######## bcd_stopwatch_flat ########
bcd_stopwatch_flat/final_placement.png
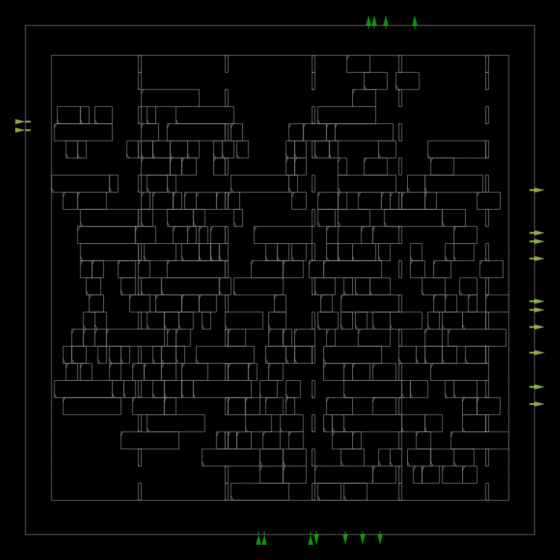
bcd_stopwatch_flat/registers.png
(8 px per um) Other sequential cells in the stronger grey, the rest of the logic in the fainter grey.
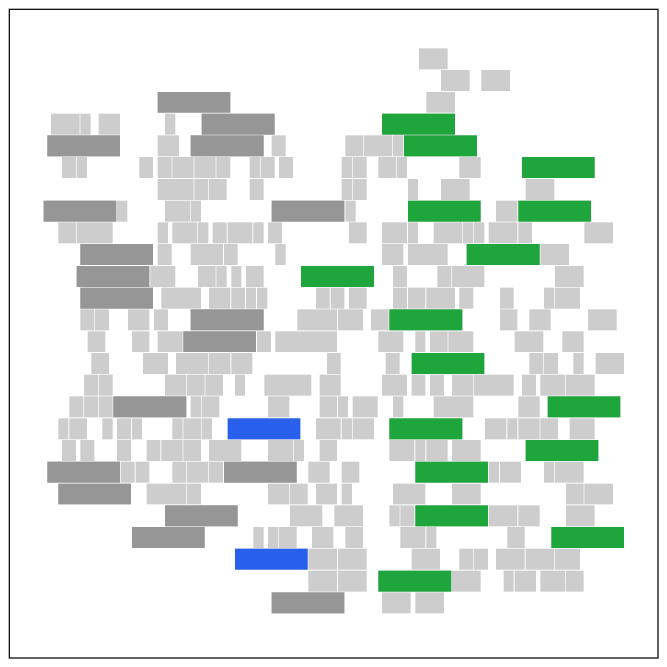
File: src/rtl/bcd_stopwatch_pkg.sv
// Shared types and constants for the BCD stopwatch: FSM state encoding and
// decade limits used by the top level and by each digit counter.
package bcd_stopwatch_pkg;

  typedef enum logic [1:0] {
    ST_IDLE = 2'd0,
    ST_RUN  = 2'd1,
    ST_STOP = 2'd2,
    ST_OVF  = 2'd3
  } state_e;

  localparam int           BCD_W   = 4;
  localparam logic [BCD_W-1:0] BCD_MAX = 4'd9;

endpackage : bcd_stopwatch_pkg

File: src/rtl/bcd_stopwatch_if.sv
// Control/display bundle between the pulse generator side and the stopwatch.
// The master drives tick and the command pulses; the slave returns the count.
interface bcd_stopwatch_if #(
  parameter int NDIGITS = 4
);

  logic                   tick;
  logic                   start_stop;
  logic                   clear;
  logic [4*NDIGITS-1:0]   digits;
  logic                   running;
  logic                   overflow;

  modport master (
    output tick, start_stop, clear,
    input  digits, running, overflow
  );

  modport slave (
    input  tick, start_stop, clear,
    output digits, running, overflow
  );

endinterface : bcd_stopwatch_if

File: src/rtl/bcd_stopwatch_digit.sv
// One decade (bcd_digit) of the stopwatch count: 0..9 with ripple carry out.
// hold_i freezes the digit so a saturated count never wraps to zero.
module bcd_stopwatch_digit
  import bcd_stopwatch_pkg::*;
(
  input  logic             clk,
  input  logic             reset,
  input  logic             clr_i,
  input  logic             inc_i,
  input  logic             hold_i,
  output logic [BCD_W-1:0] value_o,
  output logic             carry_o
);

  logic [BCD_W-1:0] value_q, value_d;

  // Carry depends only on this decade's increment and value, never on hold_i,
  // so using the last carry as the chain-wide hold forms no combinational loop.
  assign carry_o = inc_i && (value_q == BCD_MAX);
  assign value_o = value_q;

  // NOTE: every signal written in an always_comb gets a default first, so no
  // path leaves it unassigned and no latch is inferred.
  always_comb begin
    value_d = value_q;
    if (clr_i) begin
      value_d = '0;
    end else if (inc_i && !hold_i) begin
      value_d = (value_q == BCD_MAX) ? '0 : value_q + 4'd1;
    end
  end

  // NOTE: state registers use non-blocking assignments so every flop samples
  // the pre-edge value regardless of process evaluation order.
  always_ff @(posedge clk or posedge reset) begin
    if (reset) begin
      value_q <= '0;
    end else begin
      value_q <= value_d;
    end
  end

endmodule : bcd_stopwatch_digit

File: src/rtl/bcd_stopwatch.sv
// Decimal stopwatch: prescaled tick counter in packed BCD with run/stop/clear
// control, saturating at all-9s with an overflow state.
module bcd_stopwatch
  import bcd_stopwatch_pkg::*;
#(
  parameter int NDIGITS  = 4,
  parameter int PRESCALE = 10,
  parameter int PWIDTH   = 16
) (
  input  logic            clk,
  input  logic            reset,
  bcd_stopwatch_if.slave  bus
);

  localparam logic [PWIDTH-1:0] PMAX = PWIDTH'(PRESCALE - 1);

  state_e                 state_q, state_d;
  logic [PWIDTH-1:0]      presc_q, presc_d;
  logic                   running_q, overflow_q;
  logic                   inc;
  logic                   clr;
  logic                   ovf_hit;
  logic [4*NDIGITS-1:0]   digits_w;

  // A start_stop in the same cycle as a tick wins: the tick is never counted.
  assign inc = (state_q == ST_RUN) && bus.tick && !bus.start_stop &&
               (presc_q == PMAX);

  for (genvar g = 0; g < NDIGITS; g++) begin : gen_dig
    logic c_in;
    logic c_out;

    if (g == 0) begin : gen_first
      assign c_in = inc;
    end else begin : gen_rest
      assign c_in = gen_dig[g-1].c_out;
    end

    bcd_stopwatch_digit u_digit (
      .clk     (clk),
      .reset   (reset),
      .clr_i   (clr),
      .inc_i   (c_in),
      .hold_i  (ovf_hit),
      .value_o (digits_w[g*BCD_W +: BCD_W]),
      .carry_o (c_out)
    );
  end

  // Carry out of the top decade means the count is all-9s and must saturate.
  assign ovf_hit = gen_dig[NDIGITS-1].c_out;

  always_comb begin
    state_d = state_q;
    presc_d = presc_q;
    clr     = 1'b0;
    unique case (state_q)
      ST_IDLE: begin
        presc_d = '0;
        if (bus.start_stop) state_d = ST_RUN;
      end
      ST_RUN: begin
        if (bus.start_stop) begin
          state_d = ST_STOP;
        end else if (bus.tick) begin
          presc_d = (presc_q == PMAX) ? '0 : presc_q + PWIDTH'(1);
          if (ovf_hit) state_d = ST_OVF;
        end
      end
      ST_STOP: begin
        if (bus.clear) begin
          state_d = ST_IDLE;
          presc_d = '0;
          clr     = 1'b1;
        end else if (bus.start_stop) begin
          state_d = ST_RUN;
        end
      end
      ST_OVF: begin
        if (bus.clear) begin
          state_d = ST_IDLE;
          presc_d = '0;
          clr     = 1'b1;
        end
      end
      default: state_d = ST_IDLE;
    endcase
  end

  always_ff @(posedge clk or posedge reset) begin
    if (reset) begin
      state_q    <= ST_IDLE;
      presc_q    <= '0;
      running_q  <= 1'b0;
      overflow_q <= 1'b0;
    end else begin
      state_q    <= state_d;
      presc_q    <= presc_d;
      running_q  <= (state_d == ST_RUN);
      overflow_q <= (state_d == ST_OVF);
    end
  end

  assign bus.digits   = digits_w;
  assign bus.running  = running_q;
  assign bus.overflow = overflow_q;

endmodule : bcd_stopwatch

File: src/flat_wrapper.sv
// flat-port wrapper written by rule: the top's interface ports become plain ports
module bcd_stopwatch_flat import bcd_stopwatch_pkg::*;
#(
  parameter int NDIGITS  = 4,
  parameter int PRESCALE = 10,
  parameter int PWIDTH   = 16
)
  (clk, reset, bus_tick, bus_start_stop, bus_clear, bus_digits, bus_running, bus_overflow);
  bcd_stopwatch_if #(.NDIGITS(NDIGITS)) bus_i ();
  input  logic clk;
  input  logic reset;
  input wire logic [$bits(bus_i.tick)-1:0] bus_tick;
  input wire logic [$bits(bus_i.start_stop)-1:0] bus_start_stop;
  input wire logic [$bits(bus_i.clear)-1:0] bus_clear;
  output wire logic [$bits(bus_i.digits)-1:0] bus_digits;
  output wire logic [$bits(bus_i.running)-1:0] bus_running;
  output wire logic [$bits(bus_i.overflow)-1:0] bus_overflow;
  assign bus_i.tick = bus_tick;
  assign bus_i.start_stop = bus_start_stop;
  assign bus_i.clear = bus_clear;
  assign bus_digits = bus_i.digits;
  assign bus_running = bus_i.running;
  assign bus_overflow = bus_i.overflow;
  bcd_stopwatch #(.NDIGITS(NDIGITS), .PRESCALE(PRESCALE), .PWIDTH(PWIDTH)) u_core (.clk(clk), .reset(reset), .bus(bus_i));
endmodule
File: config.mk
export PLATFORM = sky130hd
export DESIGN_NAME = bcd_stopwatch_flat
export DESIGN_NICKNAME = d
export VERILOG_FILES = /design/src/rtl/bcd_stopwatch_pkg.sv /design/src/rtl/bcd_stopwatch_if.sv /design/src/rtl/bcd_stopwatch_digit.sv /design/src/rtl/bcd_stopwatch.sv /design/src/flat_wrapper.sv
export SDC_FILE = /design/constraint.sdc
export NUM_CORES = 1
export LEC_CHECK = 0
export CAP_MARGIN = 0
export CORE_MARGIN = 4
export CORE_UTILIZATION = 40
export CTS_CLUSTER_DIAMETER = 200
export DETAILED_ROUTE_END_ITERATION = 10
export PLACE_DENSITY = 0.63
export SLEW_MARGIN = 40
export SYNTH_ARGS = -nofsm -noshare
export SYNTH_HDL_FRONTEND = slang
export SYNTH_SLANG_ARGS = --single-unit
File: constraint.sdc
create_clock -name clk -period 2.5 [get_ports clk]
set_input_delay 0.5 -clock clk [delete_from_list [all_inputs] [get_ports clk]]
set_output_delay 0.5 -clock clk [all_outputs]
set_load 0.005 [all_outputs]
==> qor.csv <==
metric;value;unit
drive_gt1_share;11.9;%
endpoint;u_core.gen_dig[2].u_digit.value_o[1]$_DFFE_PP0P_;
post_synth_ao_oa_area_fraction;20.6;%
number_of_clock_buffers_inserted_by_tritoncts;5;
clockBufferDepth;2;
reg2reg_depth;5;
cp_data_required_time;2710;ps
place.detailed.hpwl;3680;um
root_buffer;clkbuf_8;
yosys.stat.chipArea;0.00213;mm^2
synth.yosys.warnings;0;
startpoint;u_core.presc_q[9]$_DFFE_PP0P_;
synth-seq-cells;36;
worst_case_vdd_ir_drop;0.384;mV
syn_area_per_cell;9.05;um^2
synthXorXnorAreaFrac;1.24;%
cts.htree.levels;2;
setup_viol_count_final;0;
dominant_cells_by_area_after_synthesis;dfrtp_1, o21ai_0, nand2_1;
fp_nets;242;
ant_nets;0;
yosysUniqueCellTypes;52;
cts.sinks;36;
fp-utilization;41.4;%
cp_max_fo;8;
fp-row-count;26;
reg2reg_setup_slack;220;ps
synthArstFlopShare;100;%
via_to_cell_ratio;5.59;
ys_seq_share;42.4;%
layout_top_cells_excl_fill_tap;dfrtp_1, o21ai_0, clkdlybuf4s50_1, nand2_1, buf_4;
n_fill_cell;520;
grt_use_met2;29.4;%
dr_total_vias;1900;
run_status;finished, final reports clean;
die_height;80.9;um
netlist_top_cells_count;dfrtp_1, o21ai_0, nand2_1;
worst_hold_end;u_core.presc_q[11]$_DFFE_PP0P_;
cap_violations;0;
Notes on bcd_stopwatch_flat/final_placement.png above:
Util after Layout: 50.7%
non-filler cells, final: 340

Notes on bcd_stopwatch_flat/registers.png above:
Key: u_core.state_q = blue [sequential cells 2]; u_core.gen_dig.u_digit.value_o = green [sequential cells 16]

through the flow:
stage	hold slack [ps]	area, um^2	total power (uW)
2_1_floorplan	452	2130	911
3_5_place_dp	497	2510	1080
4_1_cts	512	2600	1500
5_1_grt	546	2600	1590
6_report	515	2600	1490
3_3_place_gp	496	2510	1070
layout make-up:
type | count | area share (%)
Multi-Input combinational cell | 175 | 43.5
Clock buffer | 8 | 3.46
Sequential cell | 36 | 34.6
Tap cell | 70 | 3.36
Inverter | 12 | 1.73
Timing Repair Buffer | 39 | 13.4
routing by layer:
layer	part of all wire (%)	routed length [um]
met1	45	2260
met3	3.2	159
met5	0	0
met4	1.9	95
met2	50	2500
worst max-delay path, cell delays in order, from the launching register on:
cell	delay, ps
dfrtp_1	450
or4_4	560
nor4_4	430
and4_2	380
nor2b_1	180
mux2i_1	200
where the power goes:
group          switching [uW]  internal [uW]
registers                36.2            621
logic                     237            170
clock network             196            225
total                     470           1020
timing repair:
| item | CTS | global route |
|---|---|---|
| hold endpoints to repair | 0 | 0 |
| setup endpoints to repair | 0 | 3 |
| hold buffers | 0 | 0 |
| buffers inserted | 0 | 0 |
| gates resized | 0 | 2 |

######## dmem_arbiter_flat ########
$ cat src/rtl/dmem_arbiter_if.sv
// dmem_arbiter_if: core, debug and memory-side signals of the data-memory arbiter
interface dmem_arbiter_if #(
  parameter int AW = 32,
  parameter int DW = 32
);
  logic          core_req, core_we, core_gnt, core_rvalid;
  logic [AW-1:0] core_addr;
  logic [DW-1:0] core_wdata, core_rdata;
  logic          dbg_req, dbg_we, dbg_lock, dbg_gnt, dbg_rvalid;
  logic [AW-1:0] dbg_addr;
  logic [DW-1:0] dbg_wdata, dbg_rdata;
  logic [AW-1:0] mem_addr;
  logic [DW-1:0] mem_wdata, mem_rdata;
  logic          mem_we;
  modport slave (
    input  core_req, core_we, core_addr, core_wdata,
    output core_gnt, core_rvalid, core_rdata,
    input  dbg_req, dbg_we, dbg_lock, dbg_addr, dbg_wdata,
    output dbg_gnt, dbg_rvalid, dbg_rdata,
    output mem_addr, mem_wdata, mem_we,
    input  mem_rdata
  );
  modport master (
    output core_req, core_we, core_addr, core_wdata,
    input  core_gnt, core_rvalid, core_rdata,
    output dbg_req, dbg_we, dbg_lock, dbg_addr, dbg_wdata,
    input  dbg_gnt, dbg_rvalid, dbg_rdata,
    input  mem_addr, mem_wdata, mem_we,
    output mem_rdata
  );
endinterface

$ cat src/rtl/dmem_arbiter.sv
// dmem_arbiter: core/debug arbiter for a single-port synchronous data memory
module dmem_arbiter #(
  parameter int AW = 32,
  parameter int DW = 32,
  parameter int STARVE_MAX = 8
) (
  input logic clk,
  input logic rst,
  dmem_arbiter_if.slave bus
);
  typedef enum logic {OPEN, LOCKED} state_t;
  state_t state, state_nx;
  logic [7:0] starve_cnt, starve_nx;
  logic sel, owner, core_g, dbg_g, rtag_valid, rtag_owner;
  logic [DW-1:0] core_hold, dbg_hold;
  logic [AW-1:0] addr_mux;
  always_comb begin
    dbg_g = ~rst & bus.dbg_req & (state == LOCKED | starve_cnt == 8'(STARVE_MAX) | ~bus.core_req);
    core_g = ~rst & bus.core_req & ~dbg_g;
    owner = (core_g | dbg_g) ? dbg_g : sel;
    addr_mux = owner ? bus.dbg_addr : bus.core_addr;
    starve_nx = (dbg_g | ~bus.dbg_req) ? 8'd0 : starve_cnt == 8'(STARVE_MAX) ? starve_cnt : starve_cnt + 8'd1;
    state_nx = state == OPEN ? (dbg_g & bus.dbg_lock ? LOCKED : OPEN)
                             : (~bus.dbg_req | dbg_g & ~bus.dbg_lock ? OPEN : LOCKED);
  end
  // outputs are forced to their reset values for as long as rst is held
  assign bus.core_gnt = core_g;
  assign bus.dbg_gnt = dbg_g;
  assign bus.mem_addr = rst ? {AW{1'b0}} : addr_mux;
  assign bus.mem_wdata = rst ? {DW{1'b0}} : owner ? bus.dbg_wdata : bus.core_wdata;
  assign bus.mem_we = dbg_g ? bus.dbg_we : core_g & bus.core_we;
  assign bus.core_rvalid = rtag_valid & ~rtag_owner;
  assign bus.dbg_rvalid = rtag_valid & rtag_owner;
  assign bus.core_rdata = bus.core_rvalid ? bus.mem_rdata : core_hold;
  assign bus.dbg_rdata = bus.dbg_rvalid ? bus.mem_rdata : dbg_hold;
  always_ff @(posedge clk or posedge rst)
    if (rst) begin
      state <= OPEN;
      starve_cnt <= 8'd0;
      sel <= 1'b0;
      rtag_valid <= 1'b0;
      rtag_owner <= 1'b0;
      core_hold <= {DW{1'b0}};
      dbg_hold <= {DW{1'b0}};
    end else begin
      state <= state_nx;
      starve_cnt <= starve_nx;
      sel <= owner;
      rtag_valid <= core_g & ~bus.core_we | dbg_g & ~bus.dbg_we;
      rtag_owner <= dbg_g;
      core_hold <= bus.core_rdata;
      dbg_hold <= bus.dbg_rdata;
    end
endmodule

$ cat src/flat_wrapper.sv
// flat-port wrapper written by rule: the top's interface ports become plain ports
module dmem_arbiter_flat 
#(
  parameter int AW = 32,
  parameter int DW = 32,
  parameter int STARVE_MAX = 8
)
  (clk, rst, bus_core_req, bus_core_we, bus_core_addr, bus_core_wdata, bus_core_gnt, bus_core_rvalid, bus_core_rdata, bus_dbg_req, bus_dbg_we, bus_dbg_lock, bus_dbg_addr, bus_dbg_wdata, bus_dbg_gnt, bus_dbg_rvalid, bus_dbg_rdata, bus_mem_addr, bus_mem_wdata, bus_mem_we, bus_mem_rdata);
  dmem_arbiter_if #(.AW(AW), .DW(DW)) bus_i ();
  input logic clk;
  input logic rst;
  input wire logic [$bits(bus_i.core_req)-1:0] bus_core_req;
  input wire logic [$bits(bus_i.core_we)-1:0] bus_core_we;
  input wire logic [$bits(bus_i.core_addr)-1:0] bus_core_addr;
  input wire logic [$bits(bus_i.core_wdata)-1:0] bus_core_wdata;
  output wire logic [$bits(bus_i.core_gnt)-1:0] bus_core_gnt;
  output wire logic [$bits(bus_i.core_rvalid)-1:0] bus_core_rvalid;
  output wire logic [$bits(bus_i.core_rdata)-1:0] bus_core_rdata;
  input wire logic [$bits(bus_i.dbg_req)-1:0] bus_dbg_req;
  input wire logic [$bits(bus_i.dbg_we)-1:0] bus_dbg_we;
  input wire logic [$bits(bus_i.dbg_lock)-1:0] bus_dbg_lock;
  input wire logic [$bits(bus_i.dbg_addr)-1:0] bus_dbg_addr;
  input wire logic [$bits(bus_i.dbg_wdata)-1:0] bus_dbg_wdata;
  output wire logic [$bits(bus_i.dbg_gnt)-1:0] bus_dbg_gnt;
  output wire logic [$bits(bus_i.dbg_rvalid)-1:0] bus_dbg_rvalid;
  output wire logic [$bits(bus_i.dbg_rdata)-1:0] bus_dbg_rdata;
  output wire logic [$bits(bus_i.mem_addr)-1:0] bus_mem_addr;
  output wire logic [$bits(bus_i.mem_wdata)-1:0] bus_mem_wdata;
  output wire logic [$bits(bus_i.mem_we)-1:0] bus_mem_we;
  input wire logic [$bits(bus_i.mem_rdata)-1:0] bus_mem_rdata;
  assign bus_i.core_req = bus_core_req;
  assign bus_i.core_we = bus_core_we;
  assign bus_i.core_addr = bus_core_addr;
  assign bus_i.core_wdata = bus_core_wdata;
  assign bus_core_gnt = bus_i.core_gnt;
  assign bus_core_rvalid = bus_i.core_rvalid;
  assign bus_core_rdata = bus_i.core_rdata;
  assign bus_i.dbg_req = bus_dbg_req;
  assign bus_i.dbg_we = bus_dbg_we;
  assign bus_i.dbg_lock = bus_dbg_lock;
  assign bus_i.dbg_addr = bus_dbg_addr;
  assign bus_i.dbg_wdata = bus_dbg_wdata;
  assign bus_dbg_gnt = bus_i.dbg_gnt;
  assign bus_dbg_rvalid = bus_i.dbg_rvalid;
  assign bus_dbg_rdata = bus_i.dbg_rdata;
  assign bus_mem_addr = bus_i.mem_addr;
  assign bus_mem_wdata = bus_i.mem_wdata;
  assign bus_mem_we = bus_i.mem_we;
  assign bus_i.mem_rdata = bus_mem_rdata;
  dmem_arbiter #(.AW(AW), .DW(DW), .STARVE_MAX(STARVE_MAX)) u_core (.clk(clk), .rst(rst), .bus(bus_i));
endmodule
$ cat config.mk
export PLATFORM = sky130hd
export DESIGN_NAME = dmem_arbiter_flat
export DESIGN_NICKNAME = d
export VERILOG_FILES = /design/src/rtl/dmem_arbiter_if.sv /design/src/rtl/dmem_arbiter.sv /design/src/flat_wrapper.sv
export SDC_FILE = /design/constraint.sdc
export NUM_CORES = 1
export LEC_CHECK = 0
export ABC_CLOCK_PERIOD_IN_PS = 14100
export CAP_MARGIN = 20
export CORE_ASPECT_RATIO = 0.6
export CORE_UTILIZATION = 35
export CTS_BUF_LIST = sky130_fd_sc_hd__clkbuf_4
export DETAILED_ROUTE_END_ITERATION = 10
export GPL_ROUTABILITY_DRIVEN = 0
export PLACE_DENSITY = 0.86
export SETUP_SLACK_MARGIN = 0.2
export SYNTH_ARGS = -nofsm -noshare
export SYNTH_HDL_FRONTEND = slang
export SYNTH_SLANG_ARGS = --single-unit
export TNS_END_PERCENT = 20
$ cat constraint.sdc
create_clock -name clk -period 14.1 [get_ports clk]
set_input_delay 2.82 -clock clk [delete_from_list [all_inputs] [get_ports clk]]
set_output_delay 2.82 -clock clk [all_outputs]
set_load 0.03 [all_outputs]
dmem_arbiter_flat/wire_density.png
(3 px per um) The die is cut into 29 by 18 equal tiles; dark blue is low, red is high, scaled to the fullest tile. Values are wire area over tile area, all layers added.
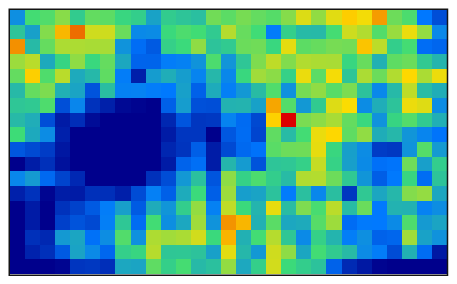
The fullest tile reaches 0.49. 9.0% of the tiles are nearly empty. 31% of the tiles are over half the peak. The densest ninth of the die: north-east. The emptiest ninth of the die: west. The mean over all tiles is 0.18.
Routed wire per std cell: 17.5 um
total number of vias: 4083
Total Wirelength: 15300 um
overall track demand over capacity in global routing: 23.2%

-- sequential cells by signal (all words and copies together) (netlist names) --
name               count
u_core.state           1
u_core.core_hold      32
u_core.sel             1
u_core.dbg_hold       32
u_core.rtag_owner      1
u_core.starve_cnt      8
u_core.rtag_valid      1
-- metal layers --
| metal | GRT usage (%) | routed length [um] | up-vias |
|---|---|---|---|
| li1 | - | - | 1976 |
| met1 | 29.0 | 6460 | 1965 |
| met2 | 42.5 | 8000 | 128 |
| met3 | 4.06 | 632 | 14 |
| met4 | 5.17 | 165 | 0 |
| met5 | 0 | 0 | - |
-- power by group --
group	switching (uW)	internal, uW	leakage (uW)
registers	14.3	267	0.000913
logic	243	210	0.00208
clock network	78.2	89.5	0.0000964
total	336	566	0.00309
-- final cells by class --
type / instances / area share [%]
Tap cell: 165 / 2.74
Antenna cell: 2 / 0.0665
Multi-Input combinational cell: 307 / 29.1
Inverter: 6 / 0.366
Sequential cell: 76 / 25.3
Timing Repair Buffer: 302 / 40.1
Clock inverter: 6 / 1.50
Clock buffer: 9 / 0.898
-- critical path: cells and delay by family --
kind | cells | cell delay [ps]
buffers and inverters | 4 | 2920
AND-OR/OR-AND | 2 | 470
multiplexers | 1 | 450
==> qor.csv <==
metric;value;unit
run_status;finished, final reports clean;
min-delay-start;u_core.dbg_hold[17]$_DFF_PP0_;
layout_top_cells_excl_fill_tap;clkdlybuf4s50_1, nand2_1, dfrtp_1, mux2i_1, mux2_2;
worst_case_vdd_ir_drop;0.0531;mV
synth_cells;419;
fp-utilization;35.9;%
reg2reg_setup_slack;11300;ps
finalInstanceArea;0.00753;mm^2
cp_data_required_time;11280;ps
chipWidth;146;um
comb_area;0.00219;mm^2
dominant_cells_by_area_after_synthesis;dfrtp_1, mux2_2, mux2i_1;
crit_path_start_kind;input port;
maxClockFrequency;0.105;GHz
postSynth.topFlopCell;dfrtp_1;
endpoint;bus_mem_wdata[4];
remaining_drc_errors;0;
mostFrequentLayoutCell;clkdlybuf4s50_1;
top_cell_area_share;43.9;%
reg2reg_to;u_core.sel$_DFF_PP0_;
tritoncts;yes;
netlist_top_cells_count;nand2_1, dfrtp_1, mux2i_1;
yosysTopAreaCell;dfrtp_1;
p_per_area;120;mW/mm^2
n_fill_cell;940;
firstDrtPassIters;4;
clk_pin_slew_worst_paths;110;ps
placement.cell_area;0.00734;mm^2
arrival;6700;ps
worst_hold_end;u_core.dbg_hold[17]$_DFF_PP0_;
post_synth_ao_oa_area_fraction;2.17;%
cap_violations;0;
drive_gt1_share;12.2;%
p_leak;0.00309;uW
final.period_utilization;67.5;%
boundaryPins;300;
post-cts-setup-buffers;0;
postCtsHoldBufs;0;
via_to_cell_ratio;4.68;
hold_slack;505;ps
rr_startpoint;u_core.starve_cnt[4]$_DFFE_PP0P_;
synth.comb.largest_family;multiplexers;

######## fifo_sync_pro ########
## src/rtl/fifo_pkg.sv

```systemverilog
// fifo_pkg: shared types, defaults and sizing helper for the synchronous FIFO
package fifo_pkg;

    typedef enum logic {
        FIFO_STD  = 1'b0,
        FIFO_FWFT = 1'b1
    } fifo_mode_e;

    localparam int AE_DEFAULT = 2;
    localparam int AF_MARGIN  = 2;

    function automatic int ptr_w(input int depth);
        return $clog2(depth);
    endfunction

endpackage

```

## src/rtl/fifo_mem.sv

```systemverilog
// fifo_mem: register array with one write port and one asynchronous read port
module fifo_mem #(
    parameter int DEPTH      = 16,
    parameter int DATA_WIDTH = 16
) (
    input  logic                     clk,
    input  logic                     we_i,
    input  logic [$clog2(DEPTH)-1:0] waddr_i,
    input  logic [DATA_WIDTH-1:0]    wdata_i,
    input  logic [$clog2(DEPTH)-1:0] raddr_i,
    output logic [DATA_WIDTH-1:0]    rdata_o
);

    logic [DATA_WIDTH-1:0] mem_q [DEPTH];

    // storage is intentionally not reset; only accepted writes touch it
    always_ff @(posedge clk) begin
        if (we_i) mem_q[waddr_i] <= wdata_i;
    end

    assign rdata_o = mem_q[raddr_i];

endmodule

```

## src/rtl/fifo_sync_pro.sv

```systemverilog
// fifo_sync_pro: count-based synchronous FIFO with thresholds, FWFT option and sticky errors
module fifo_sync_pro
    import fifo_pkg::*;
#(
    parameter int DEPTH      = 16,
    parameter int DATA_WIDTH = 16,
    parameter int FWFT       = 0,
    parameter int AF_THRESH  = DEPTH - AF_MARGIN,
    parameter int AE_THRESH  = AE_DEFAULT
) (
    input  logic                       clk,
    input  logic                       rst,
    input  logic                       w_en,
    input  logic [DATA_WIDTH-1:0]      data_in,
    input  logic                       r_en,
    output logic [DATA_WIDTH-1:0]      data_out,
    output logic                       data_valid,
    output logic                       full,
    output logic                       empty,
    output logic                       almost_full,
    output logic                       almost_empty,
    output logic [$clog2(DEPTH):0]     count,
    output logic                       overflow,
    output logic                       underflow,
    input  logic                       clr_err
);

    localparam int PW = ptr_w(DEPTH);
    localparam int CW = PW + 1;
    localparam fifo_mode_e MODE = (FWFT != 0) ? FIFO_FWFT : FIFO_STD;

    if (DEPTH < 2 || (DEPTH & (DEPTH - 1)) != 0) begin : g_bad_depth
        $error("fifo_sync_pro: DEPTH must be a power of two and at least 2");
    end
    if (AF_THRESH < 0 || AF_THRESH > DEPTH || AE_THRESH < 0 || AE_THRESH > DEPTH) begin : g_bad_thresh
        $error("fifo_sync_pro: thresholds must lie within 0..DEPTH");
    end

    logic [PW-1:0]         w_ptr_q, w_ptr_d, r_ptr_q, r_ptr_d;
    logic [CW-1:0]         count_q, count_d;
    logic [DATA_WIDTH-1:0] dout_q, dout_d, rd_data;
    logic                  dv_q, dv_d, ovf_q, ovf_d, udf_q, udf_d;
    logic                  r_acc, w_acc;

    assign empty        = count_q == '0;
    assign full         = count_q == CW'(DEPTH);
    assign almost_full  = count_q >= CW'(AF_THRESH);
    assign almost_empty = count_q <= CW'(AE_THRESH);
    assign count        = count_q;
    assign overflow     = ovf_q;
    assign underflow    = udf_q;

    // a read frees a slot, so a full FIFO still takes a write alongside an accepted read
    assign r_acc = r_en & ~empty;
    assign w_acc = w_en & (~full | r_acc);

    fifo_mem #(.DEPTH(DEPTH), .DATA_WIDTH(DATA_WIDTH)) u_mem (
        .clk     (clk),
        .we_i    (w_acc),
        .waddr_i (w_ptr_q),
        .wdata_i (data_in),
        .raddr_i (r_ptr_q),
        .rdata_o (rd_data)
    );

    // next-state for pointers, occupancy, read register and sticky error flags
    always_comb begin
        w_ptr_d = w_ptr_q + PW'(w_acc);
        r_ptr_d = r_ptr_q + PW'(r_acc);
        count_d = count_q + CW'(w_acc) - CW'(r_acc);
        dout_d  = (MODE == FIFO_STD && r_acc) ? rd_data : dout_q;
        dv_d    = MODE == FIFO_STD && r_acc;
        ovf_d   = (w_en & ~w_acc) ? 1'b1 : clr_err ? 1'b0 : ovf_q;
        udf_d   = (r_en & ~r_acc) ? 1'b1 : clr_err ? 1'b0 : udf_q;
    end

    // state registers; reset discards everything in flight
    always_ff @(posedge clk) begin
        if (rst) begin
            w_ptr_q <= '0;
            r_ptr_q <= '0;
            count_q <= '0;
            dout_q  <= '0;
            dv_q    <= 1'b0;
            ovf_q   <= 1'b0;
            udf_q   <= 1'b0;
        end else begin
            w_ptr_q <= w_ptr_d;
            r_ptr_q <= r_ptr_d;
            count_q <= count_d;
            dout_q  <= dout_d;
            dv_q    <= dv_d;
            ovf_q   <= ovf_d;
            udf_q   <= udf_d;
        end
    end

    assign data_out   = (MODE == FIFO_FWFT) ? rd_data : dout_q;
    assign data_valid = (MODE == FIFO_FWFT) ? ~empty : dv_q;

endmodule

```

## config.mk

```make
export PLATFORM = sky130hd
export DESIGN_NAME = fifo_sync_pro
export DESIGN_NICKNAME = d
export VERILOG_FILES = /design/src/rtl/fifo_pkg.sv /design/src/rtl/fifo_mem.sv /design/src/rtl/fifo_sync_pro.sv
export SDC_FILE = /design/constraint.sdc
export NUM_CORES = 1
export LEC_CHECK = 0
export CORE_MARGIN = 2
export CORE_UTILIZATION = 55
export CTS_CLUSTER_DIAMETER = 50
export DETAILED_ROUTE_END_ITERATION = 6
export PLACE_DENSITY = 0.78
export SETUP_SLACK_MARGIN = 0.02
export SYNTH_ARGS = -nofsm -noshare
export SYNTH_HDL_FRONTEND = slang
export SYNTH_SLANG_ARGS = --single-unit
```

## constraint.sdc

```tcl
create_clock -name clk -period 3.5 [get_ports clk]
set_input_delay 1.05 -clock clk [delete_from_list [all_inputs] [get_ports clk]]
set_output_delay 1.05 -clock clk [all_outputs]
set_load 0.02 [all_outputs]
```

fifo_sync_pro/registers.png
(4 px per um) Other sequential cells in the stronger grey, the rest of the logic in the fainter grey.
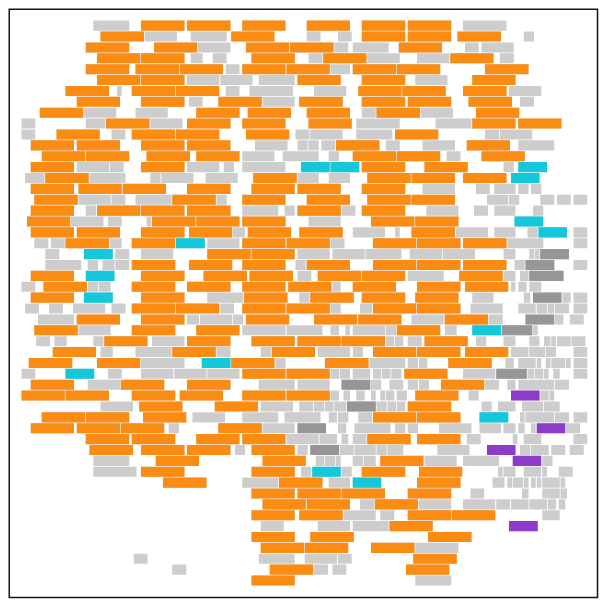
Key: data_out = cyan [sequential cells 16]; u_mem.mem_q = orange [sequential cells 256]; count = purple [sequential cells 5, where south-east]
Util after Layout: 66.3%
reported sequential group power: 4140 uW
Flop area: 0.00833 mm^2

fifo_sync_pro/metal_stack.png
(2 px per um) Two of the layers only.
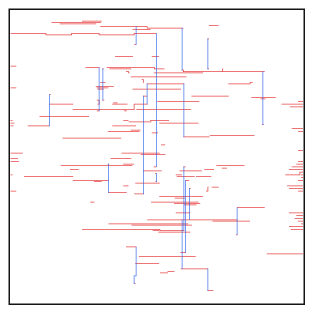
Key: met4 = blue [wire length 447 um]; met3 = red [wire length 1480 um]
total number of vias: 5577
Routed wire per std cell: 25.6 um
Total Wirelength: 23400 um
overall track demand over capacity in global routing: 22.3%

==> qor.csv <==
metric;value;unit
run_status;finished, final reports clean;
route.met2.wl;12200;um
cap_violations;0;
synth_stat.cells;539;
critical_path_class;reg -> out;
clock_latency;550;ps
worst_hold_end;data_out[11]$_SDFFE_PP0N_;
final-nonclk-buf-share;5.41;%
min-delay-start;data_out[11]$_SDFFE_PP0N_;
cts.sinks;288;
crit_path_end_kind;output pin;
tightest_pin_transition;904;ps
maxSlewViolCount;0;
finalNetCount;659;
endpoint;empty;
synth.yosys.warnings;0;
maximum_number_of_pins_on_one_net_before_global_route_repair;26;
area_fraction_in_mux_cells;15.7;%
place.detailed.hpwl;14200;um
detailroute.wirelength.met3;1480;um
startpoint;count[2]$_SDFF_PP0_;
n_fill_cell;1254;
comb-cell-share;20.5;%
total_power;9390;uW
tritoncts;yes;
vias_in_the_first_global_route;5954;
syn_area_per_cell;20.8;um^2
port_buffers;48;
area_dominant_class;flip-flops and latches;
remaining_drc_errors;0;
fifo_sync_pro/final_placement.png
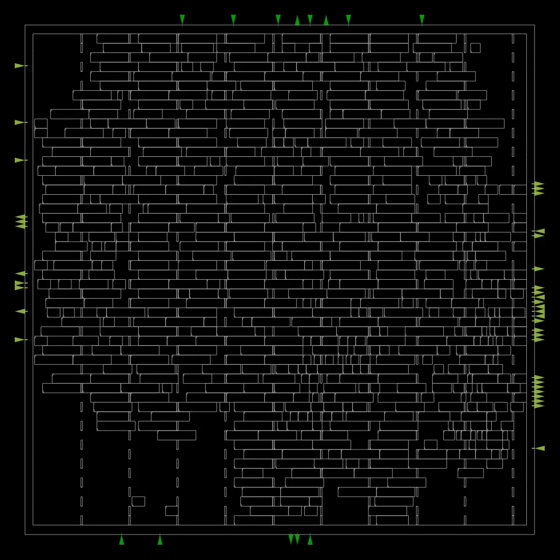
n_taps: 270
Core Footprint: 0.0201 mm^2

==> registers in the layout, indices dropped and copies added (netlist names) <==
register     cells
u_mem.mem_q    256
underflow        1
r_ptr_q          4
data_out        16
count            5
w_ptr_q          4
overflow         1
data_valid       1
==> cells in the mapped netlist <==
| master | n |
|---|---|
| nand2b_1 | 4 |
| nor4b_2 | 1 |
| inv_1 | 8 |
| o21ai_0 | 2 |
| nor2_1 | 24 |
| or3_1 | 2 |
| buf_2 | 7 |
| buf_12 | 1 |
| clkbuf_1 | 10 |
| o21bai_1 | 2 |
| xnor2_1 | 5 |
| nand3b_1 | 18 |
| a21oi_1 | 5 |
| buf_4 | 2 |
| nand2_1 | 2 |
| nand3b_2 | 1 |
| buf_6 | 3 |
| o21ai_1 | 1 |
| o21a_1 | 1 |
| nor2b_1 | 8 |
| mux2i_1 | 32 |
| nand3_1 | 3 |
| dfxtp_1 | 32 |
| fa_1 | 1 |
| inv_2 | 2 |
| buf_1 | 5 |
| ha_1 | 14 |
| edfxtp_1 | 256 |
| mux4_2 | 64 |
| o221ai_1 | 6 |
| nor3_1 | 4 |
| o221ai_2 | 10 |
| nand4bb_1 | 1 |
| xor2_1 | 2 |

######## alu_exec_pipe ########
alu_exec_pipe/final_placement.png
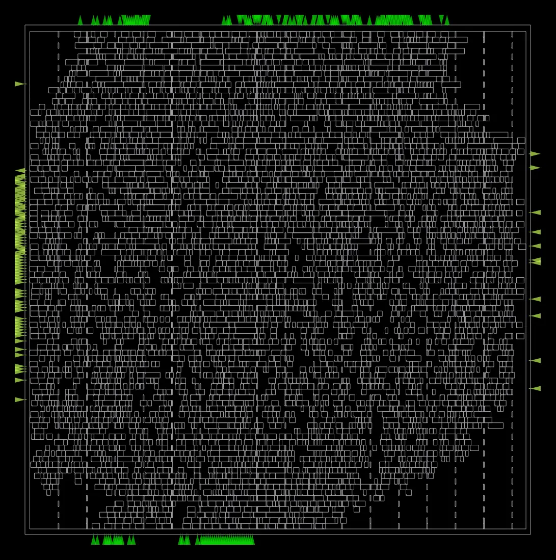
alu_exec_pipe/port_nets.png
(2 px per um)
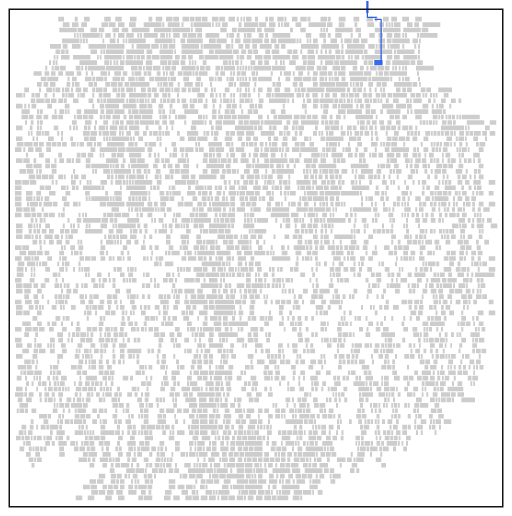
<file path="config.mk">
export PLATFORM = sky130hd
export DESIGN_NAME = alu_exec_pipe
export DESIGN_NICKNAME = d
export VERILOG_FILES = /design/src/rtl/alu_exec_pipe.sv
export SDC_FILE = /design/constraint.sdc
export NUM_CORES = 1
export LEC_CHECK = 0
export ABC_AREA = 1
export CAP_MARGIN = 40
export CORE_AREA = 2 2 244 246
export DETAILED_ROUTE_END_ITERATION = 12
export DIE_AREA = 0 0 246 248
export GPL_TIMING_DRIVEN = 1
export PLACE_DENSITY = 0.58
export SLEW_MARGIN = 15
export SYNTH_ARGS = -nofsm -noshare
export SYNTH_HDL_FRONTEND = slang
export SYNTH_SLANG_ARGS = --single-unit
</file>
<file path="constraint.sdc">
create_clock -name clk -period 1.5 [get_ports clk]
set_clock_uncertainty 0.15 [all_clocks]
set_input_delay 0.3 -clock clk [delete_from_list [all_inputs] [get_ports clk]]
set_output_delay 0.3 -clock clk [all_outputs]
set_load 0.005 [all_outputs]
</file>
<file path="src/rtl/alu_exec_pipe.sv">
// alu_exec_pipe: handshaked RV32I execute stage with registered writeback and branch redirect.
// Define ALU_EXEC_MULDIV_EN to build the RV32M multiplier and the iterative restoring divider.
module alu_exec_pipe #(
    parameter int unsigned W_PD_DATA  = 32,
    parameter int unsigned W_AA_INSTR = 32,
    parameter int unsigned W_PD_UOPS  = 6,
    parameter int unsigned W_PD_TAG   = 4
) (
    input  logic                  clk,
    input  logic                  rst_n,
    input  logic                  DFI_valid,
    output logic                  DFO_ready,
    input  logic [W_PD_UOPS-1:0]  DFI_PD_uops,
    input  logic [W_PD_DATA-1:0]  DFI_PD_rs,
    input  logic [W_PD_DATA-1:0]  DFI_PD_rt,
    input  logic [W_PD_DATA-1:0]  DFI_PD_imm,
    input  logic [W_AA_INSTR-1:0] DFI_AA_pc,
    input  logic [W_PD_TAG-1:0]   DFI_PD_tag,
    input  logic                  DFI_flush,
    input  logic                  DFI_ready,
    output logic                  DFO_valid,
    output logic [W_PD_DATA-1:0]  DFO_PD_RD1,
    output logic [W_AA_INSTR-1:0] DFO_AA_BR,
    output logic                  DFO_br_taken,
    output logic [W_PD_TAG-1:0]   DFO_PD_tag,
    output logic                  DFO_illegal
);

    localparam int unsigned SHW = $clog2(W_PD_DATA);
    localparam int unsigned CW  = $clog2(W_PD_DATA + 1);

    typedef enum logic [1:0] {
        S_IDLE,
        S_HOLD
`ifdef ALU_EXEC_MULDIV_EN
        , S_DIV
`endif
    } state_t;

    state_t state;

    logic [5:0]            uop;
    logic                  is_imm;
    logic                  br_op;
    logic [W_PD_DATA-1:0]  opa;
    logic [W_PD_DATA-1:0]  opb;
    logic [W_PD_DATA-1:0]  jalr_sum;
    logic [SHW-1:0]        shamt;
    logic [W_AA_INSTR-1:0] pc_seq;
    logic [W_AA_INSTR-1:0] pc_tgt;
    logic [W_PD_DATA-1:0]  c_rd1;
    logic [W_AA_INSTR-1:0] c_br;
    logic                  c_taken;
    logic                  c_ill;
    logic                  take;

`ifdef ALU_EXEC_MULDIV_EN
    logic                    c_div;
    logic [2*W_PD_DATA-1:0]  mul_a;
    logic [2*W_PD_DATA-1:0]  mul_b;
    logic [2*W_PD_DATA-1:0]  mul_prod;
    logic                    div_sa;
    logic                    div_sb;
    logic [W_PD_DATA-1:0]    div_rem;
    logic [W_PD_DATA-1:0]    div_quo;
    logic [W_PD_DATA-1:0]    div_dvs;
    logic [W_PD_DATA-1:0]    div_dvd;
    logic [CW-1:0]           div_cnt;
    logic                    div_neg_q;
    logic                    div_neg_r;
    logic                    div_zero;
    logic                    div_is_rem;
    logic [W_PD_TAG-1:0]     div_tag;
    logic [W_AA_INSTR-1:0]   div_pc_seq;
    logic [W_PD_DATA:0]      div_sh;
    logic                    div_ge;
    logic [W_PD_DATA-1:0]    div_q;
    logic [W_PD_DATA-1:0]    div_r;
    logic [W_PD_DATA-1:0]    div_res;
`endif

    assign DFO_ready = !DFI_flush && ((state == S_IDLE) || ((state == S_HOLD) && DFI_ready));
    assign take      = DFI_valid && DFO_ready;

    // Single-cycle result of the offered micro-op
    always_comb begin
        uop      = 6'(DFI_PD_uops);
        is_imm   = (uop[5:3] == 3'b010) || (uop == 6'b011010);
        opa      = DFI_PD_rs;
        opb      = is_imm ? DFI_PD_imm : DFI_PD_rt;
        shamt    = opb[SHW-1:0];
        pc_seq   = DFI_AA_pc + W_AA_INSTR'(4);
        pc_tgt   = DFI_AA_pc + W_AA_INSTR'(DFI_PD_imm);
        jalr_sum = opa + DFI_PD_imm;
        c_rd1    = '0;
        c_br     = pc_seq;
        c_taken  = 1'b0;
        c_ill    = 1'b0;
        br_op    = 1'b0;
`ifdef ALU_EXEC_MULDIV_EN
        c_div    = 1'b0;
`endif
        case (uop)
            6'b000000, 6'b010000: c_rd1 = opa + opb;
            6'b000001, 6'b010001: c_rd1 = opa << shamt;
            6'b000010, 6'b010010: c_rd1 = W_PD_DATA'($signed(opa) < $signed(opb));
            6'b000011, 6'b010011: c_rd1 = W_PD_DATA'(opa < opb);
            6'b000100, 6'b010100: c_rd1 = opa ^ opb;
            6'b000101, 6'b010101: c_rd1 = opa >> shamt;
            6'b000110, 6'b010110: c_rd1 = opa | opb;
            6'b000111, 6'b010111: c_rd1 = opa & opb;
            6'b001100:            c_rd1 = opa - opb;
            6'b001101, 6'b011010: c_rd1 = $signed(opa) >>> shamt;
            6'b011000: begin br_op = 1'b1; c_taken = (opa == opb); end
            6'b011001: begin br_op = 1'b1; c_taken = (opa != opb); end
            6'b011100: begin br_op = 1'b1; c_taken = ($signed(opa) < $signed(opb)); end
            6'b011101: begin br_op = 1'b1; c_taken = ($signed(opa) >= $signed(opb)); end
            6'b011110: begin br_op = 1'b1; c_taken = (opa < opb); end
            6'b011111: begin br_op = 1'b1; c_taken = (opa >= opb); end
            6'b100000: c_rd1 = W_PD_DATA'(DFI_AA_pc) + DFI_PD_imm;
            6'b100001: begin
                c_rd1   = W_PD_DATA'(pc_seq);
                c_br    = pc_tgt;
                c_taken = 1'b1;
            end
            6'b100010: begin
                c_rd1   = W_PD_DATA'(pc_seq);
                c_br    = W_AA_INSTR'(jalr_sum) & ~W_AA_INSTR'(1);
                c_taken = 1'b1;
            end
`ifdef ALU_EXEC_MULDIV_EN
            6'b101000:                       c_rd1 = mul_prod[W_PD_DATA-1:0];
            6'b101001, 6'b101010, 6'b101011: c_rd1 = mul_prod[2*W_PD_DATA-1:W_PD_DATA];
            6'b101100, 6'b101101,
            6'b101110, 6'b101111:            c_div = 1'b1;
`endif
            default: c_ill = 1'b1;
        endcase
        if (br_op && c_taken) begin
            c_br = pc_tgt;
        end
    end

`ifdef ALU_EXEC_MULDIV_EN
    // Multiplier operands sign-extended per MULH/MULHSU/MULHU; divider magnitudes and step
    always_comb begin
        mul_a    = ((uop[1:0] == 2'b01) || (uop[1:0] == 2'b10)) ?
                   {{W_PD_DATA{opa[W_PD_DATA-1]}}, opa} : {{W_PD_DATA{1'b0}}, opa};
        mul_b    = (uop[1:0] == 2'b01) ?
                   {{W_PD_DATA{DFI_PD_rt[W_PD_DATA-1]}}, DFI_PD_rt} : {{W_PD_DATA{1'b0}}, DFI_PD_rt};
        mul_prod = mul_a * mul_b;
        div_sa   = !uop[0] && DFI_PD_rs[W_PD_DATA-1];
        div_sb   = !uop[0] && DFI_PD_rt[W_PD_DATA-1];
        div_sh   = {div_rem, div_quo[W_PD_DATA-1]};
        div_ge   = div_sh >= {1'b0, div_dvs};
        div_q    = div_neg_q ? -div_quo : div_quo;
        div_r    = div_neg_r ? -div_rem : div_rem;
        if (div_zero) begin
            div_q = '1;
            div_r = div_dvd;
        end
        div_res  = div_is_rem ? div_r : div_q;
    end
`endif

    // Handshake FSM with registered result; flush overrides accept and downstream ready
    always_ff @(posedge clk or negedge rst_n) begin
        if (!rst_n) begin
            state        <= S_IDLE;
            DFO_valid    <= 1'b0;
            DFO_PD_RD1   <= '0;
            DFO_AA_BR    <= '0;
            DFO_br_taken <= 1'b0;
            DFO_PD_tag   <= '0;
            DFO_illegal  <= 1'b0;
`ifdef ALU_EXEC_MULDIV_EN
            div_rem      <= '0;
            div_quo      <= '0;
            div_dvs      <= '0;
            div_dvd      <= '0;
            div_cnt      <= '0;
            div_neg_q    <= 1'b0;
            div_neg_r    <= 1'b0;
            div_zero     <= 1'b0;
            div_is_rem   <= 1'b0;
            div_tag      <= '0;
            div_pc_seq   <= '0;
`endif
        end else if (DFI_flush) begin
            state     <= S_IDLE;
            DFO_valid <= 1'b0;
        end else if (take) begin
`ifdef ALU_EXEC_MULDIV_EN
            if (c_div) begin
                state      <= S_DIV;
                DFO_valid  <= 1'b0;
                div_rem    <= '0;
                div_quo    <= div_sa ? -DFI_PD_rs : DFI_PD_rs;
                div_dvs    <= div_sb ? -DFI_PD_rt : DFI_PD_rt;
                div_dvd    <= DFI_PD_rs;
                div_cnt    <= '0;
                div_neg_q  <= div_sa ^ div_sb;
                div_neg_r  <= div_sa;
                div_zero   <= (DFI_PD_rt == '0);
                div_is_rem <= uop[1];
                div_tag    <= DFI_PD_tag;
                div_pc_seq <= pc_seq;
            end else
`endif
            begin
                state        <= S_HOLD;
                DFO_valid    <= 1'b1;
                DFO_PD_RD1   <= c_rd1;
                DFO_AA_BR    <= c_br;
                DFO_br_taken <= c_taken;
                DFO_PD_tag   <= DFI_PD_tag;
                DFO_illegal  <= c_ill;
            end
        end else begin
            case (state)
                S_HOLD: begin
                    if (DFI_ready) begin
                        state     <= S_IDLE;
                        DFO_valid <= 1'b0;
                    end
                end
`ifdef ALU_EXEC_MULDIV_EN
                S_DIV: begin
                    if (div_cnt == CW'(W_PD_DATA)) begin
                        state        <= S_HOLD;
                        DFO_valid    <= 1'b1;
                        DFO_PD_RD1   <= div_res;
                        DFO_AA_BR    <= div_pc_seq;
                        DFO_br_taken <= 1'b0;
                        DFO_PD_tag   <= div_tag;
                        DFO_illegal  <= 1'b0;
                    end else begin
                        div_rem <= div_ge ? W_PD_DATA'(div_sh - {1'b0, div_dvs}) : div_sh[W_PD_DATA-1:0];
                        div_quo <= {div_quo[W_PD_DATA-2:0], div_ge};
                        div_cnt <= div_cnt + CW'(1);
                    end
                end
`endif
                default: ;
            endcase
        end
    end

endmodule

</file>
==> qor.csv <==
metric;value;unit
comb-cell-share;49.4;%
clk_pin_slew_worst_paths;70;ps
crit_path_frequent_cell;nand2_4;
minimum_setup_slack_in_the_final_design;-2120;ps
post_synth_ao_oa_area_fraction;26.3;%
die_area;0.0610;mm^2
setup_viol_count_final;67;
run_status;complete, but fails checks;
dr_total_vias;27700;
inverters_excl_clock;413;
cp_data_required_time;1610;ps
grt_total_ovfl;0;
regArea;0.00179;mm^2
power-top-group;combinational cells;
violated_checks;setup timing;
## Picture notes: alu_exec_pipe/final_placement.png
non-filler cells, final: 5175
flop share of the area: 5.51%
number of core rows: 89

## Picture notes: alu_exec_pipe/port_nets.png
Key: DFO_ready = blue [bits 1, direction output, end cells 1, buffers 1, wire 33.5 um]

==> critical path: cells and delay by family <==
kind	cells	cell delay, ps
buffers and inverters	8	920
adders and majority gates	1	240
AOI/OAI and AO/OA	2	130
and+or+nand+nor	19	2100
==> path summary, 6_finish.rpt <==
path / slack [ps] / start / end / cells past startpoint
min in group clk: 270 / DFI_ready / DFO_valid$_DFFE_PN0P_ / 6
worst min register to register: 320 / DFO_AA_BR[28]$_DFFE_PN0P_ / DFO_AA_BR[28]$_DFFE_PN0P_ / 2
max in group asynchronous: 450 / rst_n / DFO_AA_BR[14]$_DFFE_PN0P_ / 3
worst min-delay path: 260 / rst_n / DFO_PD_RD1[27]$_DFFE_PN0P_ / 2
worst max register to register: -90 / DFO_valid$_DFFE_PN0P_ / DFO_AA_BR[28]$_DFFE_PN0P_ / 8
worst max-delay path: -2120 / DFI_PD_uops[5] / DFO_AA_BR[10]$_DFFE_PN0P_ / 30
==> repair_timing <==
action	in CTS	in global routing
gates resized	715	190
hold buffers	1	0
setup buffers	97	24
pin swaps	168	93
cloned	13	0
endpoints found under the hold margin	19	0
setup endpoints to repair	142	89

######## serial_port_ctrl ########
File: config.mk
export PLATFORM = sky130hd
export DESIGN_NAME = serial_port_ctrl
export DESIGN_NICKNAME = d
export VERILOG_FILES = /design/src/rtl/serial_port_ctrl.sv
export SDC_FILE = /design/constraint.sdc
export NUM_CORES = 1
export LEC_CHECK = 0
export ABC_AREA = 1
export ABC_CLOCK_PERIOD_IN_PS = 4220
export CORE_UTILIZATION = 63
export CTS_CLUSTER_DIAMETER = 30
export DETAILED_ROUTE_END_ITERATION = 16
export PLACE_DENSITY = 0.95
export REMOVE_ABC_BUFFERS = 1
export SYNTH_ARGS = -nofsm -noshare
export SYNTH_HDL_FRONTEND = slang
export SYNTH_SLANG_ARGS = --single-unit
File: constraint.sdc
create_clock -name clk -period 4.22 [get_ports clk]
set_input_delay 0.633 -clock clk [delete_from_list [all_inputs] [get_ports clk]]
set_output_delay 0.633 -clock clk [all_outputs]
set_load 0.05 [all_outputs]
File: src/rtl/serial_port_ctrl.sv
// Byte-wide UART transceiver for one memory-mapped serial port (8N1).
// Define SERIAL_PARITY_EN to add an even-parity bit (8E1) on both directions.
module serial_port_ctrl #(
  parameter int unsigned CLKS_PER_BIT = 96
) (
  input  logic       clk,
  input  logic       rst,
  input  logic       rxd,
  output logic       txd,
  input  logic       writeData,
  input  logic [7:0] txByte,
  input  logic       readData,
  output logic [7:0] serialPortData,
  output logic [1:0] serialPortState
);

  localparam int unsigned CW = $clog2(CLKS_PER_BIT);
  typedef logic [CW-1:0] cnt_t;
  localparam cnt_t BIT_LOAD  = cnt_t'(CLKS_PER_BIT - 1);
  localparam cnt_t HALF_LOAD = cnt_t'((CLKS_PER_BIT / 2) - 1);

  typedef enum logic [2:0] {
    RX_IDLE,
    RX_START,
    RX_DATA,
`ifdef SERIAL_PARITY_EN
    RX_PARITY,
`endif
    RX_STOP
  } rxState_t;

  typedef enum logic [2:0] {
    TX_IDLE,
    TX_START,
    TX_DATA,
`ifdef SERIAL_PARITY_EN
    TX_PARITY,
`endif
    TX_STOP
  } txState_t;

  // ---------------- receiver ----------------
  logic       rxSync1, rxSync2, rxIn;
  rxState_t   rxState, rxStateNext;
  cnt_t       rxCnt, rxCntNext;
  logic [2:0] rxBit, rxBitNext;
  logic [7:0] rxShift, rxShiftNext;
  logic       rxDone;
  logic       rxReady;
`ifdef SERIAL_PARITY_EN
  logic       rxPar, rxParNext;
`endif

  assign rxIn = rxSync2;

  always_ff @(posedge clk or negedge rst) begin
    if (!rst) begin
      rxSync1 <= 1'b1;
      rxSync2 <= 1'b1;
      rxState <= RX_IDLE;
      rxCnt   <= '0;
      rxBit   <= '0;
      rxShift <= '0;
`ifdef SERIAL_PARITY_EN
      rxPar   <= 1'b0;
`endif
    end else begin
      rxSync1 <= rxd;
      rxSync2 <= rxSync1;
      rxState <= rxStateNext;
      rxCnt   <= rxCntNext;
      rxBit   <= rxBitNext;
      rxShift <= rxShiftNext;
`ifdef SERIAL_PARITY_EN
      rxPar   <= rxParNext;
`endif
    end
  end

  always_comb begin
    rxStateNext = rxState;
    rxCntNext   = rxCnt;
    rxBitNext   = rxBit;
    rxShiftNext = rxShift;
    rxDone      = 1'b0;
`ifdef SERIAL_PARITY_EN
    rxParNext   = rxPar;
`endif
    case (rxState)
      RX_IDLE: begin
        if (!rxIn) begin
          rxStateNext = RX_START;
          rxCntNext   = HALF_LOAD;
        end
      end
      RX_START: begin
        if (rxCnt != '0) begin
          rxCntNext = rxCnt - cnt_t'(1);
        end else if (rxIn) begin
          rxStateNext = RX_IDLE;
        end else begin
          rxStateNext = RX_DATA;
          rxCntNext   = BIT_LOAD;
          rxBitNext   = '0;
        end
      end
      RX_DATA: begin
        if (rxCnt != '0) begin
          rxCntNext = rxCnt - cnt_t'(1);
        end else begin
          rxShiftNext = {rxIn, rxShift[7:1]};
          rxCntNext   = BIT_LOAD;
          if (rxBit == 3'd7) begin
`ifdef SERIAL_PARITY_EN
            rxStateNext = RX_PARITY;
`else
            rxStateNext = RX_STOP;
`endif
          end else begin
            rxBitNext = rxBit + 3'd1;
          end
        end
      end
`ifdef SERIAL_PARITY_EN
      RX_PARITY: begin
        if (rxCnt != '0) begin
          rxCntNext = rxCnt - cnt_t'(1);
        end else begin
          rxParNext   = rxIn;
          rxCntNext   = BIT_LOAD;
          rxStateNext = RX_STOP;
        end
      end
`endif
      RX_STOP: begin
        if (rxCnt != '0) begin
          rxCntNext = rxCnt - cnt_t'(1);
        end else begin
          rxStateNext = RX_IDLE;
`ifdef SERIAL_PARITY_EN
          rxDone = rxIn && (rxPar == ^rxShift);
`else
          rxDone = rxIn;
`endif
        end
      end
      default: rxStateNext = RX_IDLE;
    endcase
  end

  // A completing byte takes priority over a simultaneous read strobe.
  always_ff @(posedge clk or negedge rst) begin
    if (!rst) begin
      serialPortData <= '0;
      rxReady        <= 1'b0;
    end else if (rxDone) begin
      serialPortData <= rxShift;
      rxReady        <= 1'b1;
    end else if (readData) begin
      rxReady        <= 1'b0;
    end
  end

  // ---------------- transmitter ----------------
  txState_t   txState, txStateNext;
  cnt_t       txCnt, txCntNext;
  logic [2:0] txBit, txBitNext;
  logic [7:0] txShift, txShiftNext;
  logic       txdNext;
`ifdef SERIAL_PARITY_EN
  logic       txPar, txParNext;
`endif

  always_ff @(posedge clk or negedge rst) begin
    if (!rst) begin
      txState <= TX_IDLE;
      txCnt   <= '0;
      txBit   <= '0;
      txShift <= '0;
      txd     <= 1'b1;
`ifdef SERIAL_PARITY_EN
      txPar   <= 1'b0;
`endif
    end else begin
      txState <= txStateNext;
      txCnt   <= txCntNext;
      txBit   <= txBitNext;
      txShift <= txShiftNext;
      txd     <= txdNext;
`ifdef SERIAL_PARITY_EN
      txPar   <= txParNext;
`endif
    end
  end

  // txd is computed one bit ahead and registered, so it changes only on bit boundaries.
  always_comb begin
    txStateNext = txState;
    txCntNext   = txCnt;
    txBitNext   = txBit;
    txShiftNext = txShift;
    txdNext     = txd;
`ifdef SERIAL_PARITY_EN
    txParNext   = txPar;
`endif
    case (txState)
      TX_IDLE: begin
        txdNext = 1'b1;
        if (writeData) begin
          txStateNext = TX_START;
          txCntNext   = BIT_LOAD;
          txShiftNext = txByte;
          txdNext     = 1'b0;
`ifdef SERIAL_PARITY_EN
          txParNext   = ^txByte;
`endif
        end
      end
      TX_START: begin
        if (txCnt != '0) begin
          txCntNext = txCnt - cnt_t'(1);
        end else begin
          txStateNext = TX_DATA;
          txCntNext   = BIT_LOAD;
          txBitNext   = '0;
          txdNext     = txShift[0];
          txShiftNext = {1'b0, txShift[7:1]};
        end
      end
      TX_DATA: begin
        if (txCnt != '0) begin
          txCntNext = txCnt - cnt_t'(1);
        end else begin
          txCntNext = BIT_LOAD;
          if (txBit == 3'd7) begin
`ifdef SERIAL_PARITY_EN
            txStateNext = TX_PARITY;
            txdNext     = txPar;
`else
            txStateNext = TX_STOP;
            txdNext     = 1'b1;
`endif
          end else begin
            txBitNext   = txBit + 3'd1;
            txdNext     = txShift[0];
            txShiftNext = {1'b0, txShift[7:1]};
          end
        end
      end
`ifdef SERIAL_PARITY_EN
      TX_PARITY: begin
        if (txCnt != '0) begin
          txCntNext = txCnt - cnt_t'(1);
        end else begin
          txStateNext = TX_STOP;
          txCntNext   = BIT_LOAD;
          txdNext     = 1'b1;
        end
      end
`endif
      TX_STOP: begin
        if (txCnt != '0) begin
          txCntNext = txCnt - cnt_t'(1);
        end else begin
          txStateNext = TX_IDLE;
        end
      end
      default: begin
        txStateNext = TX_IDLE;
        txdNext     = 1'b1;
      end
    endcase
  end

  assign serialPortState = {rxReady, (txState == TX_IDLE)};

endmodule

serial_port_ctrl/registers.png
(8 px per um) Other sequential cells in the stronger grey, the rest of the logic in the fainter grey.
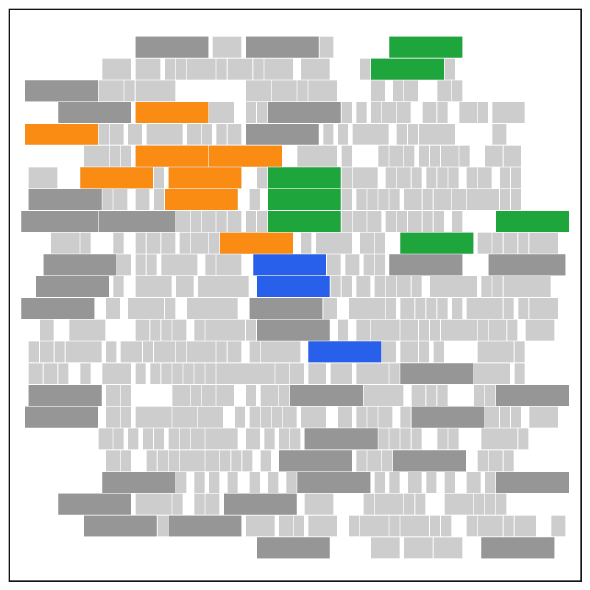
Key: txBit = blue [sequential cells 3]; rxShift = orange [sequential cells 8]; txCnt = green [sequential cells 7]
Another 34 sequential cells are not coloured.

serial_port_ctrl/port_nets.png
(6 px per um)
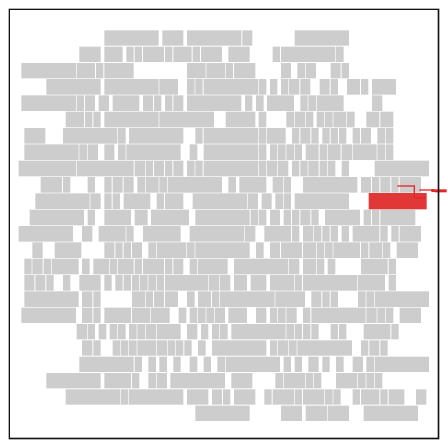
Key: txd = red [bits 1, direction output, end cells 1, buffers 1, wire 9.90 um]
number of input and output port buffers inserted: 23
io pins: 24

==> qor.csv <==
metric;value;unit
rr_startpoint;txCnt[1]$_DFFE_PN0P_;
clockBufferDepth;2;
remaining_drc_errors;2;
critPathSlowestCell;clkdlybuf4s50_1;
finalInstanceArea;0.00336;mm^2
drive_gt1_share;11.3;%
finalNetCount;436;
final-hold-violation-count;0;
internal-power;999;uW
run_status;complete, but fails checks;
synth_cells;381;
violated_checks;DRC;
crit_path_end_kind;output pin;
layout_min_cycle_time;2460;ps
post_synth_and_or_nand_nor_area_fraction;30.2;%
cap_violations;0;
total_power;1800;uW
n_fill_cell;307;
startpoint;txState[1]$_DFFE_PN0P_;
p_leak;0.00171;uW
post_synth_ao_oa_area_fraction;11.2;%
ys_seq_share;43.1;%
rsz0062_at_grt;false;
root_buffer;clkbuf_8;
crit_path_start_kind;flop;
finalClockSkew;11.2;ps
gr-usage-met3;4.64;%
maximum_number_of_pins_on_one_net_before_global_route_repair;53;
die_height;71.3;um
reg2reg_to;txShift[2]$_DFFE_PN0P_;
==> power by group through the flow <==
stage | combinational, uW | clock [uW] | sequential, uW
4_1_cts | 844 | 296 | 658
6_report | 853 | 291 | 659
5_1_grt | 964 | 314 | 671
3_3_place_gp | 795 | 0 | 664
2_1_floorplan | 638 | 0 | 673
3_5_place_dp | 830 | 0 | 669
==> registers in the layout (all words and copies together), names as in the netlist <==
name / count
rxReady: 1
rxIn: 1
txShift: 8
txCnt: 7
txBit: 3
serialPortData: 8
rxCnt: 7
rxState: 2
txState: 2
txd: 1
rxShift: 8
rxSync1: 1
rxBit: 3
==> worst max path at each step <==
stage	endpoint	slack, ps
finish	serialPortState[0]	1760
global route	serialPortState[0]	1670
CTS	serialPortState[0]	1750
detailed placement	serialPortState[0]	2100
global placement	serialPortState[0]	2140
floorplan	txCnt[0]$_DFFE_PN0P_	2320
==> layout make-up <==
type,count,share of cell area (%)
Clock inverter,3,0.632
Tap cell,52,1.93
Sequential cell,52,38.8
Clock buffer,5,2.05
Multi-Input combinational cell,277,44.6
Inverter,46,5.13
Timing Repair Buffer,24,6.92

######## multicycle_controller_flat ########
multicycle_controller_flat/metal_stack.png
(4 px per um) Two of the layers only.
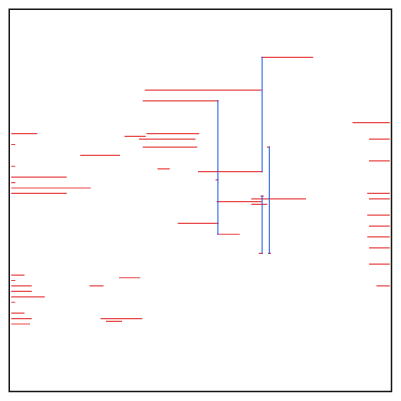
multicycle_controller_flat/port_nets.png
(4 px per um)
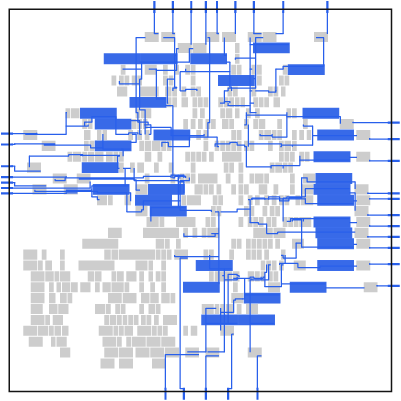
### config.mk
export PLATFORM = sky130hd
export DESIGN_NAME = multicycle_controller_flat
export DESIGN_NICKNAME = d
export VERILOG_FILES = /design/src/rtl/multicycle_controller_pkg.sv /design/src/rtl/multicycle_controller_if.sv /design/src/rtl/multicycle_controller_instr_decoder.sv /design/src/rtl/multicycle_controller.sv /design/src/flat_wrapper.sv
export SDC_FILE = /design/constraint.sdc
export NUM_CORES = 1
export LEC_CHECK = 0
export ABC_AREA = 1
export CORE_MARGIN = 3
export CORE_UTILIZATION = 30
export DETAILED_ROUTE_END_ITERATION = 7
export HOLD_SLACK_MARGIN = 0.02
export PLACE_DENSITY = 0.6
export RECOVER_POWER = 100
export SLEW_MARGIN = 5
export SYNTH_ARGS = -nofsm -noshare
export SYNTH_HDL_FRONTEND = slang
export SYNTH_SLANG_ARGS = --single-unit
### constraint.sdc
create_clock -name clk -period 2.64 [get_ports clk]
set_clock_uncertainty 0.05 [all_clocks]
set_input_delay 0.528 -clock clk [delete_from_list [all_inputs] [get_ports clk]]
set_output_delay 0.528 -clock clk [all_outputs]
set_load 0.01 [all_outputs]
### src/rtl/multicycle_controller_pkg.sv
// Shared definitions for the multicycle RV32I controller: FSM state
// encoding, supported opcodes and the select/ALUOp/ImmSrc encodings
// that the datapath muxes expect.
package riscv_ctrl_pkg;

  typedef enum logic [3:0] {
    FETCH    = 4'd0,
    DECODE   = 4'd1,
    MEMADR   = 4'd2,
    MEMREAD  = 4'd3,
    MEMWB    = 4'd4,
    MEMWRITE = 4'd5,
    EXECR    = 4'd6,
    EXECI    = 4'd7,
    ALUWB    = 4'd8,
    BEQ      = 4'd9,
    JAL      = 4'd10,
    TRAP     = 4'd11
  } state_t;

  localparam logic [6:0] OP_LW  = 7'b0000011;
  localparam logic [6:0] OP_SW  = 7'b0100011;
  localparam logic [6:0] OP_R   = 7'b0110011;
  localparam logic [6:0] OP_I   = 7'b0010011;
  localparam logic [6:0] OP_BEQ = 7'b1100011;
  localparam logic [6:0] OP_JAL = 7'b1101111;

  localparam logic [1:0] RES_ALUOUT    = 2'b00;
  localparam logic [1:0] RES_DATA      = 2'b01;
  localparam logic [1:0] RES_ALURESULT = 2'b10;

  localparam logic [1:0] SRCA_PC    = 2'b00;
  localparam logic [1:0] SRCA_OLDPC = 2'b01;
  localparam logic [1:0] SRCA_RS1   = 2'b10;

  localparam logic [1:0] SRCB_RS2  = 2'b00;
  localparam logic [1:0] SRCB_IMM  = 2'b01;
  localparam logic [1:0] SRCB_FOUR = 2'b10;

  localparam logic [1:0] ALUOP_ADD   = 2'b00;
  localparam logic [1:0] ALUOP_SUB   = 2'b01;
  localparam logic [1:0] ALUOP_FUNCT = 2'b10;

  localparam logic [1:0] IMM_I = 2'b00;
  localparam logic [1:0] IMM_S = 2'b01;
  localparam logic [1:0] IMM_B = 2'b10;
  localparam logic [1:0] IMM_J = 2'b11;

endpackage

### src/rtl/multicycle_controller_if.sv
// Bundle between the controller and the multicycle datapath.
// master: controller side (consumes Opcode/Zero/MemReady, drives controls).
// slave : datapath side (drives Opcode/Zero/MemReady, consumes controls).
interface multicycle_controller_if #(parameter int CNT_W = 32);
  logic [6:0]       Opcode;
  logic             Zero;
  logic             MemReady;
  logic             PCWrite;
  logic             AdrSrc;
  logic             MemWrite;
  logic             IRWrite;
  logic             RegWrite;
  logic [1:0]       ResultSrc;
  logic [1:0]       ALUSrcA;
  logic [1:0]       ALUSrcB;
  logic [1:0]       ALUOp;
  logic [1:0]       ImmSrc;
  logic             Illegal;
  logic [CNT_W-1:0] InstRet;

  modport master (
    input  Opcode, Zero, MemReady,
    output PCWrite, AdrSrc, MemWrite, IRWrite, RegWrite, ResultSrc,
           ALUSrcA, ALUSrcB, ALUOp, ImmSrc, Illegal, InstRet
  );

  modport slave (
    output Opcode, Zero, MemReady,
    input  PCWrite, AdrSrc, MemWrite, IRWrite, RegWrite, ResultSrc,
           ALUSrcA, ALUSrcB, ALUOp, ImmSrc, Illegal, InstRet
  );
endinterface

### src/rtl/multicycle_controller_instr_decoder.sv
// Opcode -> immediate format select. Purely combinational so the
// datapath tests can reuse it standalone.
// Ports: opcode (in, 7) instr[6:0]; imm_src (out, 2) 00 I, 01 S, 10 B, 11 J.
module instr_decoder
  import riscv_ctrl_pkg::*;
(
  input  logic [6:0] opcode,
  output logic [1:0] imm_src
);

  // Immediate format per opcode; unsupported opcodes fall back to I.
  always_comb begin
    imm_src = IMM_I;
    case (opcode)
      OP_LW:   imm_src = IMM_I;
      OP_I:    imm_src = IMM_I;
      OP_SW:   imm_src = IMM_S;
      OP_BEQ:  imm_src = IMM_B;
      OP_JAL:  imm_src = IMM_J;
      default: imm_src = IMM_I;
    endcase
  end

endmodule

### src/rtl/multicycle_controller.sv
// Control FSM of the multicycle RV32I core (lw, sw, R, I, beq, jal).
// Ports: clk, reset (async, active-high); bus (master modport): Opcode,
// Zero, MemReady in; PCWrite, AdrSrc, MemWrite, IRWrite, RegWrite,
// ResultSrc, ALUSrcA, ALUSrcB, ALUOp, ImmSrc, Illegal, InstRet out.
// Selects are Moore from the state register; write enables are
// additionally gated by reset so an abort never leaks a pulse.
module multicycle_controller
  import riscv_ctrl_pkg::*;
#(
  parameter bit MEM_HANDSHAKE = 1'b1,
  parameter int CNT_W         = 32
) (
  input  logic                  clk,
  input  logic                  reset,
  multicycle_controller_if.master bus
);

  state_t           state_r;
  state_t           next_s;
  logic [CNT_W-1:0] inst_ret_r;
  logic             mem_ready_s;
  logic             retire_s;
  logic             pc_write_s, adr_src_s, mem_write_s, ir_write_s, reg_write_s;
  logic [1:0]       result_src_s, alu_src_a_s, alu_src_b_s, alu_op_s;

  assign mem_ready_s = MEM_HANDSHAKE ? bus.MemReady : 1'b1;

  instr_decoder u_instr_decoder (
    .opcode  (bus.Opcode),
    .imm_src (bus.ImmSrc)
  );

  // State register.
  always_ff @(posedge clk or posedge reset) begin
    if (reset) state_r <= FETCH;
    else       state_r <= next_s;
  end

  // Next-state and per-state control outputs.
  always_comb begin
    next_s       = state_r;
    pc_write_s   = 1'b0;
    adr_src_s    = 1'b0;
    mem_write_s  = 1'b0;
    ir_write_s   = 1'b0;
    reg_write_s  = 1'b0;
    retire_s     = 1'b0;
    result_src_s = RES_ALUOUT;
    alu_src_a_s  = SRCA_PC;
    alu_src_b_s  = SRCB_RS2;
    alu_op_s     = ALUOP_ADD;
    case (state_r)
      FETCH: begin
        alu_src_b_s  = SRCB_FOUR;
        result_src_s = RES_ALURESULT;
        ir_write_s   = mem_ready_s;
        pc_write_s   = mem_ready_s;
        if (mem_ready_s) next_s = DECODE;
        else             next_s = FETCH;
      end
      DECODE: begin
        alu_src_a_s = SRCA_OLDPC;
        alu_src_b_s = SRCB_IMM;
        case (bus.Opcode)
          OP_LW, OP_SW: next_s = MEMADR;
          OP_R:         next_s = EXECR;
          OP_I:         next_s = EXECI;
          OP_BEQ:       next_s = BEQ;
          OP_JAL:       next_s = JAL;
          default:      next_s = TRAP;
        endcase
      end
      MEMADR: begin
        alu_src_a_s = SRCA_RS1;
        alu_src_b_s = SRCB_IMM;
        if (bus.Opcode == OP_LW) next_s = MEMREAD;
        else                     next_s = MEMWRITE;
      end
      MEMREAD: begin
        adr_src_s = 1'b1;
        if (mem_ready_s) next_s = MEMWB;
        else             next_s = MEMREAD;
      end
      MEMWB: begin
        result_src_s = RES_DATA;
        reg_write_s  = 1'b1;
        retire_s     = 1'b1;
        next_s       = FETCH;
      end
      MEMWRITE: begin
        adr_src_s   = 1'b1;
        mem_write_s = 1'b1;
        retire_s    = mem_ready_s;
        if (mem_ready_s) next_s = FETCH;
        else             next_s = MEMWRITE;
      end
      EXECR: begin
        alu_src_a_s = SRCA_RS1;
        alu_op_s    = ALUOP_FUNCT;
        next_s      = ALUWB;
      end
      EXECI: begin
        alu_src_a_s = SRCA_RS1;
        alu_src_b_s = SRCB_IMM;
        alu_op_s    = ALUOP_FUNCT;
        next_s      = ALUWB;
      end
      ALUWB: begin
        reg_write_s = 1'b1;
        retire_s    = 1'b1;
        next_s      = FETCH;
      end
      BEQ: begin
        alu_src_a_s = SRCA_RS1;
        alu_op_s    = ALUOP_SUB;
        pc_write_s  = bus.Zero;
        retire_s    = 1'b1;
        next_s      = FETCH;
      end
      JAL: begin
        // Target was computed in DECODE; ALU now forms PC+4 for rd.
        alu_src_a_s = SRCA_OLDPC;
        alu_src_b_s = SRCB_FOUR;
        pc_write_s  = 1'b1;
        next_s      = ALUWB;
      end
      TRAP:    next_s = TRAP;
      default: next_s = FETCH;
    endcase
  end

  // Retired-instruction counter; wraps naturally at 2^CNT_W.
  always_ff @(posedge clk or posedge reset) begin
    if (reset)         inst_ret_r <= '0;
    else if (retire_s) inst_ret_r <= inst_ret_r + CNT_W'(1);
    else               inst_ret_r <= inst_ret_r;
  end

  assign bus.PCWrite   = pc_write_s  & ~reset;
  assign bus.IRWrite   = ir_write_s  & ~reset;
  assign bus.RegWrite  = reg_write_s & ~reset;
  assign bus.MemWrite  = mem_write_s & ~reset;
  assign bus.AdrSrc    = adr_src_s;
  assign bus.ResultSrc = result_src_s;
  assign bus.ALUSrcA   = alu_src_a_s;
  assign bus.ALUSrcB   = alu_src_b_s;
  assign bus.ALUOp     = alu_op_s;
  // TRAP is absorbing until reset, so this is sticky by construction.
  assign bus.Illegal   = (state_r == TRAP);
  assign bus.InstRet   = inst_ret_r;

endmodule

### src/flat_wrapper.sv
// flat-port wrapper written by rule: the top's interface ports become plain ports
module multicycle_controller_flat import riscv_ctrl_pkg::*;
#(
  parameter bit MEM_HANDSHAKE = 1'b1,
  parameter int CNT_W         = 32
)
  (clk, reset, bus_Opcode, bus_Zero, bus_MemReady, bus_PCWrite, bus_AdrSrc, bus_MemWrite, bus_IRWrite, bus_RegWrite, bus_ResultSrc, bus_ALUSrcA, bus_ALUSrcB, bus_ALUOp, bus_ImmSrc, bus_Illegal, bus_InstRet);
  multicycle_controller_if #(.CNT_W(CNT_W)) bus_i ();
  input  logic clk;
  input  logic reset;
  input wire logic [$bits(bus_i.Opcode)-1:0] bus_Opcode;
  input wire logic [$bits(bus_i.Zero)-1:0] bus_Zero;
  input wire logic [$bits(bus_i.MemReady)-1:0] bus_MemReady;
  output wire logic [$bits(bus_i.PCWrite)-1:0] bus_PCWrite;
  output wire logic [$bits(bus_i.AdrSrc)-1:0] bus_AdrSrc;
  output wire logic [$bits(bus_i.MemWrite)-1:0] bus_MemWrite;
  output wire logic [$bits(bus_i.IRWrite)-1:0] bus_IRWrite;
  output wire logic [$bits(bus_i.RegWrite)-1:0] bus_RegWrite;
  output wire logic [$bits(bus_i.ResultSrc)-1:0] bus_ResultSrc;
  output wire logic [$bits(bus_i.ALUSrcA)-1:0] bus_ALUSrcA;
  output wire logic [$bits(bus_i.ALUSrcB)-1:0] bus_ALUSrcB;
  output wire logic [$bits(bus_i.ALUOp)-1:0] bus_ALUOp;
  output wire logic [$bits(bus_i.ImmSrc)-1:0] bus_ImmSrc;
  output wire logic [$bits(bus_i.Illegal)-1:0] bus_Illegal;
  output wire logic [$bits(bus_i.InstRet)-1:0] bus_InstRet;
  assign bus_i.Opcode = bus_Opcode;
  assign bus_i.Zero = bus_Zero;
  assign bus_i.MemReady = bus_MemReady;
  assign bus_PCWrite = bus_i.PCWrite;
  assign bus_AdrSrc = bus_i.AdrSrc;
  assign bus_MemWrite = bus_i.MemWrite;
  assign bus_IRWrite = bus_i.IRWrite;
  assign bus_RegWrite = bus_i.RegWrite;
  assign bus_ResultSrc = bus_i.ResultSrc;
  assign bus_ALUSrcA = bus_i.ALUSrcA;
  assign bus_ALUSrcB = bus_i.ALUSrcB;
  assign bus_ALUOp = bus_i.ALUOp;
  assign bus_ImmSrc = bus_i.ImmSrc;
  assign bus_Illegal = bus_i.Illegal;
  assign bus_InstRet = bus_i.InstRet;
  multicycle_controller #(.MEM_HANDSHAKE(MEM_HANDSHAKE), .CNT_W(CNT_W)) u_core (.clk(clk), .reset(reset), .bus(bus_i));
endmodule
==> qor.csv <==
metric;value;unit
p_leak;0.00149;uW
finalInstanceArea;0.00319;mm^2
run_status;finished, final reports clean;
via_to_cell_ratio;4.57;
detailedPlace.worstSlack;-66.5;ps
pwr.group.combinational;881;uW
root_buffer;clkbuf_8;
synthArstFlopShare;100;%
grt_use_met2;24.1;%
layout_min_cycle_time;2500;ps
reg2reg_depth;8;
remaining_drc_errors;0;
yosysMostFrequentCell;nand2_1;
synth.yosys.warnings;0;
totalNegativeSetupSlack;0;ps
relative_contribution_of_the_clock_network_to_total_power;18.8;%
comb-cell-share;40.6;%
seq_power_share;36.3;%
hold_path.class;reg -> reg;
placed_cells_incl_taps;531;
Notes on multicycle_controller_flat/metal_stack.png above:
Key: met3 = red [wire length 347 um]; met4 = blue [wire length 103 um]
overall track demand over capacity in global routing: 14.9%
Total Wirelength: 6280 um
Routed wire per std cell: 11.7 um
total number of vias: 2463

Notes on multicycle_controller_flat/port_nets.png above:
Key: bus_InstRet = blue [bits 32, direction output, end cells 32, buffers 32, wire 1520 um]

-- sequential cells by signal, summed over array words and instances (netlist names) --
signal / count
u_core.bus.InstRet: 32
u_core.state_r: 4
-- kinds of logic (layout without fill, tap and decap cells) --
| group | after synthesis | count (layout) | share of synthesized area, % |
|---|---|---|---|
| DFF | 36 | 36 | 37.8 |
| adders and majority gates | 1 | 1 | 0.525 |
| AOI/OAI and AO/OA | 11 | 11 | 2.94 |
| xor gates and xnor gates | 16 | 16 | 5.88 |
| buffers and inverters | 43 | 115 | 7.71 |
| and+or+nand+nor | 261 | 261 | 45.2 |
-- placed cells by master, fill, tap and decap left out, types with 2 or more instances in the layout --
master           netlist  final
nand2_1              160    161
nor2_1                57     55
dlygate4sd3_1          0     44
inv_1                 38     39
dfrtp_1               36     36
nand3_1               18     18
xnor2_1               14     14
clkdlybuf4s50_1        0     12
nor3_1                 7      7
nor2_2                 4      6
nand4_1                6      6
buf_4                  1      6
clkbuf_8               0      5
o21ai_0                3      4
nand3b_1               3      3
clkbuf_1               0      3
nand2_2                3      2
xor2_1                 2      2
o211ai_1               2      2
-- critical path, cell delays in order --
cell and delay, ps:
clkdlybuf4s50_1 540, nand2_1 110, a31oi_1 180, clkdlybuf4s50_1 560

######## psum_accum_drain_flat ########
psum_accum_drain_flat/port_nets.png
(1.5 px per um)
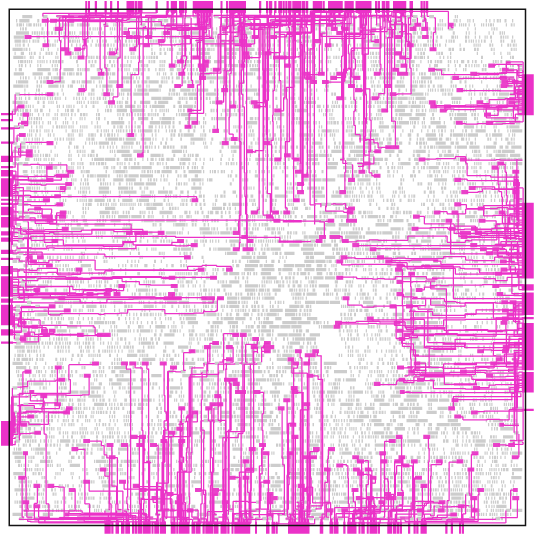
psum_accum_drain_flat/wire_density.png
(1 px per um) The die is cut into 34 by 34 equal tiles; dark blue is low, red is high, scaled to the fullest tile. Values are wire area over tile area, all layers added.
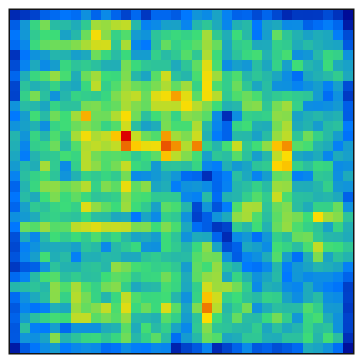
`src/rtl/psum_accum_drain_if.sv`:
```
// Psum stream interface: column psum vector in, one-column-per-beat drain out.
interface psum_accum_drain_if #(
  parameter int NUM_COLS     = 14,
  parameter int DATA_WIDTH   = 32,
  parameter int COL_ID_WIDTH = 4
);
  logic [DATA_WIDTH-1:0]   psum_in_vec [0:NUM_COLS-1];
  logic                    psum_in_valid;
  logic                    psum_in_ready;
  logic [DATA_WIDTH-1:0]   out_data;
  logic [COL_ID_WIDTH-1:0] out_col;
  logic                    out_valid;
  logic                    out_ready;

  // Producer/consumer side (grid + global buffer)
  modport master (
    output psum_in_vec, psum_in_valid, out_ready,
    input  psum_in_ready, out_data, out_col, out_valid
  );

  // Accumulate/drain block side
  modport slave (
    input  psum_in_vec, psum_in_valid, out_ready,
    output psum_in_ready, out_data, out_col, out_valid
  );
endinterface

```
`src/rtl/psum_accum_drain.sv`:
```
// Psum output buffer for the PE grid: accumulates N column-psum vectors into
// per-column accumulators, then drains them one column per valid/ready beat.

// One column accumulator: clear on job start, add on each accepted pass.
module psum_acc_lane #(
  parameter int DATA_WIDTH = 32
) (
  input  logic                  clk,
  input  logic                  rst,
  input  logic                  clr,
  input  logic                  add_en,
  input  logic [DATA_WIDTH-1:0] psum,
  output logic [DATA_WIDTH-1:0] acc
);
  logic [DATA_WIDTH-1:0] acc_d, acc_q;

  // Next accumulator value; wraps modulo 2^DATA_WIDTH
  always_comb begin
    acc_d = acc_q;
    if (clr)         acc_d = '0;
    else if (add_en) acc_d = acc_q + psum;
  end

  // Accumulator register
  always_ff @(posedge clk) begin
    if (rst) acc_q <= '0;
    else     acc_q <= acc_d;
  end

  assign acc = acc_q;
endmodule

module psum_accum_drain #(
  parameter int NUM_COLS     = 14,
  parameter int DATA_WIDTH   = 32,
  parameter int PASS_WIDTH   = 4,
  parameter int COL_ID_WIDTH = 4
) (
  input  logic                  clk,
  input  logic                  rst,
  input  logic                  start,
  input  logic [PASS_WIDTH-1:0] cfg_num_passes,
  psum_accum_drain_if.slave     bus,
  output logic                  busy,
  output logic                  done
);
  typedef enum logic [1:0] {IDLE, ACCUM, DRAIN} state_t;

  localparam logic [COL_ID_WIDTH-1:0] LAST_COL = COL_ID_WIDTH'(NUM_COLS-1);

  state_t                  state_d, state_q;
  logic [PASS_WIDTH-1:0]   pass_cnt_d, pass_cnt_q;
  logic [PASS_WIDTH-1:0]   num_passes_d, num_passes_q;
  logic [COL_ID_WIDTH-1:0] col_idx_d, col_idx_q;
  logic [DATA_WIDTH-1:0]   out_data_d, out_data_q;
  logic                    done_d, done_q;
  logic                    acc_clr, acc_add;
  logic [COL_ID_WIDTH-1:0] next_col;

  logic [NUM_COLS-1:0][DATA_WIDTH-1:0] acc;

  genvar g;
  generate
    for (g = 0; g < NUM_COLS; g++) begin : g_lane
      psum_acc_lane #(.DATA_WIDTH(DATA_WIDTH)) u_lane (
        .clk    (clk),
        .rst    (rst),
        .clr    (acc_clr),
        .add_en (acc_add),
        .psum   (bus.psum_in_vec[g]),
        .acc    (acc[g])
      );
    end
  endgenerate

  assign next_col = col_idx_q + 1'b1;

  // Sequencer: job start, pass counting, drain column stepping and done pulse.
  // out_data is registered; on the final pass it is loaded with the column-0
  // sum being written this cycle so the first drain beat needs no bubble.
  always_comb begin
    state_d      = state_q;
    pass_cnt_d   = pass_cnt_q;
    num_passes_d = num_passes_q;
    col_idx_d    = col_idx_q;
    out_data_d   = out_data_q;
    done_d       = 1'b0;
    acc_clr      = 1'b0;
    acc_add      = 1'b0;
    case (state_q)
      IDLE: begin
        if (start) begin
          acc_clr      = 1'b1;
          num_passes_d = (cfg_num_passes == '0) ? PASS_WIDTH'(1) : cfg_num_passes;
          pass_cnt_d   = '0;
          state_d      = ACCUM;
        end
      end
      ACCUM: begin
        if (bus.psum_in_valid) begin
          acc_add    = 1'b1;
          pass_cnt_d = pass_cnt_q + 1'b1;
          if (pass_cnt_q == num_passes_q - 1'b1) begin
            state_d    = DRAIN;
            col_idx_d  = '0;
            out_data_d = acc[0] + bus.psum_in_vec[0];
          end
        end
      end
      DRAIN: begin
        if (bus.out_ready) begin
          if (col_idx_q == LAST_COL) begin
            state_d    = IDLE;
            col_idx_d  = '0;
            out_data_d = '0;
            done_d     = 1'b1;
          end else begin
            col_idx_d  = next_col;
            out_data_d = acc[next_col];
          end
        end
      end
      default: state_d = IDLE;
    endcase
  end

  // Control state registers
  always_ff @(posedge clk) begin
    if (rst) begin
      state_q      <= IDLE;
      pass_cnt_q   <= '0;
      num_passes_q <= PASS_WIDTH'(1);
      col_idx_q    <= '0;
      out_data_q   <= '0;
      done_q       <= 1'b0;
    end else begin
      state_q      <= state_d;
      pass_cnt_q   <= pass_cnt_d;
      num_passes_q <= num_passes_d;
      col_idx_q    <= col_idx_d;
      out_data_q   <= out_data_d;
      done_q       <= done_d;
    end
  end

  assign busy              = (state_q != IDLE);
  assign bus.psum_in_ready = (state_q == ACCUM);
  assign bus.out_valid     = (state_q == DRAIN);
  assign bus.out_data      = out_data_q;
  assign bus.out_col       = col_idx_q;
  assign done              = done_q;
endmodule
```
`src/flat_wrapper.sv`:
```
// flat-port wrapper written by rule: the top's interface ports become plain ports
module psum_accum_drain_flat 
#(
  parameter int NUM_COLS     = 14,
  parameter int DATA_WIDTH   = 32,
  parameter int PASS_WIDTH   = 4,
  parameter int COL_ID_WIDTH = 4
)
  (clk, rst, start, cfg_num_passes, busy, done, bus_psum_in_vec, bus_psum_in_valid, bus_out_ready, bus_psum_in_ready, bus_out_data, bus_out_col, bus_out_valid);
  psum_accum_drain_if #(.NUM_COLS(NUM_COLS), .DATA_WIDTH(DATA_WIDTH), .COL_ID_WIDTH(COL_ID_WIDTH)) bus_i ();
  input  logic clk;
  input  logic rst;
  input  logic start;
  input  logic [PASS_WIDTH-1:0] cfg_num_passes;
  output logic busy;
  output logic done;
  input wire logic [$bits(bus_i.psum_in_vec)-1:0] bus_psum_in_vec;
  input wire logic [$bits(bus_i.psum_in_valid)-1:0] bus_psum_in_valid;
  input wire logic [$bits(bus_i.out_ready)-1:0] bus_out_ready;
  output wire logic [$bits(bus_i.psum_in_ready)-1:0] bus_psum_in_ready;
  output wire logic [$bits(bus_i.out_data)-1:0] bus_out_data;
  output wire logic [$bits(bus_i.out_col)-1:0] bus_out_col;
  output wire logic [$bits(bus_i.out_valid)-1:0] bus_out_valid;
  assign bus_i.psum_in_vec = {>>{bus_psum_in_vec}};
  assign bus_i.psum_in_valid = bus_psum_in_valid;
  assign bus_i.out_ready = bus_out_ready;
  assign bus_psum_in_ready = bus_i.psum_in_ready;
  assign bus_out_data = bus_i.out_data;
  assign bus_out_col = bus_i.out_col;
  assign bus_out_valid = bus_i.out_valid;
  psum_accum_drain #(.NUM_COLS(NUM_COLS), .DATA_WIDTH(DATA_WIDTH), .PASS_WIDTH(PASS_WIDTH), .COL_ID_WIDTH(COL_ID_WIDTH)) u_core (.clk(clk), .rst(rst), .start(start), .cfg_num_passes(cfg_num_passes), .bus(bus_i), .busy(busy), .done(done));
endmodule
```
`config.mk`:
```
export PLATFORM = sky130hd
export DESIGN_NAME = psum_accum_drain_flat
export DESIGN_NICKNAME = d
export VERILOG_FILES = /design/src/rtl/psum_accum_drain_if.sv /design/src/rtl/psum_accum_drain.sv /design/src/flat_wrapper.sv
export SDC_FILE = /design/constraint.sdc
export NUM_CORES = 2
export LEC_CHECK = 0
export ABC_AREA = 1
export CAP_MARGIN = 5
export CORE_UTILIZATION = 45
export CTS_CLUSTER_SIZE = 8
export DETAILED_ROUTE_END_ITERATION = 7
export GPL_ROUTABILITY_DRIVEN = 1
export PLACE_DENSITY = 0.65
export SYNTH_ARGS = -nofsm -noshare
export SYNTH_HDL_FRONTEND = slang
export SYNTH_SLANG_ARGS = --single-unit
```
`constraint.sdc`:
```
create_clock -name clk -period 4.6 [get_ports clk]
set_input_delay 1.15 -clock clk [delete_from_list [all_inputs] [get_ports clk]]
set_output_delay 1.15 -clock clk [all_outputs]
set_load 0.005 [all_outputs]
```
==> qor.csv <==
metric;value;unit
sequentialPower;5410;uW
dominant_cells_by_area_after_synthesis;nand2_1, dfxtp_1, inv_1;
edf_count;0;
run_status;finished, final reports clean;
p_leak;0.0333;uW
yosys.stat.chipArea;0.0524;mm^2
final_cell_count_no_fill;11100;
wl_per_cell;20.7;um
finalClockSkew;43.5;ps
fp_nets;10100;
internal-power;11300;uW
fin_util;53.0;%
crit_path_start_kind;flop;
comb_area;0.0351;mm^2
finalInstanceArea;0.0609;mm^2
About psum_accum_drain_flat/port_nets.png:
Key: bus_psum_in_vec = magenta [bits 448, direction input, end cells 462, buffers 448, wire 31.8 mm]
number of input and output port buffers inserted: 496
io pins: 497

About psum_accum_drain_flat/wire_density.png:
The mean over all tiles is 0.33. The fullest tile reaches 0.77. 29% of the tiles are over half the peak.

metal layers:
| metal | up-vias | part of all wire, % |
|---|---|---|
| met3 | 347 | 9.2 |
| met2 | 2584 | 41 |
| met1 | 27900 | 46 |
| met5 | - | 0.073 |
| met4 | 26 | 4.2 |
| li1 | 30300 | - |
cell usage in the layout, fill, tap and decap left out, types with 33 or more instances in the layout:
| cell type | count |
|---|---|
| a21oi_1 | 877 |
| buf_4 | 33 |
| clkbuf_16 | 79 |
| clkdlybuf4s50_1 | 496 |
| dfxtp_1 | 494 |
| ha_1 | 437 |
| inv_1 | 1675 |
| nand2_1 | 2698 |
| nand3_1 | 632 |
| nand4_1 | 87 |
| nor2_1 | 658 |
| nor3_1 | 89 |
| o211ai_1 | 84 |
| o21a_1 | 103 |
| o21ai_0 | 682 |
| o21ai_1 | 47 |
| o21bai_1 | 126 |
| xor2_1 | 159 |
registers in the layout, indices dropped and copies added, names as in the netlist:
register / flops
u_core.bus.out_data: 32
u_core.state_q: 2
u_core.pass_cnt_q: 4
u_core.done: 1
u_core.g_lane.u_lane.acc: 448
u_core.bus.out_col: 4
u_core.num_passes_q: 4

######## adder_prefix_pipe ########
## src/rtl/adder_prefix_pipe.sv

```systemverilog
// Pipelined Kogge-Stone adder/subtractor.
// Elastic valid/ready handshake on both sides.
// Sum and flags are decoded combinationally from the last stage register.
module adder_prefix_pipe #(
    parameter int unsigned WIDTH  = 32,
    parameter int unsigned STAGES = 2
) (
    input  logic             clk,
    input  logic             rst_n,
    input  logic             flush_i,
    input  logic             in_valid,
    output logic             in_ready,
    input  logic [WIDTH-1:0] a_i,
    input  logic [WIDTH-1:0] b_i,
    input  logic             cin_i,
    input  logic             sub_i,
    output logic             out_valid,
    input  logic             out_ready,
    output logic [WIDTH-1:0] sum_o,
    output logic             cout_o,
    output logic             ovf_o,
    output logic             zero_o,
    output logic             neg_o
);

    localparam int unsigned LVLS = $clog2(WIDTH);

    typedef struct packed {
        logic [WIDTH-1:0] g;      // group generate, carry-in folded into bit 0
        logic [WIDTH-1:0] p;      // group propagate
        logic [WIDTH-1:0] po;     // per-bit propagate, needed for the final sum
        logic             c0;     // effective carry into bit 0
        logic             a_msb;  // operand A sign bit, for overflow
    } stage_t;

    // Apply prefix levels [lo, hi) to a generate/propagate set.
    function automatic stage_t prefix_levels(input stage_t x,
                                             input int unsigned lo,
                                             input int unsigned hi);
        stage_t           y;
        logic [WIDTH-1:0] g_prev;
        logic [WIDTH-1:0] p_prev;
        int unsigned      d;
        y = x;
        for (int unsigned lvl = 0; lvl < LVLS; lvl++) begin
            if (lvl >= lo && lvl < hi) begin
                d      = 32'(1) << lvl;
                g_prev = y.g;
                p_prev = y.p;
                for (int unsigned i = 0; i < WIDTH; i++) begin
                    if (i >= d) begin
                        y.g[i] = g_prev[i] | (p_prev[i] & g_prev[i-d]);
                        y.p[i] = p_prev[i] & p_prev[i-d];
                    end
                end
            end
        end
        return y;
    endfunction

    logic [WIDTH-1:0]  bx_c;
    stage_t            prep_c;
    stage_t            nxt_c [STAGES];
    stage_t            st_q  [STAGES];
    stage_t            st_d  [STAGES];
    logic [STAGES-1:0] v_q;
    logic [STAGES-1:0] v_d;
    logic [STAGES-1:0] vin_c;
    logic [STAGES:0]   rdy_c;
    stage_t            last_c;
    logic [WIDTH-1:0]  sum_c;
    logic              unused_p;

    // Operand preparation: invert B and carry for subtract, fold carry-in into g[0].
    always_comb begin
        prep_c       = '0;
        bx_c         = sub_i ? ~b_i : b_i;
        prep_c.c0    = sub_i ? ~cin_i : cin_i;
        prep_c.g     = a_i & bx_c;
        prep_c.p     = a_i ^ bx_c;
        prep_c.po    = prep_c.p;
        prep_c.g[0]  = prep_c.g[0] | (a_i[0] & prep_c.c0) | (prep_c.p[0] & prep_c.c0);
        prep_c.a_msb = a_i[WIDTH-1];
    end

    // Prefix levels spread evenly over the stages; stage s ends after level floor(L*(s+1)/S).
    for (genvar s = 0; s < STAGES; s++) begin : g_lvl
        localparam int unsigned LO = (LVLS * s) / STAGES;
        localparam int unsigned HI = (LVLS * (s + 1)) / STAGES;
        if (s == 0) begin : g_first
            assign nxt_c[s] = prefix_levels(prep_c, LO, HI);
        end else begin : g_rest
            assign nxt_c[s] = prefix_levels(st_q[s-1], LO, HI);
        end
    end

    // Valid bit feeding each stage: in_valid for stage 0, previous stage valid otherwise.
    if (STAGES == 1) begin : g_vin1
        assign vin_c = in_valid;
    end else begin : g_vinn
        assign vin_c = {v_q[STAGES-2:0], in_valid};
    end

    // Ready chain, stage advance and register next-state; flush clears valids only.
    always_comb begin
        rdy_c         = '0;
        v_d           = v_q;
        st_d          = st_q;
        rdy_c[STAGES] = out_ready;
        for (int s = int'(STAGES) - 1; s >= 0; s--) begin
            rdy_c[s] = ~v_q[s] | rdy_c[s+1];
        end
        for (int unsigned s = 0; s < STAGES; s++) begin
            if (flush_i) begin
                v_d[s] = 1'b0;
            end else if (rdy_c[s]) begin
                v_d[s] = vin_c[s];
                if (vin_c[s]) begin
                    st_d[s] = nxt_c[s];
                end
            end
        end
        in_ready = rdy_c[0] & ~flush_i;
    end

    // Stage valid and data registers.
    always_ff @(posedge clk or negedge rst_n) begin
        if (!rst_n) begin
            v_q <= '0;
            for (int unsigned s = 0; s < STAGES; s++) begin
                st_q[s] <= '0;
            end
        end else begin
            v_q  <= v_d;
            st_q <= st_d;
        end
    end

    assign last_c   = st_q[STAGES-1];
    assign unused_p = ^last_c.p;

    // Sum and flags from the final prefix carries.
    always_comb begin
        sum_c     = last_c.po ^ {last_c.g[WIDTH-2:0], last_c.c0};
        sum_o     = sum_c;
        cout_o    = last_c.g[WIDTH-1];
        ovf_o     = ~last_c.po[WIDTH-1] & (sum_c[WIDTH-1] ^ last_c.a_msb);
        zero_o    = (sum_c == '0);
        neg_o     = sum_c[WIDTH-1];
        out_valid = v_q[STAGES-1];
    end

endmodule

```

## config.mk

```make
export PLATFORM = sky130hd
export DESIGN_NAME = adder_prefix_pipe
export DESIGN_NICKNAME = d
export VERILOG_FILES = /design/src/rtl/adder_prefix_pipe.sv
export SDC_FILE = /design/constraint.sdc
export NUM_CORES = 1
export LEC_CHECK = 0
export ABC_CLOCK_PERIOD_IN_PS = 1800
export CAP_MARGIN = 20
export CORE_MARGIN = 4
export CORE_UTILIZATION = 45
export CTS_BUF_LIST = sky130_fd_sc_hd__clkbuf_4 sky130_fd_sc_hd__clkbuf_8 sky130_fd_sc_hd__clkbuf_16
export DETAILED_ROUTE_END_ITERATION = 8
export GPL_TIMING_DRIVEN = 0
export MAX_ROUTING_LAYER = met4
export PLACE_DENSITY = 0.67
export SYNTH_ARGS = -nofsm -noshare
export SYNTH_HDL_FRONTEND = slang
export SYNTH_SLANG_ARGS = --single-unit
```

## constraint.sdc

```tcl
create_clock -name clk -period 1.8 [get_ports clk]
set_input_delay 0.27 -clock clk [delete_from_list [all_inputs] [get_ports clk]]
set_output_delay 0.27 -clock clk [all_outputs]
set_load 0.05 [all_outputs]
```

adder_prefix_pipe/port_nets.png
(3 px per um)
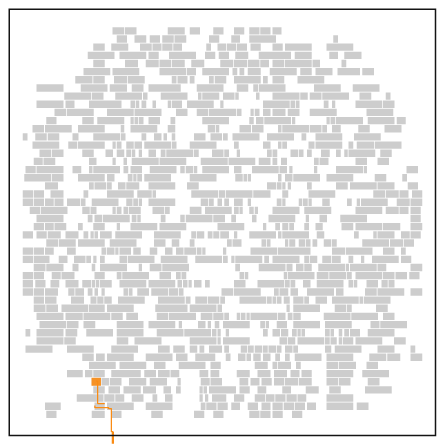
Key: cin_i = orange [bits 1, direction input, end cells 1, buffers 1, wire 25.6 um]
io pins: 109
number of input and output port buffers inserted: 107

==> qor.csv <==
metric;value;unit
path_cells;xor2_2 -> nor4_4 -> nand4_1 -> nor2_4 -> buf_8;
maxClockFrequency;0.418;GHz
fp-utilization;46.1;%
minimum_setup_slack_in_the_final_design;-593;ps
p_per_area;1500;mW/mm^2
clockBufferDepth;2;
rsz0062_at_grt;true;
chipWidth;142;um
area_growth_syn_to_layout;29.2;%
relative_contribution_of_the_clock_network_to_total_power;26.1;%
seq_power_share;35.2;%
critPathSlowestCell;dfrtp_1;
sw_frac_of_total;39.9;%
yosys.stat.chipArea;0.00803;mm^2
seq_cells;162;
grt_usage;23.0;%
dr_top_layer;met4;
critical_path_class;reg -> out;
cp_max_fo;2;
die_area;0.0200;mm^2
power_switching;6200;uW
maxSlewHeadroom;58.3;%
stages_on_worst_setup_path;5;
layout.clock_buffers;20;
seqAreaFraction;39.1;%
syn_area_per_cell;11.4;um^2
gp_congestion;0.897;
synthArstFlopShare;100;%
regArea;0.00405;mm^2
route.met2.wl;11000;um
remaining_drc_errors;0;
grt.busiest_layer;met2;
internal-power;9320;uW
vias_in_the_first_global_route;6233;
violated_checks;setup timing;
detailedPlace.worstSlack;-1170;ps
comb_area;0.00400;mm^2
run_status;complete, but fails checks;
worst-path-buf-inv;1;
synth_area;0.00803;mm^2
reg2reg_depth;7;
min-delay-start;sub_i;
setup_viol_count_final;2;
wl_per_cell;20.4;um
adder_prefix_pipe/wire_density.png
(3 px per um) The die is cut into 28 by 28 equal tiles; dark blue is low, red is high, scaled to the fullest tile. Values are wire area over tile area, all layers added.
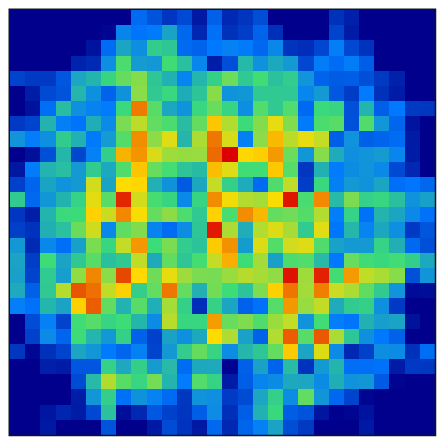
The densest ninth of the die: centre. 27% of the tiles are over half the peak. The fullest tile reaches 0.50.

## placed cells by master, fill, tap and decap left out, types with 5 or more instances in the layout
cell type and n:
a21o_1 26, a21oi_1 51, buf_2 20, buf_4 7, buf_6 7, bufinv_16 5, clkbuf_16 18, clkbuf_2 8
clkdlybuf4s15_2 21, clkdlybuf4s50_1 68, dfrtp_1 162, ha_1 32, inv_1 7, mux2_2 97, mux2i_1 6, nand2_1 68
nand4_1 15, nor2_1 21, o21ai_0 57, o31ai_1 15, xor2_1 40, xor2_2 25
## cells by family (layout without fill, tap and decap cells)
kind of cell | count (synthesis) | in the layout | share of synthesized area [%]
flops | 162 | 162 | 50.5
fa+ha+maj | 32 | 32 | 4.99
mux | 103 | 103 | 14.4
xor+xnor | 66 | 66 | 7.20
simple gates | 128 | 128 | 7.21
compound gates | 172 | 172 | 12.8
buf+inv | 43 | 184 | 2.99
## what timing repair did
item,4_1_cts,5_1_grt
resized,134,23
pin swaps,4,4
hold buffers,1,0
endpoints found under the setup margin,48,28
buffers inserted,1,0
hold endpoints to repair,81,0
## state kept, by name, summed over array words and instances (netlist names)
signal,flops
nxt_c,38
v_q,2
cout_o,1
last_c,65
st_q,56

######## pc_gen ########
pc_gen/metal_stack.png
(3 px per um) Two of the layers only.
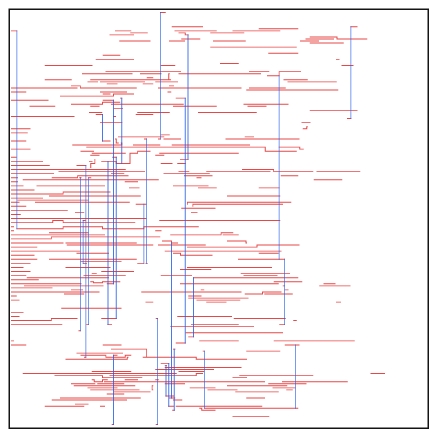
## config.mk

```make
export PLATFORM = sky130hd
export DESIGN_NAME = pc_gen
export DESIGN_NICKNAME = d
export VERILOG_FILES = /design/src/rtl/pc_pkg.sv /design/src/rtl/pc_ras.sv /design/src/rtl/pc_gen.sv
export SDC_FILE = /design/constraint.sdc
export NUM_CORES = 1
export LEC_CHECK = 0
export ABC_AREA = 1
export CAP_MARGIN = 20
export CORE_MARGIN = 2
export CORE_UTILIZATION = 60
export DETAILED_ROUTE_END_ITERATION = 7
export DONT_BUFFER_PORTS = 1
export PLACE_DENSITY = 0.76
export SETUP_SLACK_MARGIN = 0.2
export SYNTH_ARGS = -nofsm -noshare
export SYNTH_HDL_FRONTEND = slang
export SYNTH_HIERARCHICAL = 1
export SYNTH_SLANG_ARGS = --single-unit
```

## constraint.sdc

```tcl
create_clock -name CLK -period 5.25 [get_ports CLK]
set_input_delay 1.3125 -clock CLK [delete_from_list [all_inputs] [get_ports CLK]]
set_output_delay 1.3125 -clock CLK [all_outputs]
set_load 0.05 [all_outputs]
```

## src/rtl/pc_pkg.sv

```systemverilog
// Next-PC select codes, default boot address and the target-alignment rule shared by the PC generator.
// No logic of its own, so there is no latency and no backpressure.
package pc_pkg;

    typedef enum logic [2:0] {
        SEL_INC  = 3'd0,
        SEL_JUMP = 3'd1,
        SEL_RET  = 3'd2,
        SEL_TRAP = 3'd3,
        SEL_MRET = 3'd4
    } sel_e;

    localparam logic [31:0] PC_RESET_ADDR = 32'h1A00_0000;

    // With compressed instructions only byte-odd targets are illegal; otherwise word alignment is required.
    function automatic logic addr_misaligned(input logic [1:0] lo, input logic c_ext);
        return c_ext ? lo[0] : (lo != 2'b00);
    endfunction

endpackage

```

## src/rtl/pc_ras.sv

```systemverilog
// Circular return-address stack; the newest entry is always visible on top_dat.
// Push/pop take effect on the next edge; a push when full overwrites the oldest entry, and a pop when empty is ignored.
module pc_ras #(
    parameter int XLEN      = 32,
    parameter int RAS_DEPTH = 4
) (
    input  logic            clk,
    input  logic            rst,
    input  logic            push,
    input  logic            pop,
    input  logic [XLEN-1:0] push_dat,
    output logic [XLEN-1:0] top_dat,
    output logic            empty,
    output logic            full
);
    localparam int PW = $clog2(RAS_DEPTH);
    localparam int CW = $clog2(RAS_DEPTH + 1);
    localparam logic [CW-1:0] DEPTH_C = CW'(RAS_DEPTH);

    logic [XLEN-1:0] mem_q [RAS_DEPTH];
    logic [XLEN-1:0] mem_d [RAS_DEPTH];
    logic [PW-1:0]   ptr_q, ptr_d;
    logic [CW-1:0]   cnt_q, cnt_d;
    logic            do_pop;

    assign empty   = (cnt_q == '0);
    assign full    = (cnt_q == DEPTH_C);
    assign top_dat = mem_q[ptr_q];
    assign do_pop  = pop && !empty;

    // ptr_q names the newest slot; the power-of-two depth makes the pointer wrap naturally.
    always_comb begin
        mem_d = mem_q;
        ptr_d = ptr_q;
        cnt_d = cnt_q;
        if (do_pop && push) begin
            mem_d[ptr_q] = push_dat;
        end else if (push) begin
            ptr_d        = ptr_q + 1'b1;
            mem_d[ptr_d] = push_dat;
            if (!full) begin
                cnt_d = cnt_q + 1'b1;
            end
        end else if (do_pop) begin
            ptr_d = ptr_q - 1'b1;
            cnt_d = cnt_q - 1'b1;
        end
    end

    always_ff @(posedge clk) begin
        if (rst) begin
            ptr_q <= '0;
            cnt_q <= '0;
        end else begin
            ptr_q <= ptr_d;
            cnt_q <= cnt_d;
        end
        mem_q <= mem_d;
    end

endmodule

```

## src/rtl/pc_gen.sv

```systemverilog
// Program-counter generator: increment, jump, return via stack, trap and mret, with misaligned-target trapping.
// One-cycle update per enabled clock; no backpressure, ENABLE=0 freezes everything except the MISALIGN pulse.
module pc_gen
    import pc_pkg::*;
#(
    parameter int              XLEN       = 32,
    parameter logic [XLEN-1:0] RESET_ADDR = XLEN'(PC_RESET_ADDR),
    parameter int              RAS_DEPTH  = 4,
    parameter bit              C_EXT      = 1'b0
) (
    input  logic            CLK,
    input  logic            RES,
    input  logic            ENABLE,
    input  logic [2:0]      SEL,
    input  logic [XLEN-1:0] D,
    input  logic [XLEN-1:0] TRAP_VEC,
    input  logic            IS_C,
    input  logic            RAS_PUSH,
    output logic [XLEN-1:0] PC_OUT,
    output logic [XLEN-1:0] EPC_OUT,
    output logic            MISALIGN,
    output logic            RAS_EMPTY
);
    logic [XLEN-1:0] pc_q, pc_d;
    logic [XLEN-1:0] epc_q, epc_d;
    logic            misalign_q, misalign_d;
    logic [XLEN-1:0] step, pc_inc, target, trap_al, ras_top;
    logic            tgt_sel, misal, ras_push, ras_pop, ras_empty, ras_full;

    always_comb begin
        step    = (C_EXT && IS_C) ? XLEN'(2) : XLEN'(4);
        pc_inc  = pc_q + step;
        trap_al = TRAP_VEC & ~XLEN'(3);

        target  = D;
        tgt_sel = 1'b0;
        case (SEL)
            SEL_JUMP: tgt_sel = 1'b1;
            SEL_RET: begin
                tgt_sel = 1'b1;
                if (!ras_empty) begin
                    target = ras_top;
                end
            end
            SEL_MRET: begin
                tgt_sel = 1'b1;
                target  = epc_q;
            end
            default: ;
        endcase
        misal = tgt_sel && addr_misaligned(target[1:0], C_EXT);

        pc_d       = pc_q;
        epc_d      = epc_q;
        misalign_d = 1'b0;
        ras_pop    = 1'b0;
        ras_push   = 1'b0;
        if (ENABLE) begin
            if (misal) begin
                pc_d       = trap_al;
                epc_d      = pc_q;
                misalign_d = 1'b1;
            end else begin
                case (SEL)
                    SEL_INC:                     pc_d = pc_inc;
                    SEL_JUMP, SEL_RET, SEL_MRET: pc_d = target;
                    SEL_TRAP: begin
                        epc_d = pc_q;
                        pc_d  = trap_al;
                    end
                    default: ;
                endcase
            end
            // A redirected (trapped) target must leave the stack untouched.
            ras_pop  = !misal && !RES && (SEL == SEL_RET) && !ras_empty;
            ras_push = !misal && !RES && RAS_PUSH && (SEL <= SEL_MRET);
        end
    end

    always_ff @(posedge CLK) begin
        if (RES) begin
            pc_q       <= RESET_ADDR;
            epc_q      <= '0;
            misalign_q <= 1'b0;
        end else begin
            pc_q       <= pc_d;
            epc_q      <= epc_d;
            misalign_q <= misalign_d;
        end
    end

    pc_ras #(
        .XLEN      (XLEN),
        .RAS_DEPTH (RAS_DEPTH)
    ) u_ras (
        .clk      (CLK),
        .rst      (RES),
        .push     (ras_push),
        .pop      (ras_pop),
        .push_dat (pc_inc),
        .top_dat  (ras_top),
        .empty    (ras_empty),
        .full     (ras_full)
    );

    a_full_not_empty: assert property (@(posedge CLK) disable iff (RES) ras_full |-> !ras_empty);

    assign PC_OUT    = pc_q;
    assign EPC_OUT   = epc_q;
    assign MISALIGN  = misalign_q;
    assign RAS_EMPTY = ras_empty;

endmodule

```

==> qor.csv <==
metric;value;unit
gp_congestion;1.02;
n_antenna_cell;0;
area_growth_syn_to_layout;5.17;%
cp_max_fo;18;
fp-utilization;61.1;%
grt_usage;33.9;%
layout.clock_buffers;18;
relative_contribution_of_the_clock_network_to_total_power;36.6;%
minimum_setup_slack_in_the_final_design;963;ps
tritoncts;yes;
power-top-group;registers;
run_status;finished, final reports clean;
startpoint;SEL[2];
grt_total_ovfl;0;
wl_per_cell;19.7;um
placed_cells_incl_taps;1631;
arrival;4400;ps
die_height;139;um
final-hold-violation-count;0;
comb-cell-share;41.9;%
final_cell_count_no_fill;1662;
clk_pin_slew_worst_paths;70;ps
dr_total_vias;9944;
comb_area;0.00483;mm^2
min-delay-start;u_ras/cnt_q[1]$_SDFFE_PP0P_;
rsz0062_at_grt;false;
worst_case_vdd_ir_drop;0.248;mV
seqAreaFraction;45.5;%
finalClockSkew;15.1;ps
place.detailed.hpwl;22200;um
most_flops_register;u_ras/mem_q;
timing.critical_path.slowest_cell_delay;750;ps
warning_count;34;
firstDrtPassIters;7;
remaining_drc_errors;0;
routedLengthMet1;12700;um
synth_cells;1461;
maxSlewHeadroom;36.1;%
placement.cell_area;0.0110;mm^2
totalNegativeSetupSlack;0;ps
gr-usage-met3;6.77;%
About pc_gen/metal_stack.png:
Key: met4 = blue [wire length 999 um]; met3 = red [wire length 3820 um]

## cell usage in the layout, fill, tap and decap left out, types with 3 or more instances in the layout
cell type / instances
nand2_1: 393
nor2_1: 274
edfxtp_1: 128
o21ai_0: 112
inv_1: 110
nand3_1: 92
a21oi_1: 71
dfxtp_1: 69
o22ai_1: 32
buf_4: 22
clkbuf_16: 17
nor2_2: 12
a21boi_0: 10
ha_1: 8
nand3b_1: 7
inv_2: 6
xnor2_1: 6
and2_1: 6
nand4_1: 6
clkinv_1: 4
o21ai_1: 4
nand2_2: 3
nand3_2: 3
o21bai_1: 3
xor2_1: 3
o211ai_1: 3
inv_6: 3
o21ai_2: 3
a21oi_4: 3
## path summary, 6_finish.rpt
path                                               endpoint  slack (ps)  depth (start not counted)
worst max-delay path              u_ras/mem_q[25]$_DFFE_PP_         960                         14
worst min register to register  u_ras/cnt_q[1]$_SDFFE_PP0P_         540                          2
worst min-delay path            u_ras/cnt_q[1]$_SDFFE_PP0P_         540                          2
worst max register to register    u_ras/mem_q[25]$_DFFE_PP_         970                         16

######## bsk_prd_poller ########
`src/rtl/bsk_prd_poller.sv`:
```
// PRD command-receiver bus master: polls both units, checks complementary nibbles, filters by repetition.
// Defining BSK_PRD_ID_CHECK_EN adds a unit-code readback step per unit and drives id_err.
module bsk_prd_poller #(
  parameter int STROBE_W    = 4,
  parameter int MATCH_CNT   = 3,
  parameter int POLL_PERIOD = 1000
) (
  input  logic        clk,
  input  logic        aclr,
  input  logic        start,
  input  logic [31:0] ind,
  input  logic [1:0]  test_req,
  input  logic [15:0] bus_din,
  output logic [15:0] bus_dout,
  output logic        bus_oe,
  output logic        rd_n,
  output logic        wr_n,
  output logic [1:0]  addr,
  output logic [3:0]  cs,
  output logic [31:0] com,
  output logic        com_upd,
  output logic        busy,
  output logic [1:0]  par_err,
  output logic [1:0]  id_err
);
`ifdef BSK_PRD_ID_CHECK_EN
  localparam int SPU = 5;
`else
  localparam int SPU = 4;
`endif
  localparam int NSTEP = 2 * SPU;
  localparam int SCW = (STROBE_W > 1) ? $clog2(STROBE_W) : 1;
  localparam logic [SCW-1:0] SLAST = SCW'(STROBE_W - 1);
  localparam logic [3:0] MC = 4'(MATCH_CNT);
  localparam int PW = (POLL_PERIOD > 1) ? $clog2(POLL_PERIOD) : 1;
  localparam logic [PW-1:0] PLAST = PW'((POLL_PERIOD > 0) ? POLL_PERIOD - 1 : 0);

  typedef enum logic [2:0] {S_IDLE, S_SETUP, S_STROBE, S_HOLD, S_NEXT} state_t;
  state_t state, state_nx;

  logic [3:0]      step, step_nx;
  logic [SCW-1:0]  scnt;
  logic [PW-1:0]   pcnt;
  logic            per_hit, start_poll, active, unit, nu, is_wr, last_strobe, rd_done;
  logic [2:0]      idx, ni;
  logic [15:0]     din_q, dout_nx;
  logic [3:0][7:0] cand, com_b;
  logic [3:0][3:0] mcnt;
  logic [3:0]      cnt_nx;
  logic [7:0]      cmd;
  logic [1:0]      bi;
  logic            word_ok, acc;

  // Step order per unit: RD a0, RD a1, WR a2, WR a3, [RD a3 unit code]
  function automatic logic f_unit(input logic [3:0] s);
    return s >= 4'(SPU);
  endfunction
  function automatic logic [2:0] f_idx(input logic [3:0] s);
    return f_unit(s) ? 3'(s - 4'(SPU)) : s[2:0];
  endfunction

  assign unit        = f_unit(step);
  assign idx         = f_idx(step);
  assign nu          = f_unit(step_nx);
  assign ni          = f_idx(step_nx);
  assign is_wr       = (idx == 3'd2) || (idx == 3'd3);
  assign per_hit     = (POLL_PERIOD != 0) && (pcnt == PLAST);
  assign start_poll  = (state == S_IDLE) && (start || per_hit);
  assign last_strobe = (state == S_STROBE) && (scnt == SLAST);
  assign rd_done     = (state == S_HOLD) && !is_wr;

  always_comb begin
    state_nx = state;
    step_nx  = step;
    case (state)
      S_IDLE:   if (start_poll) begin state_nx = S_SETUP; step_nx = '0; end
      S_SETUP:  state_nx = S_STROBE;
      S_STROBE: if (scnt == SLAST) state_nx = S_HOLD;
      S_HOLD:   state_nx = S_NEXT;
      S_NEXT: begin
        if (step == 4'(NSTEP - 1)) state_nx = S_IDLE;
        else begin state_nx = S_SETUP; step_nx = step + 4'd1; end
      end
      default:  state_nx = S_IDLE;
    endcase
  end

  always_comb begin
    dout_nx = '0;
    if (ni == 3'd2)      dout_nx = nu ? ind[31:16] : ind[15:0];
    else if (ni == 3'd3) dout_nx = {15'b0, test_req[nu]};
  end

  always_ff @(posedge clk or posedge aclr) begin
    if (aclr) begin
      state    <= S_IDLE;
      step     <= '0;
      scnt     <= '0;
      pcnt     <= '0;
      bus_dout <= '0;
      din_q    <= '0;
    end else begin
      state <= state_nx;
      step  <= step_nx;
      scnt  <= (state == S_STROBE && state_nx == S_STROBE) ? scnt + 1'b1 : '0;
      if (POLL_PERIOD != 0) pcnt <= per_hit ? '0 : pcnt + 1'b1;
      // write data is captured on entry to SETUP and held through HOLD
      if (state_nx == S_SETUP) bus_dout <= dout_nx;
      if (last_strobe && !is_wr) din_q <= bus_din;
    end
  end

  // bus is active low: command bit = inverted low nibble of each byte
  assign word_ok = (din_q[7:4] == ~din_q[3:0]) && (din_q[15:12] == ~din_q[11:8]);
  assign cmd     = ~{din_q[11:8], din_q[3:0]};
  assign bi      = {unit, idx[0]};

  always_comb begin
    cnt_nx = 4'd1;
    if (cmd == cand[bi]) cnt_nx = (mcnt[bi] >= MC) ? MC : mcnt[bi] + 4'd1;
    acc = (cnt_nx == MC) && (cmd != com_b[bi]);
  end

  always_ff @(posedge clk or posedge aclr) begin
    if (aclr) begin
      cand    <= '0;
      mcnt    <= '0;
      com_b   <= '0;
      com_upd <= 1'b0;
      par_err <= '0;
    end else begin
      com_upd <= 1'b0;
      if (start_poll) par_err <= '0;
      if (rd_done && idx != 3'd4) begin
        if (!word_ok) begin
          par_err[unit] <= 1'b1;
          mcnt[bi]      <= '0;
        end else begin
          cand[bi] <= cmd;
          mcnt[bi] <= cnt_nx;
          if (acc) begin
            com_b[bi] <= cmd;
            com_upd   <= 1'b1;
          end
        end
      end
    end
  end

`ifdef BSK_PRD_ID_CHECK_EN
  logic [1:0] tst_q, id_q;
  logic [7:0] id_hi;
  assign id_hi = 8'hA4 + {7'b0, unit};

  always_ff @(posedge clk or posedge aclr) begin
    if (aclr) begin
      tst_q <= '0;
      id_q  <= '0;
    end else begin
      // expected unit code echoes the test bit actually written this poll
      if (state_nx == S_SETUP && ni == 3'd3) tst_q[nu] <= test_req[nu];
      if (start_poll) id_q <= '0;
      if (rd_done && idx == 3'd4 && din_q != {id_hi, 7'h31, tst_q[unit]}) id_q[unit] <= 1'b1;
    end
  end
  assign id_err = id_q;
`else
  assign id_err = 2'b00;
`endif

  assign active  = (state == S_SETUP) || (state == S_STROBE) || (state == S_HOLD);
  assign cs      = active ? (unit ? 4'b1001 : 4'b1011) : 4'hF;
  assign addr    = active ? ((idx == 3'd4) ? 2'd3 : idx[1:0]) : 2'd0;
  assign bus_oe  = active && is_wr;
  assign rd_n    = !(state == S_STROBE && !is_wr);
  assign wr_n    = !(state == S_STROBE && is_wr);
  assign busy    = (state != S_IDLE);
  assign com     = com_b;

endmodule

```
`config.mk`:
```
export PLATFORM = sky130hd
export DESIGN_NAME = bsk_prd_poller
export DESIGN_NICKNAME = d
export VERILOG_FILES = /design/src/rtl/bsk_prd_poller.sv
export SDC_FILE = /design/constraint.sdc
export NUM_CORES = 1
export LEC_CHECK = 0
export ABC_AREA = 0
export CAP_MARGIN = 20
export CORE_ASPECT_RATIO = 1.5
export CORE_MARGIN = 5
export CORE_UTILIZATION = 25
export CTS_BUF_LIST = sky130_fd_sc_hd__clkbuf_2
export CTS_CLUSTER_SIZE = 25
export DETAILED_ROUTE_END_ITERATION = 7
export GPL_ROUTABILITY_DRIVEN = 0
export PLACE_DENSITY_LB_ADDON = 0.25
export SLEW_MARGIN = 20
export SYNTH_ARGS = -nofsm -noshare
export SYNTH_HDL_FRONTEND = slang
export SYNTH_SLANG_ARGS = --single-unit
export TNS_END_PERCENT = 50
```
`constraint.sdc`:
```
create_clock -name clk -period 5.2 [get_ports clk]
set_input_delay 0.52 -clock clk [delete_from_list [all_inputs] [get_ports clk]]
set_output_delay 0.52 -clock clk [all_outputs]
set_load 0.05 [all_outputs]
```
==> qor.csv <==
metric;value;unit
stages_on_worst_setup_path;4;
nonClockBufferCount;117;
reg2reg_depth;7;
tritoncts;yes;
finalClockSkew;28.8;ps
grt_pass1_wl;28100;um
hold-path-cell-count;3;
yosysTopAreaCell;dfrtp_1;
clockBufferDepth;2;
synth.comb.largest_family;multiplexers;
clock_tree_area_fraction;2.53;%
coreArea;0.0263;mm^2
fp-utilization;25.1;%
die_area;0.0299;mm^2
fin_util;31.3;%
synth.yosys.warnings;0;
die_height;209;um
run_status;finished, final reports clean;
worst-path-buf-inv;1;
cell usage in the layout, fill, tap and decap left out, drive strengths merged, types with 3 or more instances in the layout:
cell type      instances
mux2i                 74
o22ai                  4
buf                    5
clkdlybuf4s50        111
mux2                  16
xnor2                 24
o211ai                10
nor2b                  5
and3                   4
nor3b                  3
and4                   3
dfrtp                134
nor2                  34
nand2                 62
a21oi                  5
xor2                  12
o21ai                 58
or3                    4
nand2b                10
or2                    4
inv                   45
nand3                 13
clkbuf                19
ha                     6
nand4                  8
conb                   4
and2                  12
clkinv                 8
clkinvlp               3
nor3                   6
mux4                   6
layer usage:
metal | wire [um] | vias up | track usage, %
li1 | - | 2301 | -
met1 | 7020 | 2255 | 13.9
met2 | 8990 | 87 | 21.5
met3 | 622 | 18 | 2.98
met4 | 257 | 0 | 4.17
met5 | 0 | - | 0
registers in the layout, summed over array words and instances (netlist names), named ones only:
signal	flops
pcnt	10
state	3
din_q	16
par_err	2
mcnt	16
scnt	2
cand	32
com_upd	1
bus_dout	16
com	32
step	3
report_power, final:
part           switching, uW  internal [uW]  total, uW
logic                    648            473       1120
clock network            390            212        601
registers                265           1150       1420
bsk_prd_poller/metal_stack.png
(2 px per um) Two of the layers only.
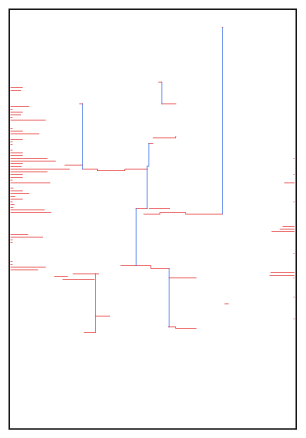
Key: met4 = blue [wire length 257 um]; met3 = red [wire length 623 um]
total number of vias: 4661
overall track demand over capacity in global routing: 12.1%
Total Wirelength: 16900 um
Routed wire per std cell: 15.8 um



==> gallery <==
Cell outlines without signal wires.
shot_01.png
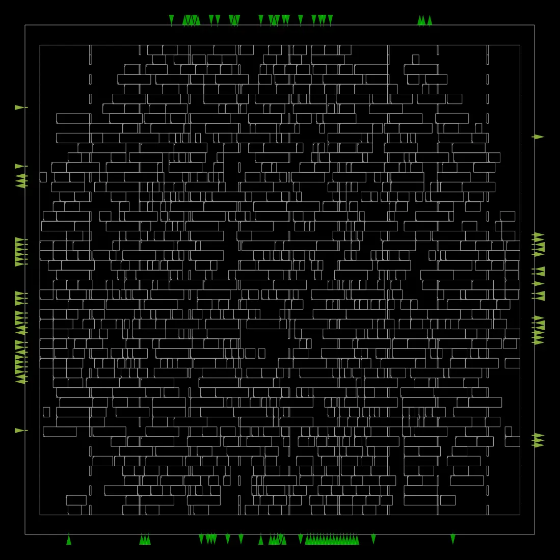
shot_02.png
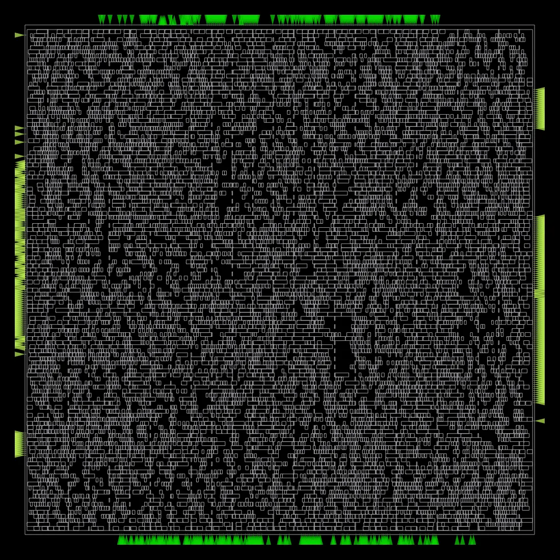
shot_03.png
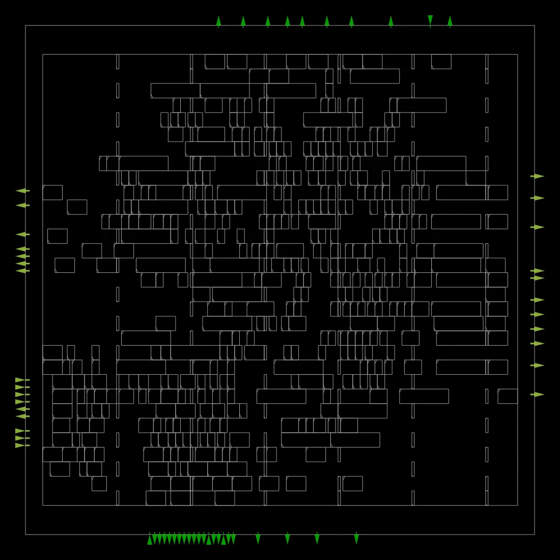
shot_04.png
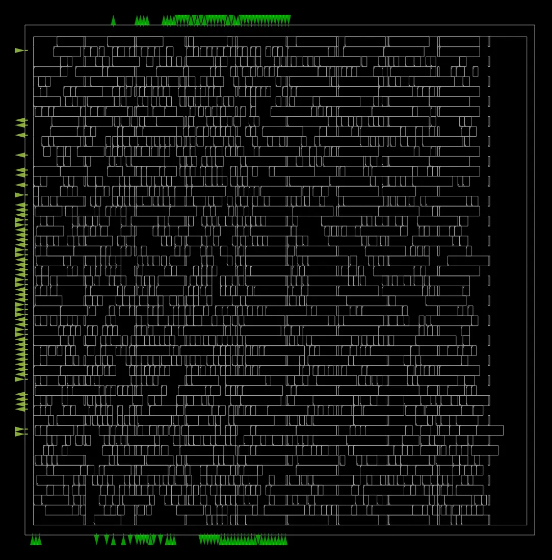
shot_05.png
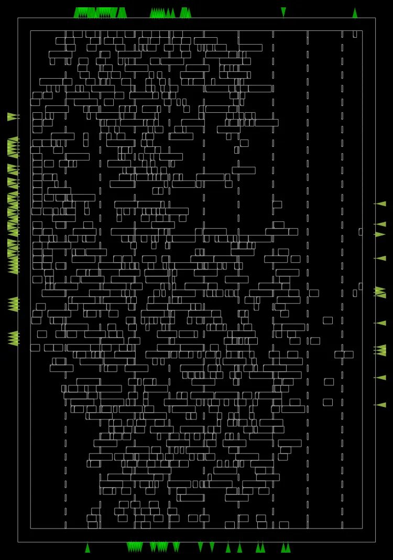
shot_06.png
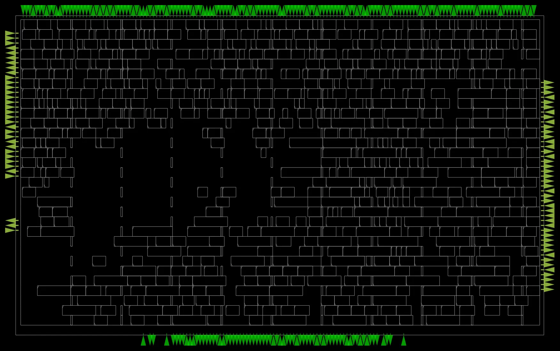
bsk_prd_poller: shot_05.png
adder_prefix_pipe: shot_01.png
dmem_arbiter_flat: shot_06.png
multicycle_controller_flat: shot_03.png
psum_accum_drain_flat: shot_02.png
pc_gen: shot_04.png
- most sequential cells: shot_02.png
- lowest utilization: shot_05.png


==> layout pictures side by side <==
Metal layers overlaid.
image #1
(3 px per um) Two of the layers only.
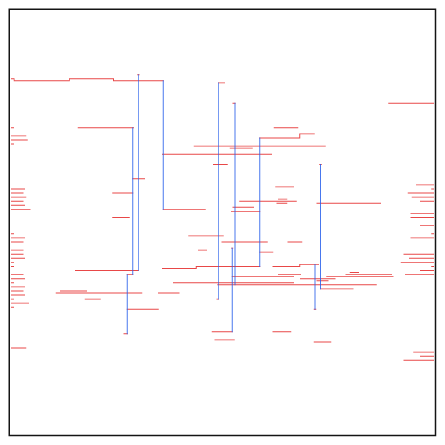
image #2
(1.5 px per um) Two of the layers only.
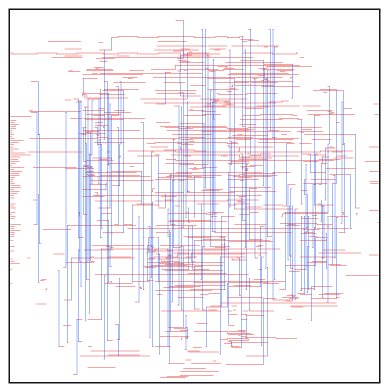
image #3
(4 px per um) Two of the layers only.
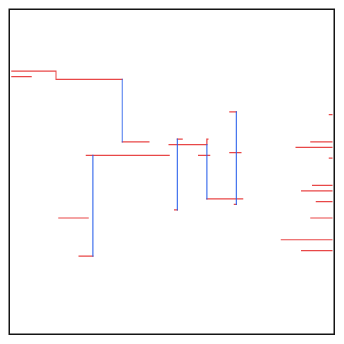
image #4
(6 px per um) Two of the layers only.
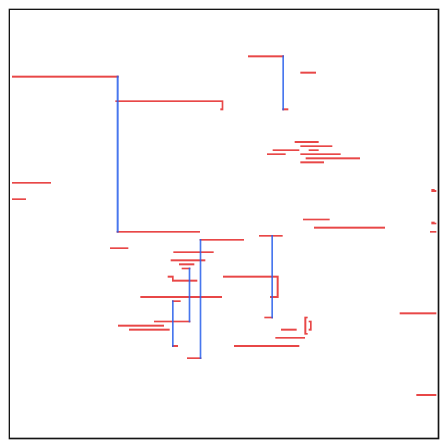
image #5
(3 px per um) Two of the layers only.
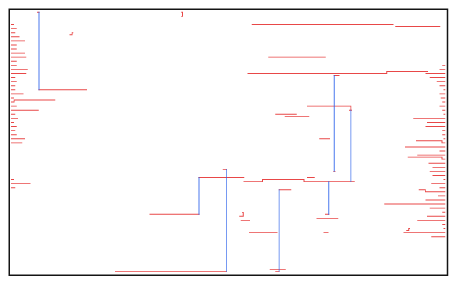
image #6
(1 px per um) Two of the layers only.
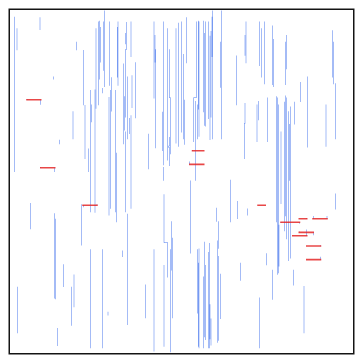
Of these, least wire: image #3
Of these, smallest die: image #4
image #5 -> dmem_arbiter_flat
image #1 -> adder_prefix_pipe
image #6 -> psum_accum_drain_flat
image #2 -> alu_exec_pipe
image #4 -> serial_port_ctrl
image #3 -> bcd_stopwatch_flat

Key to image #1:
Key: met4 = blue [wire length 437 um]; met3 = red [wire length 904 um]

Power is estimated from default activity; no workload was simulated.
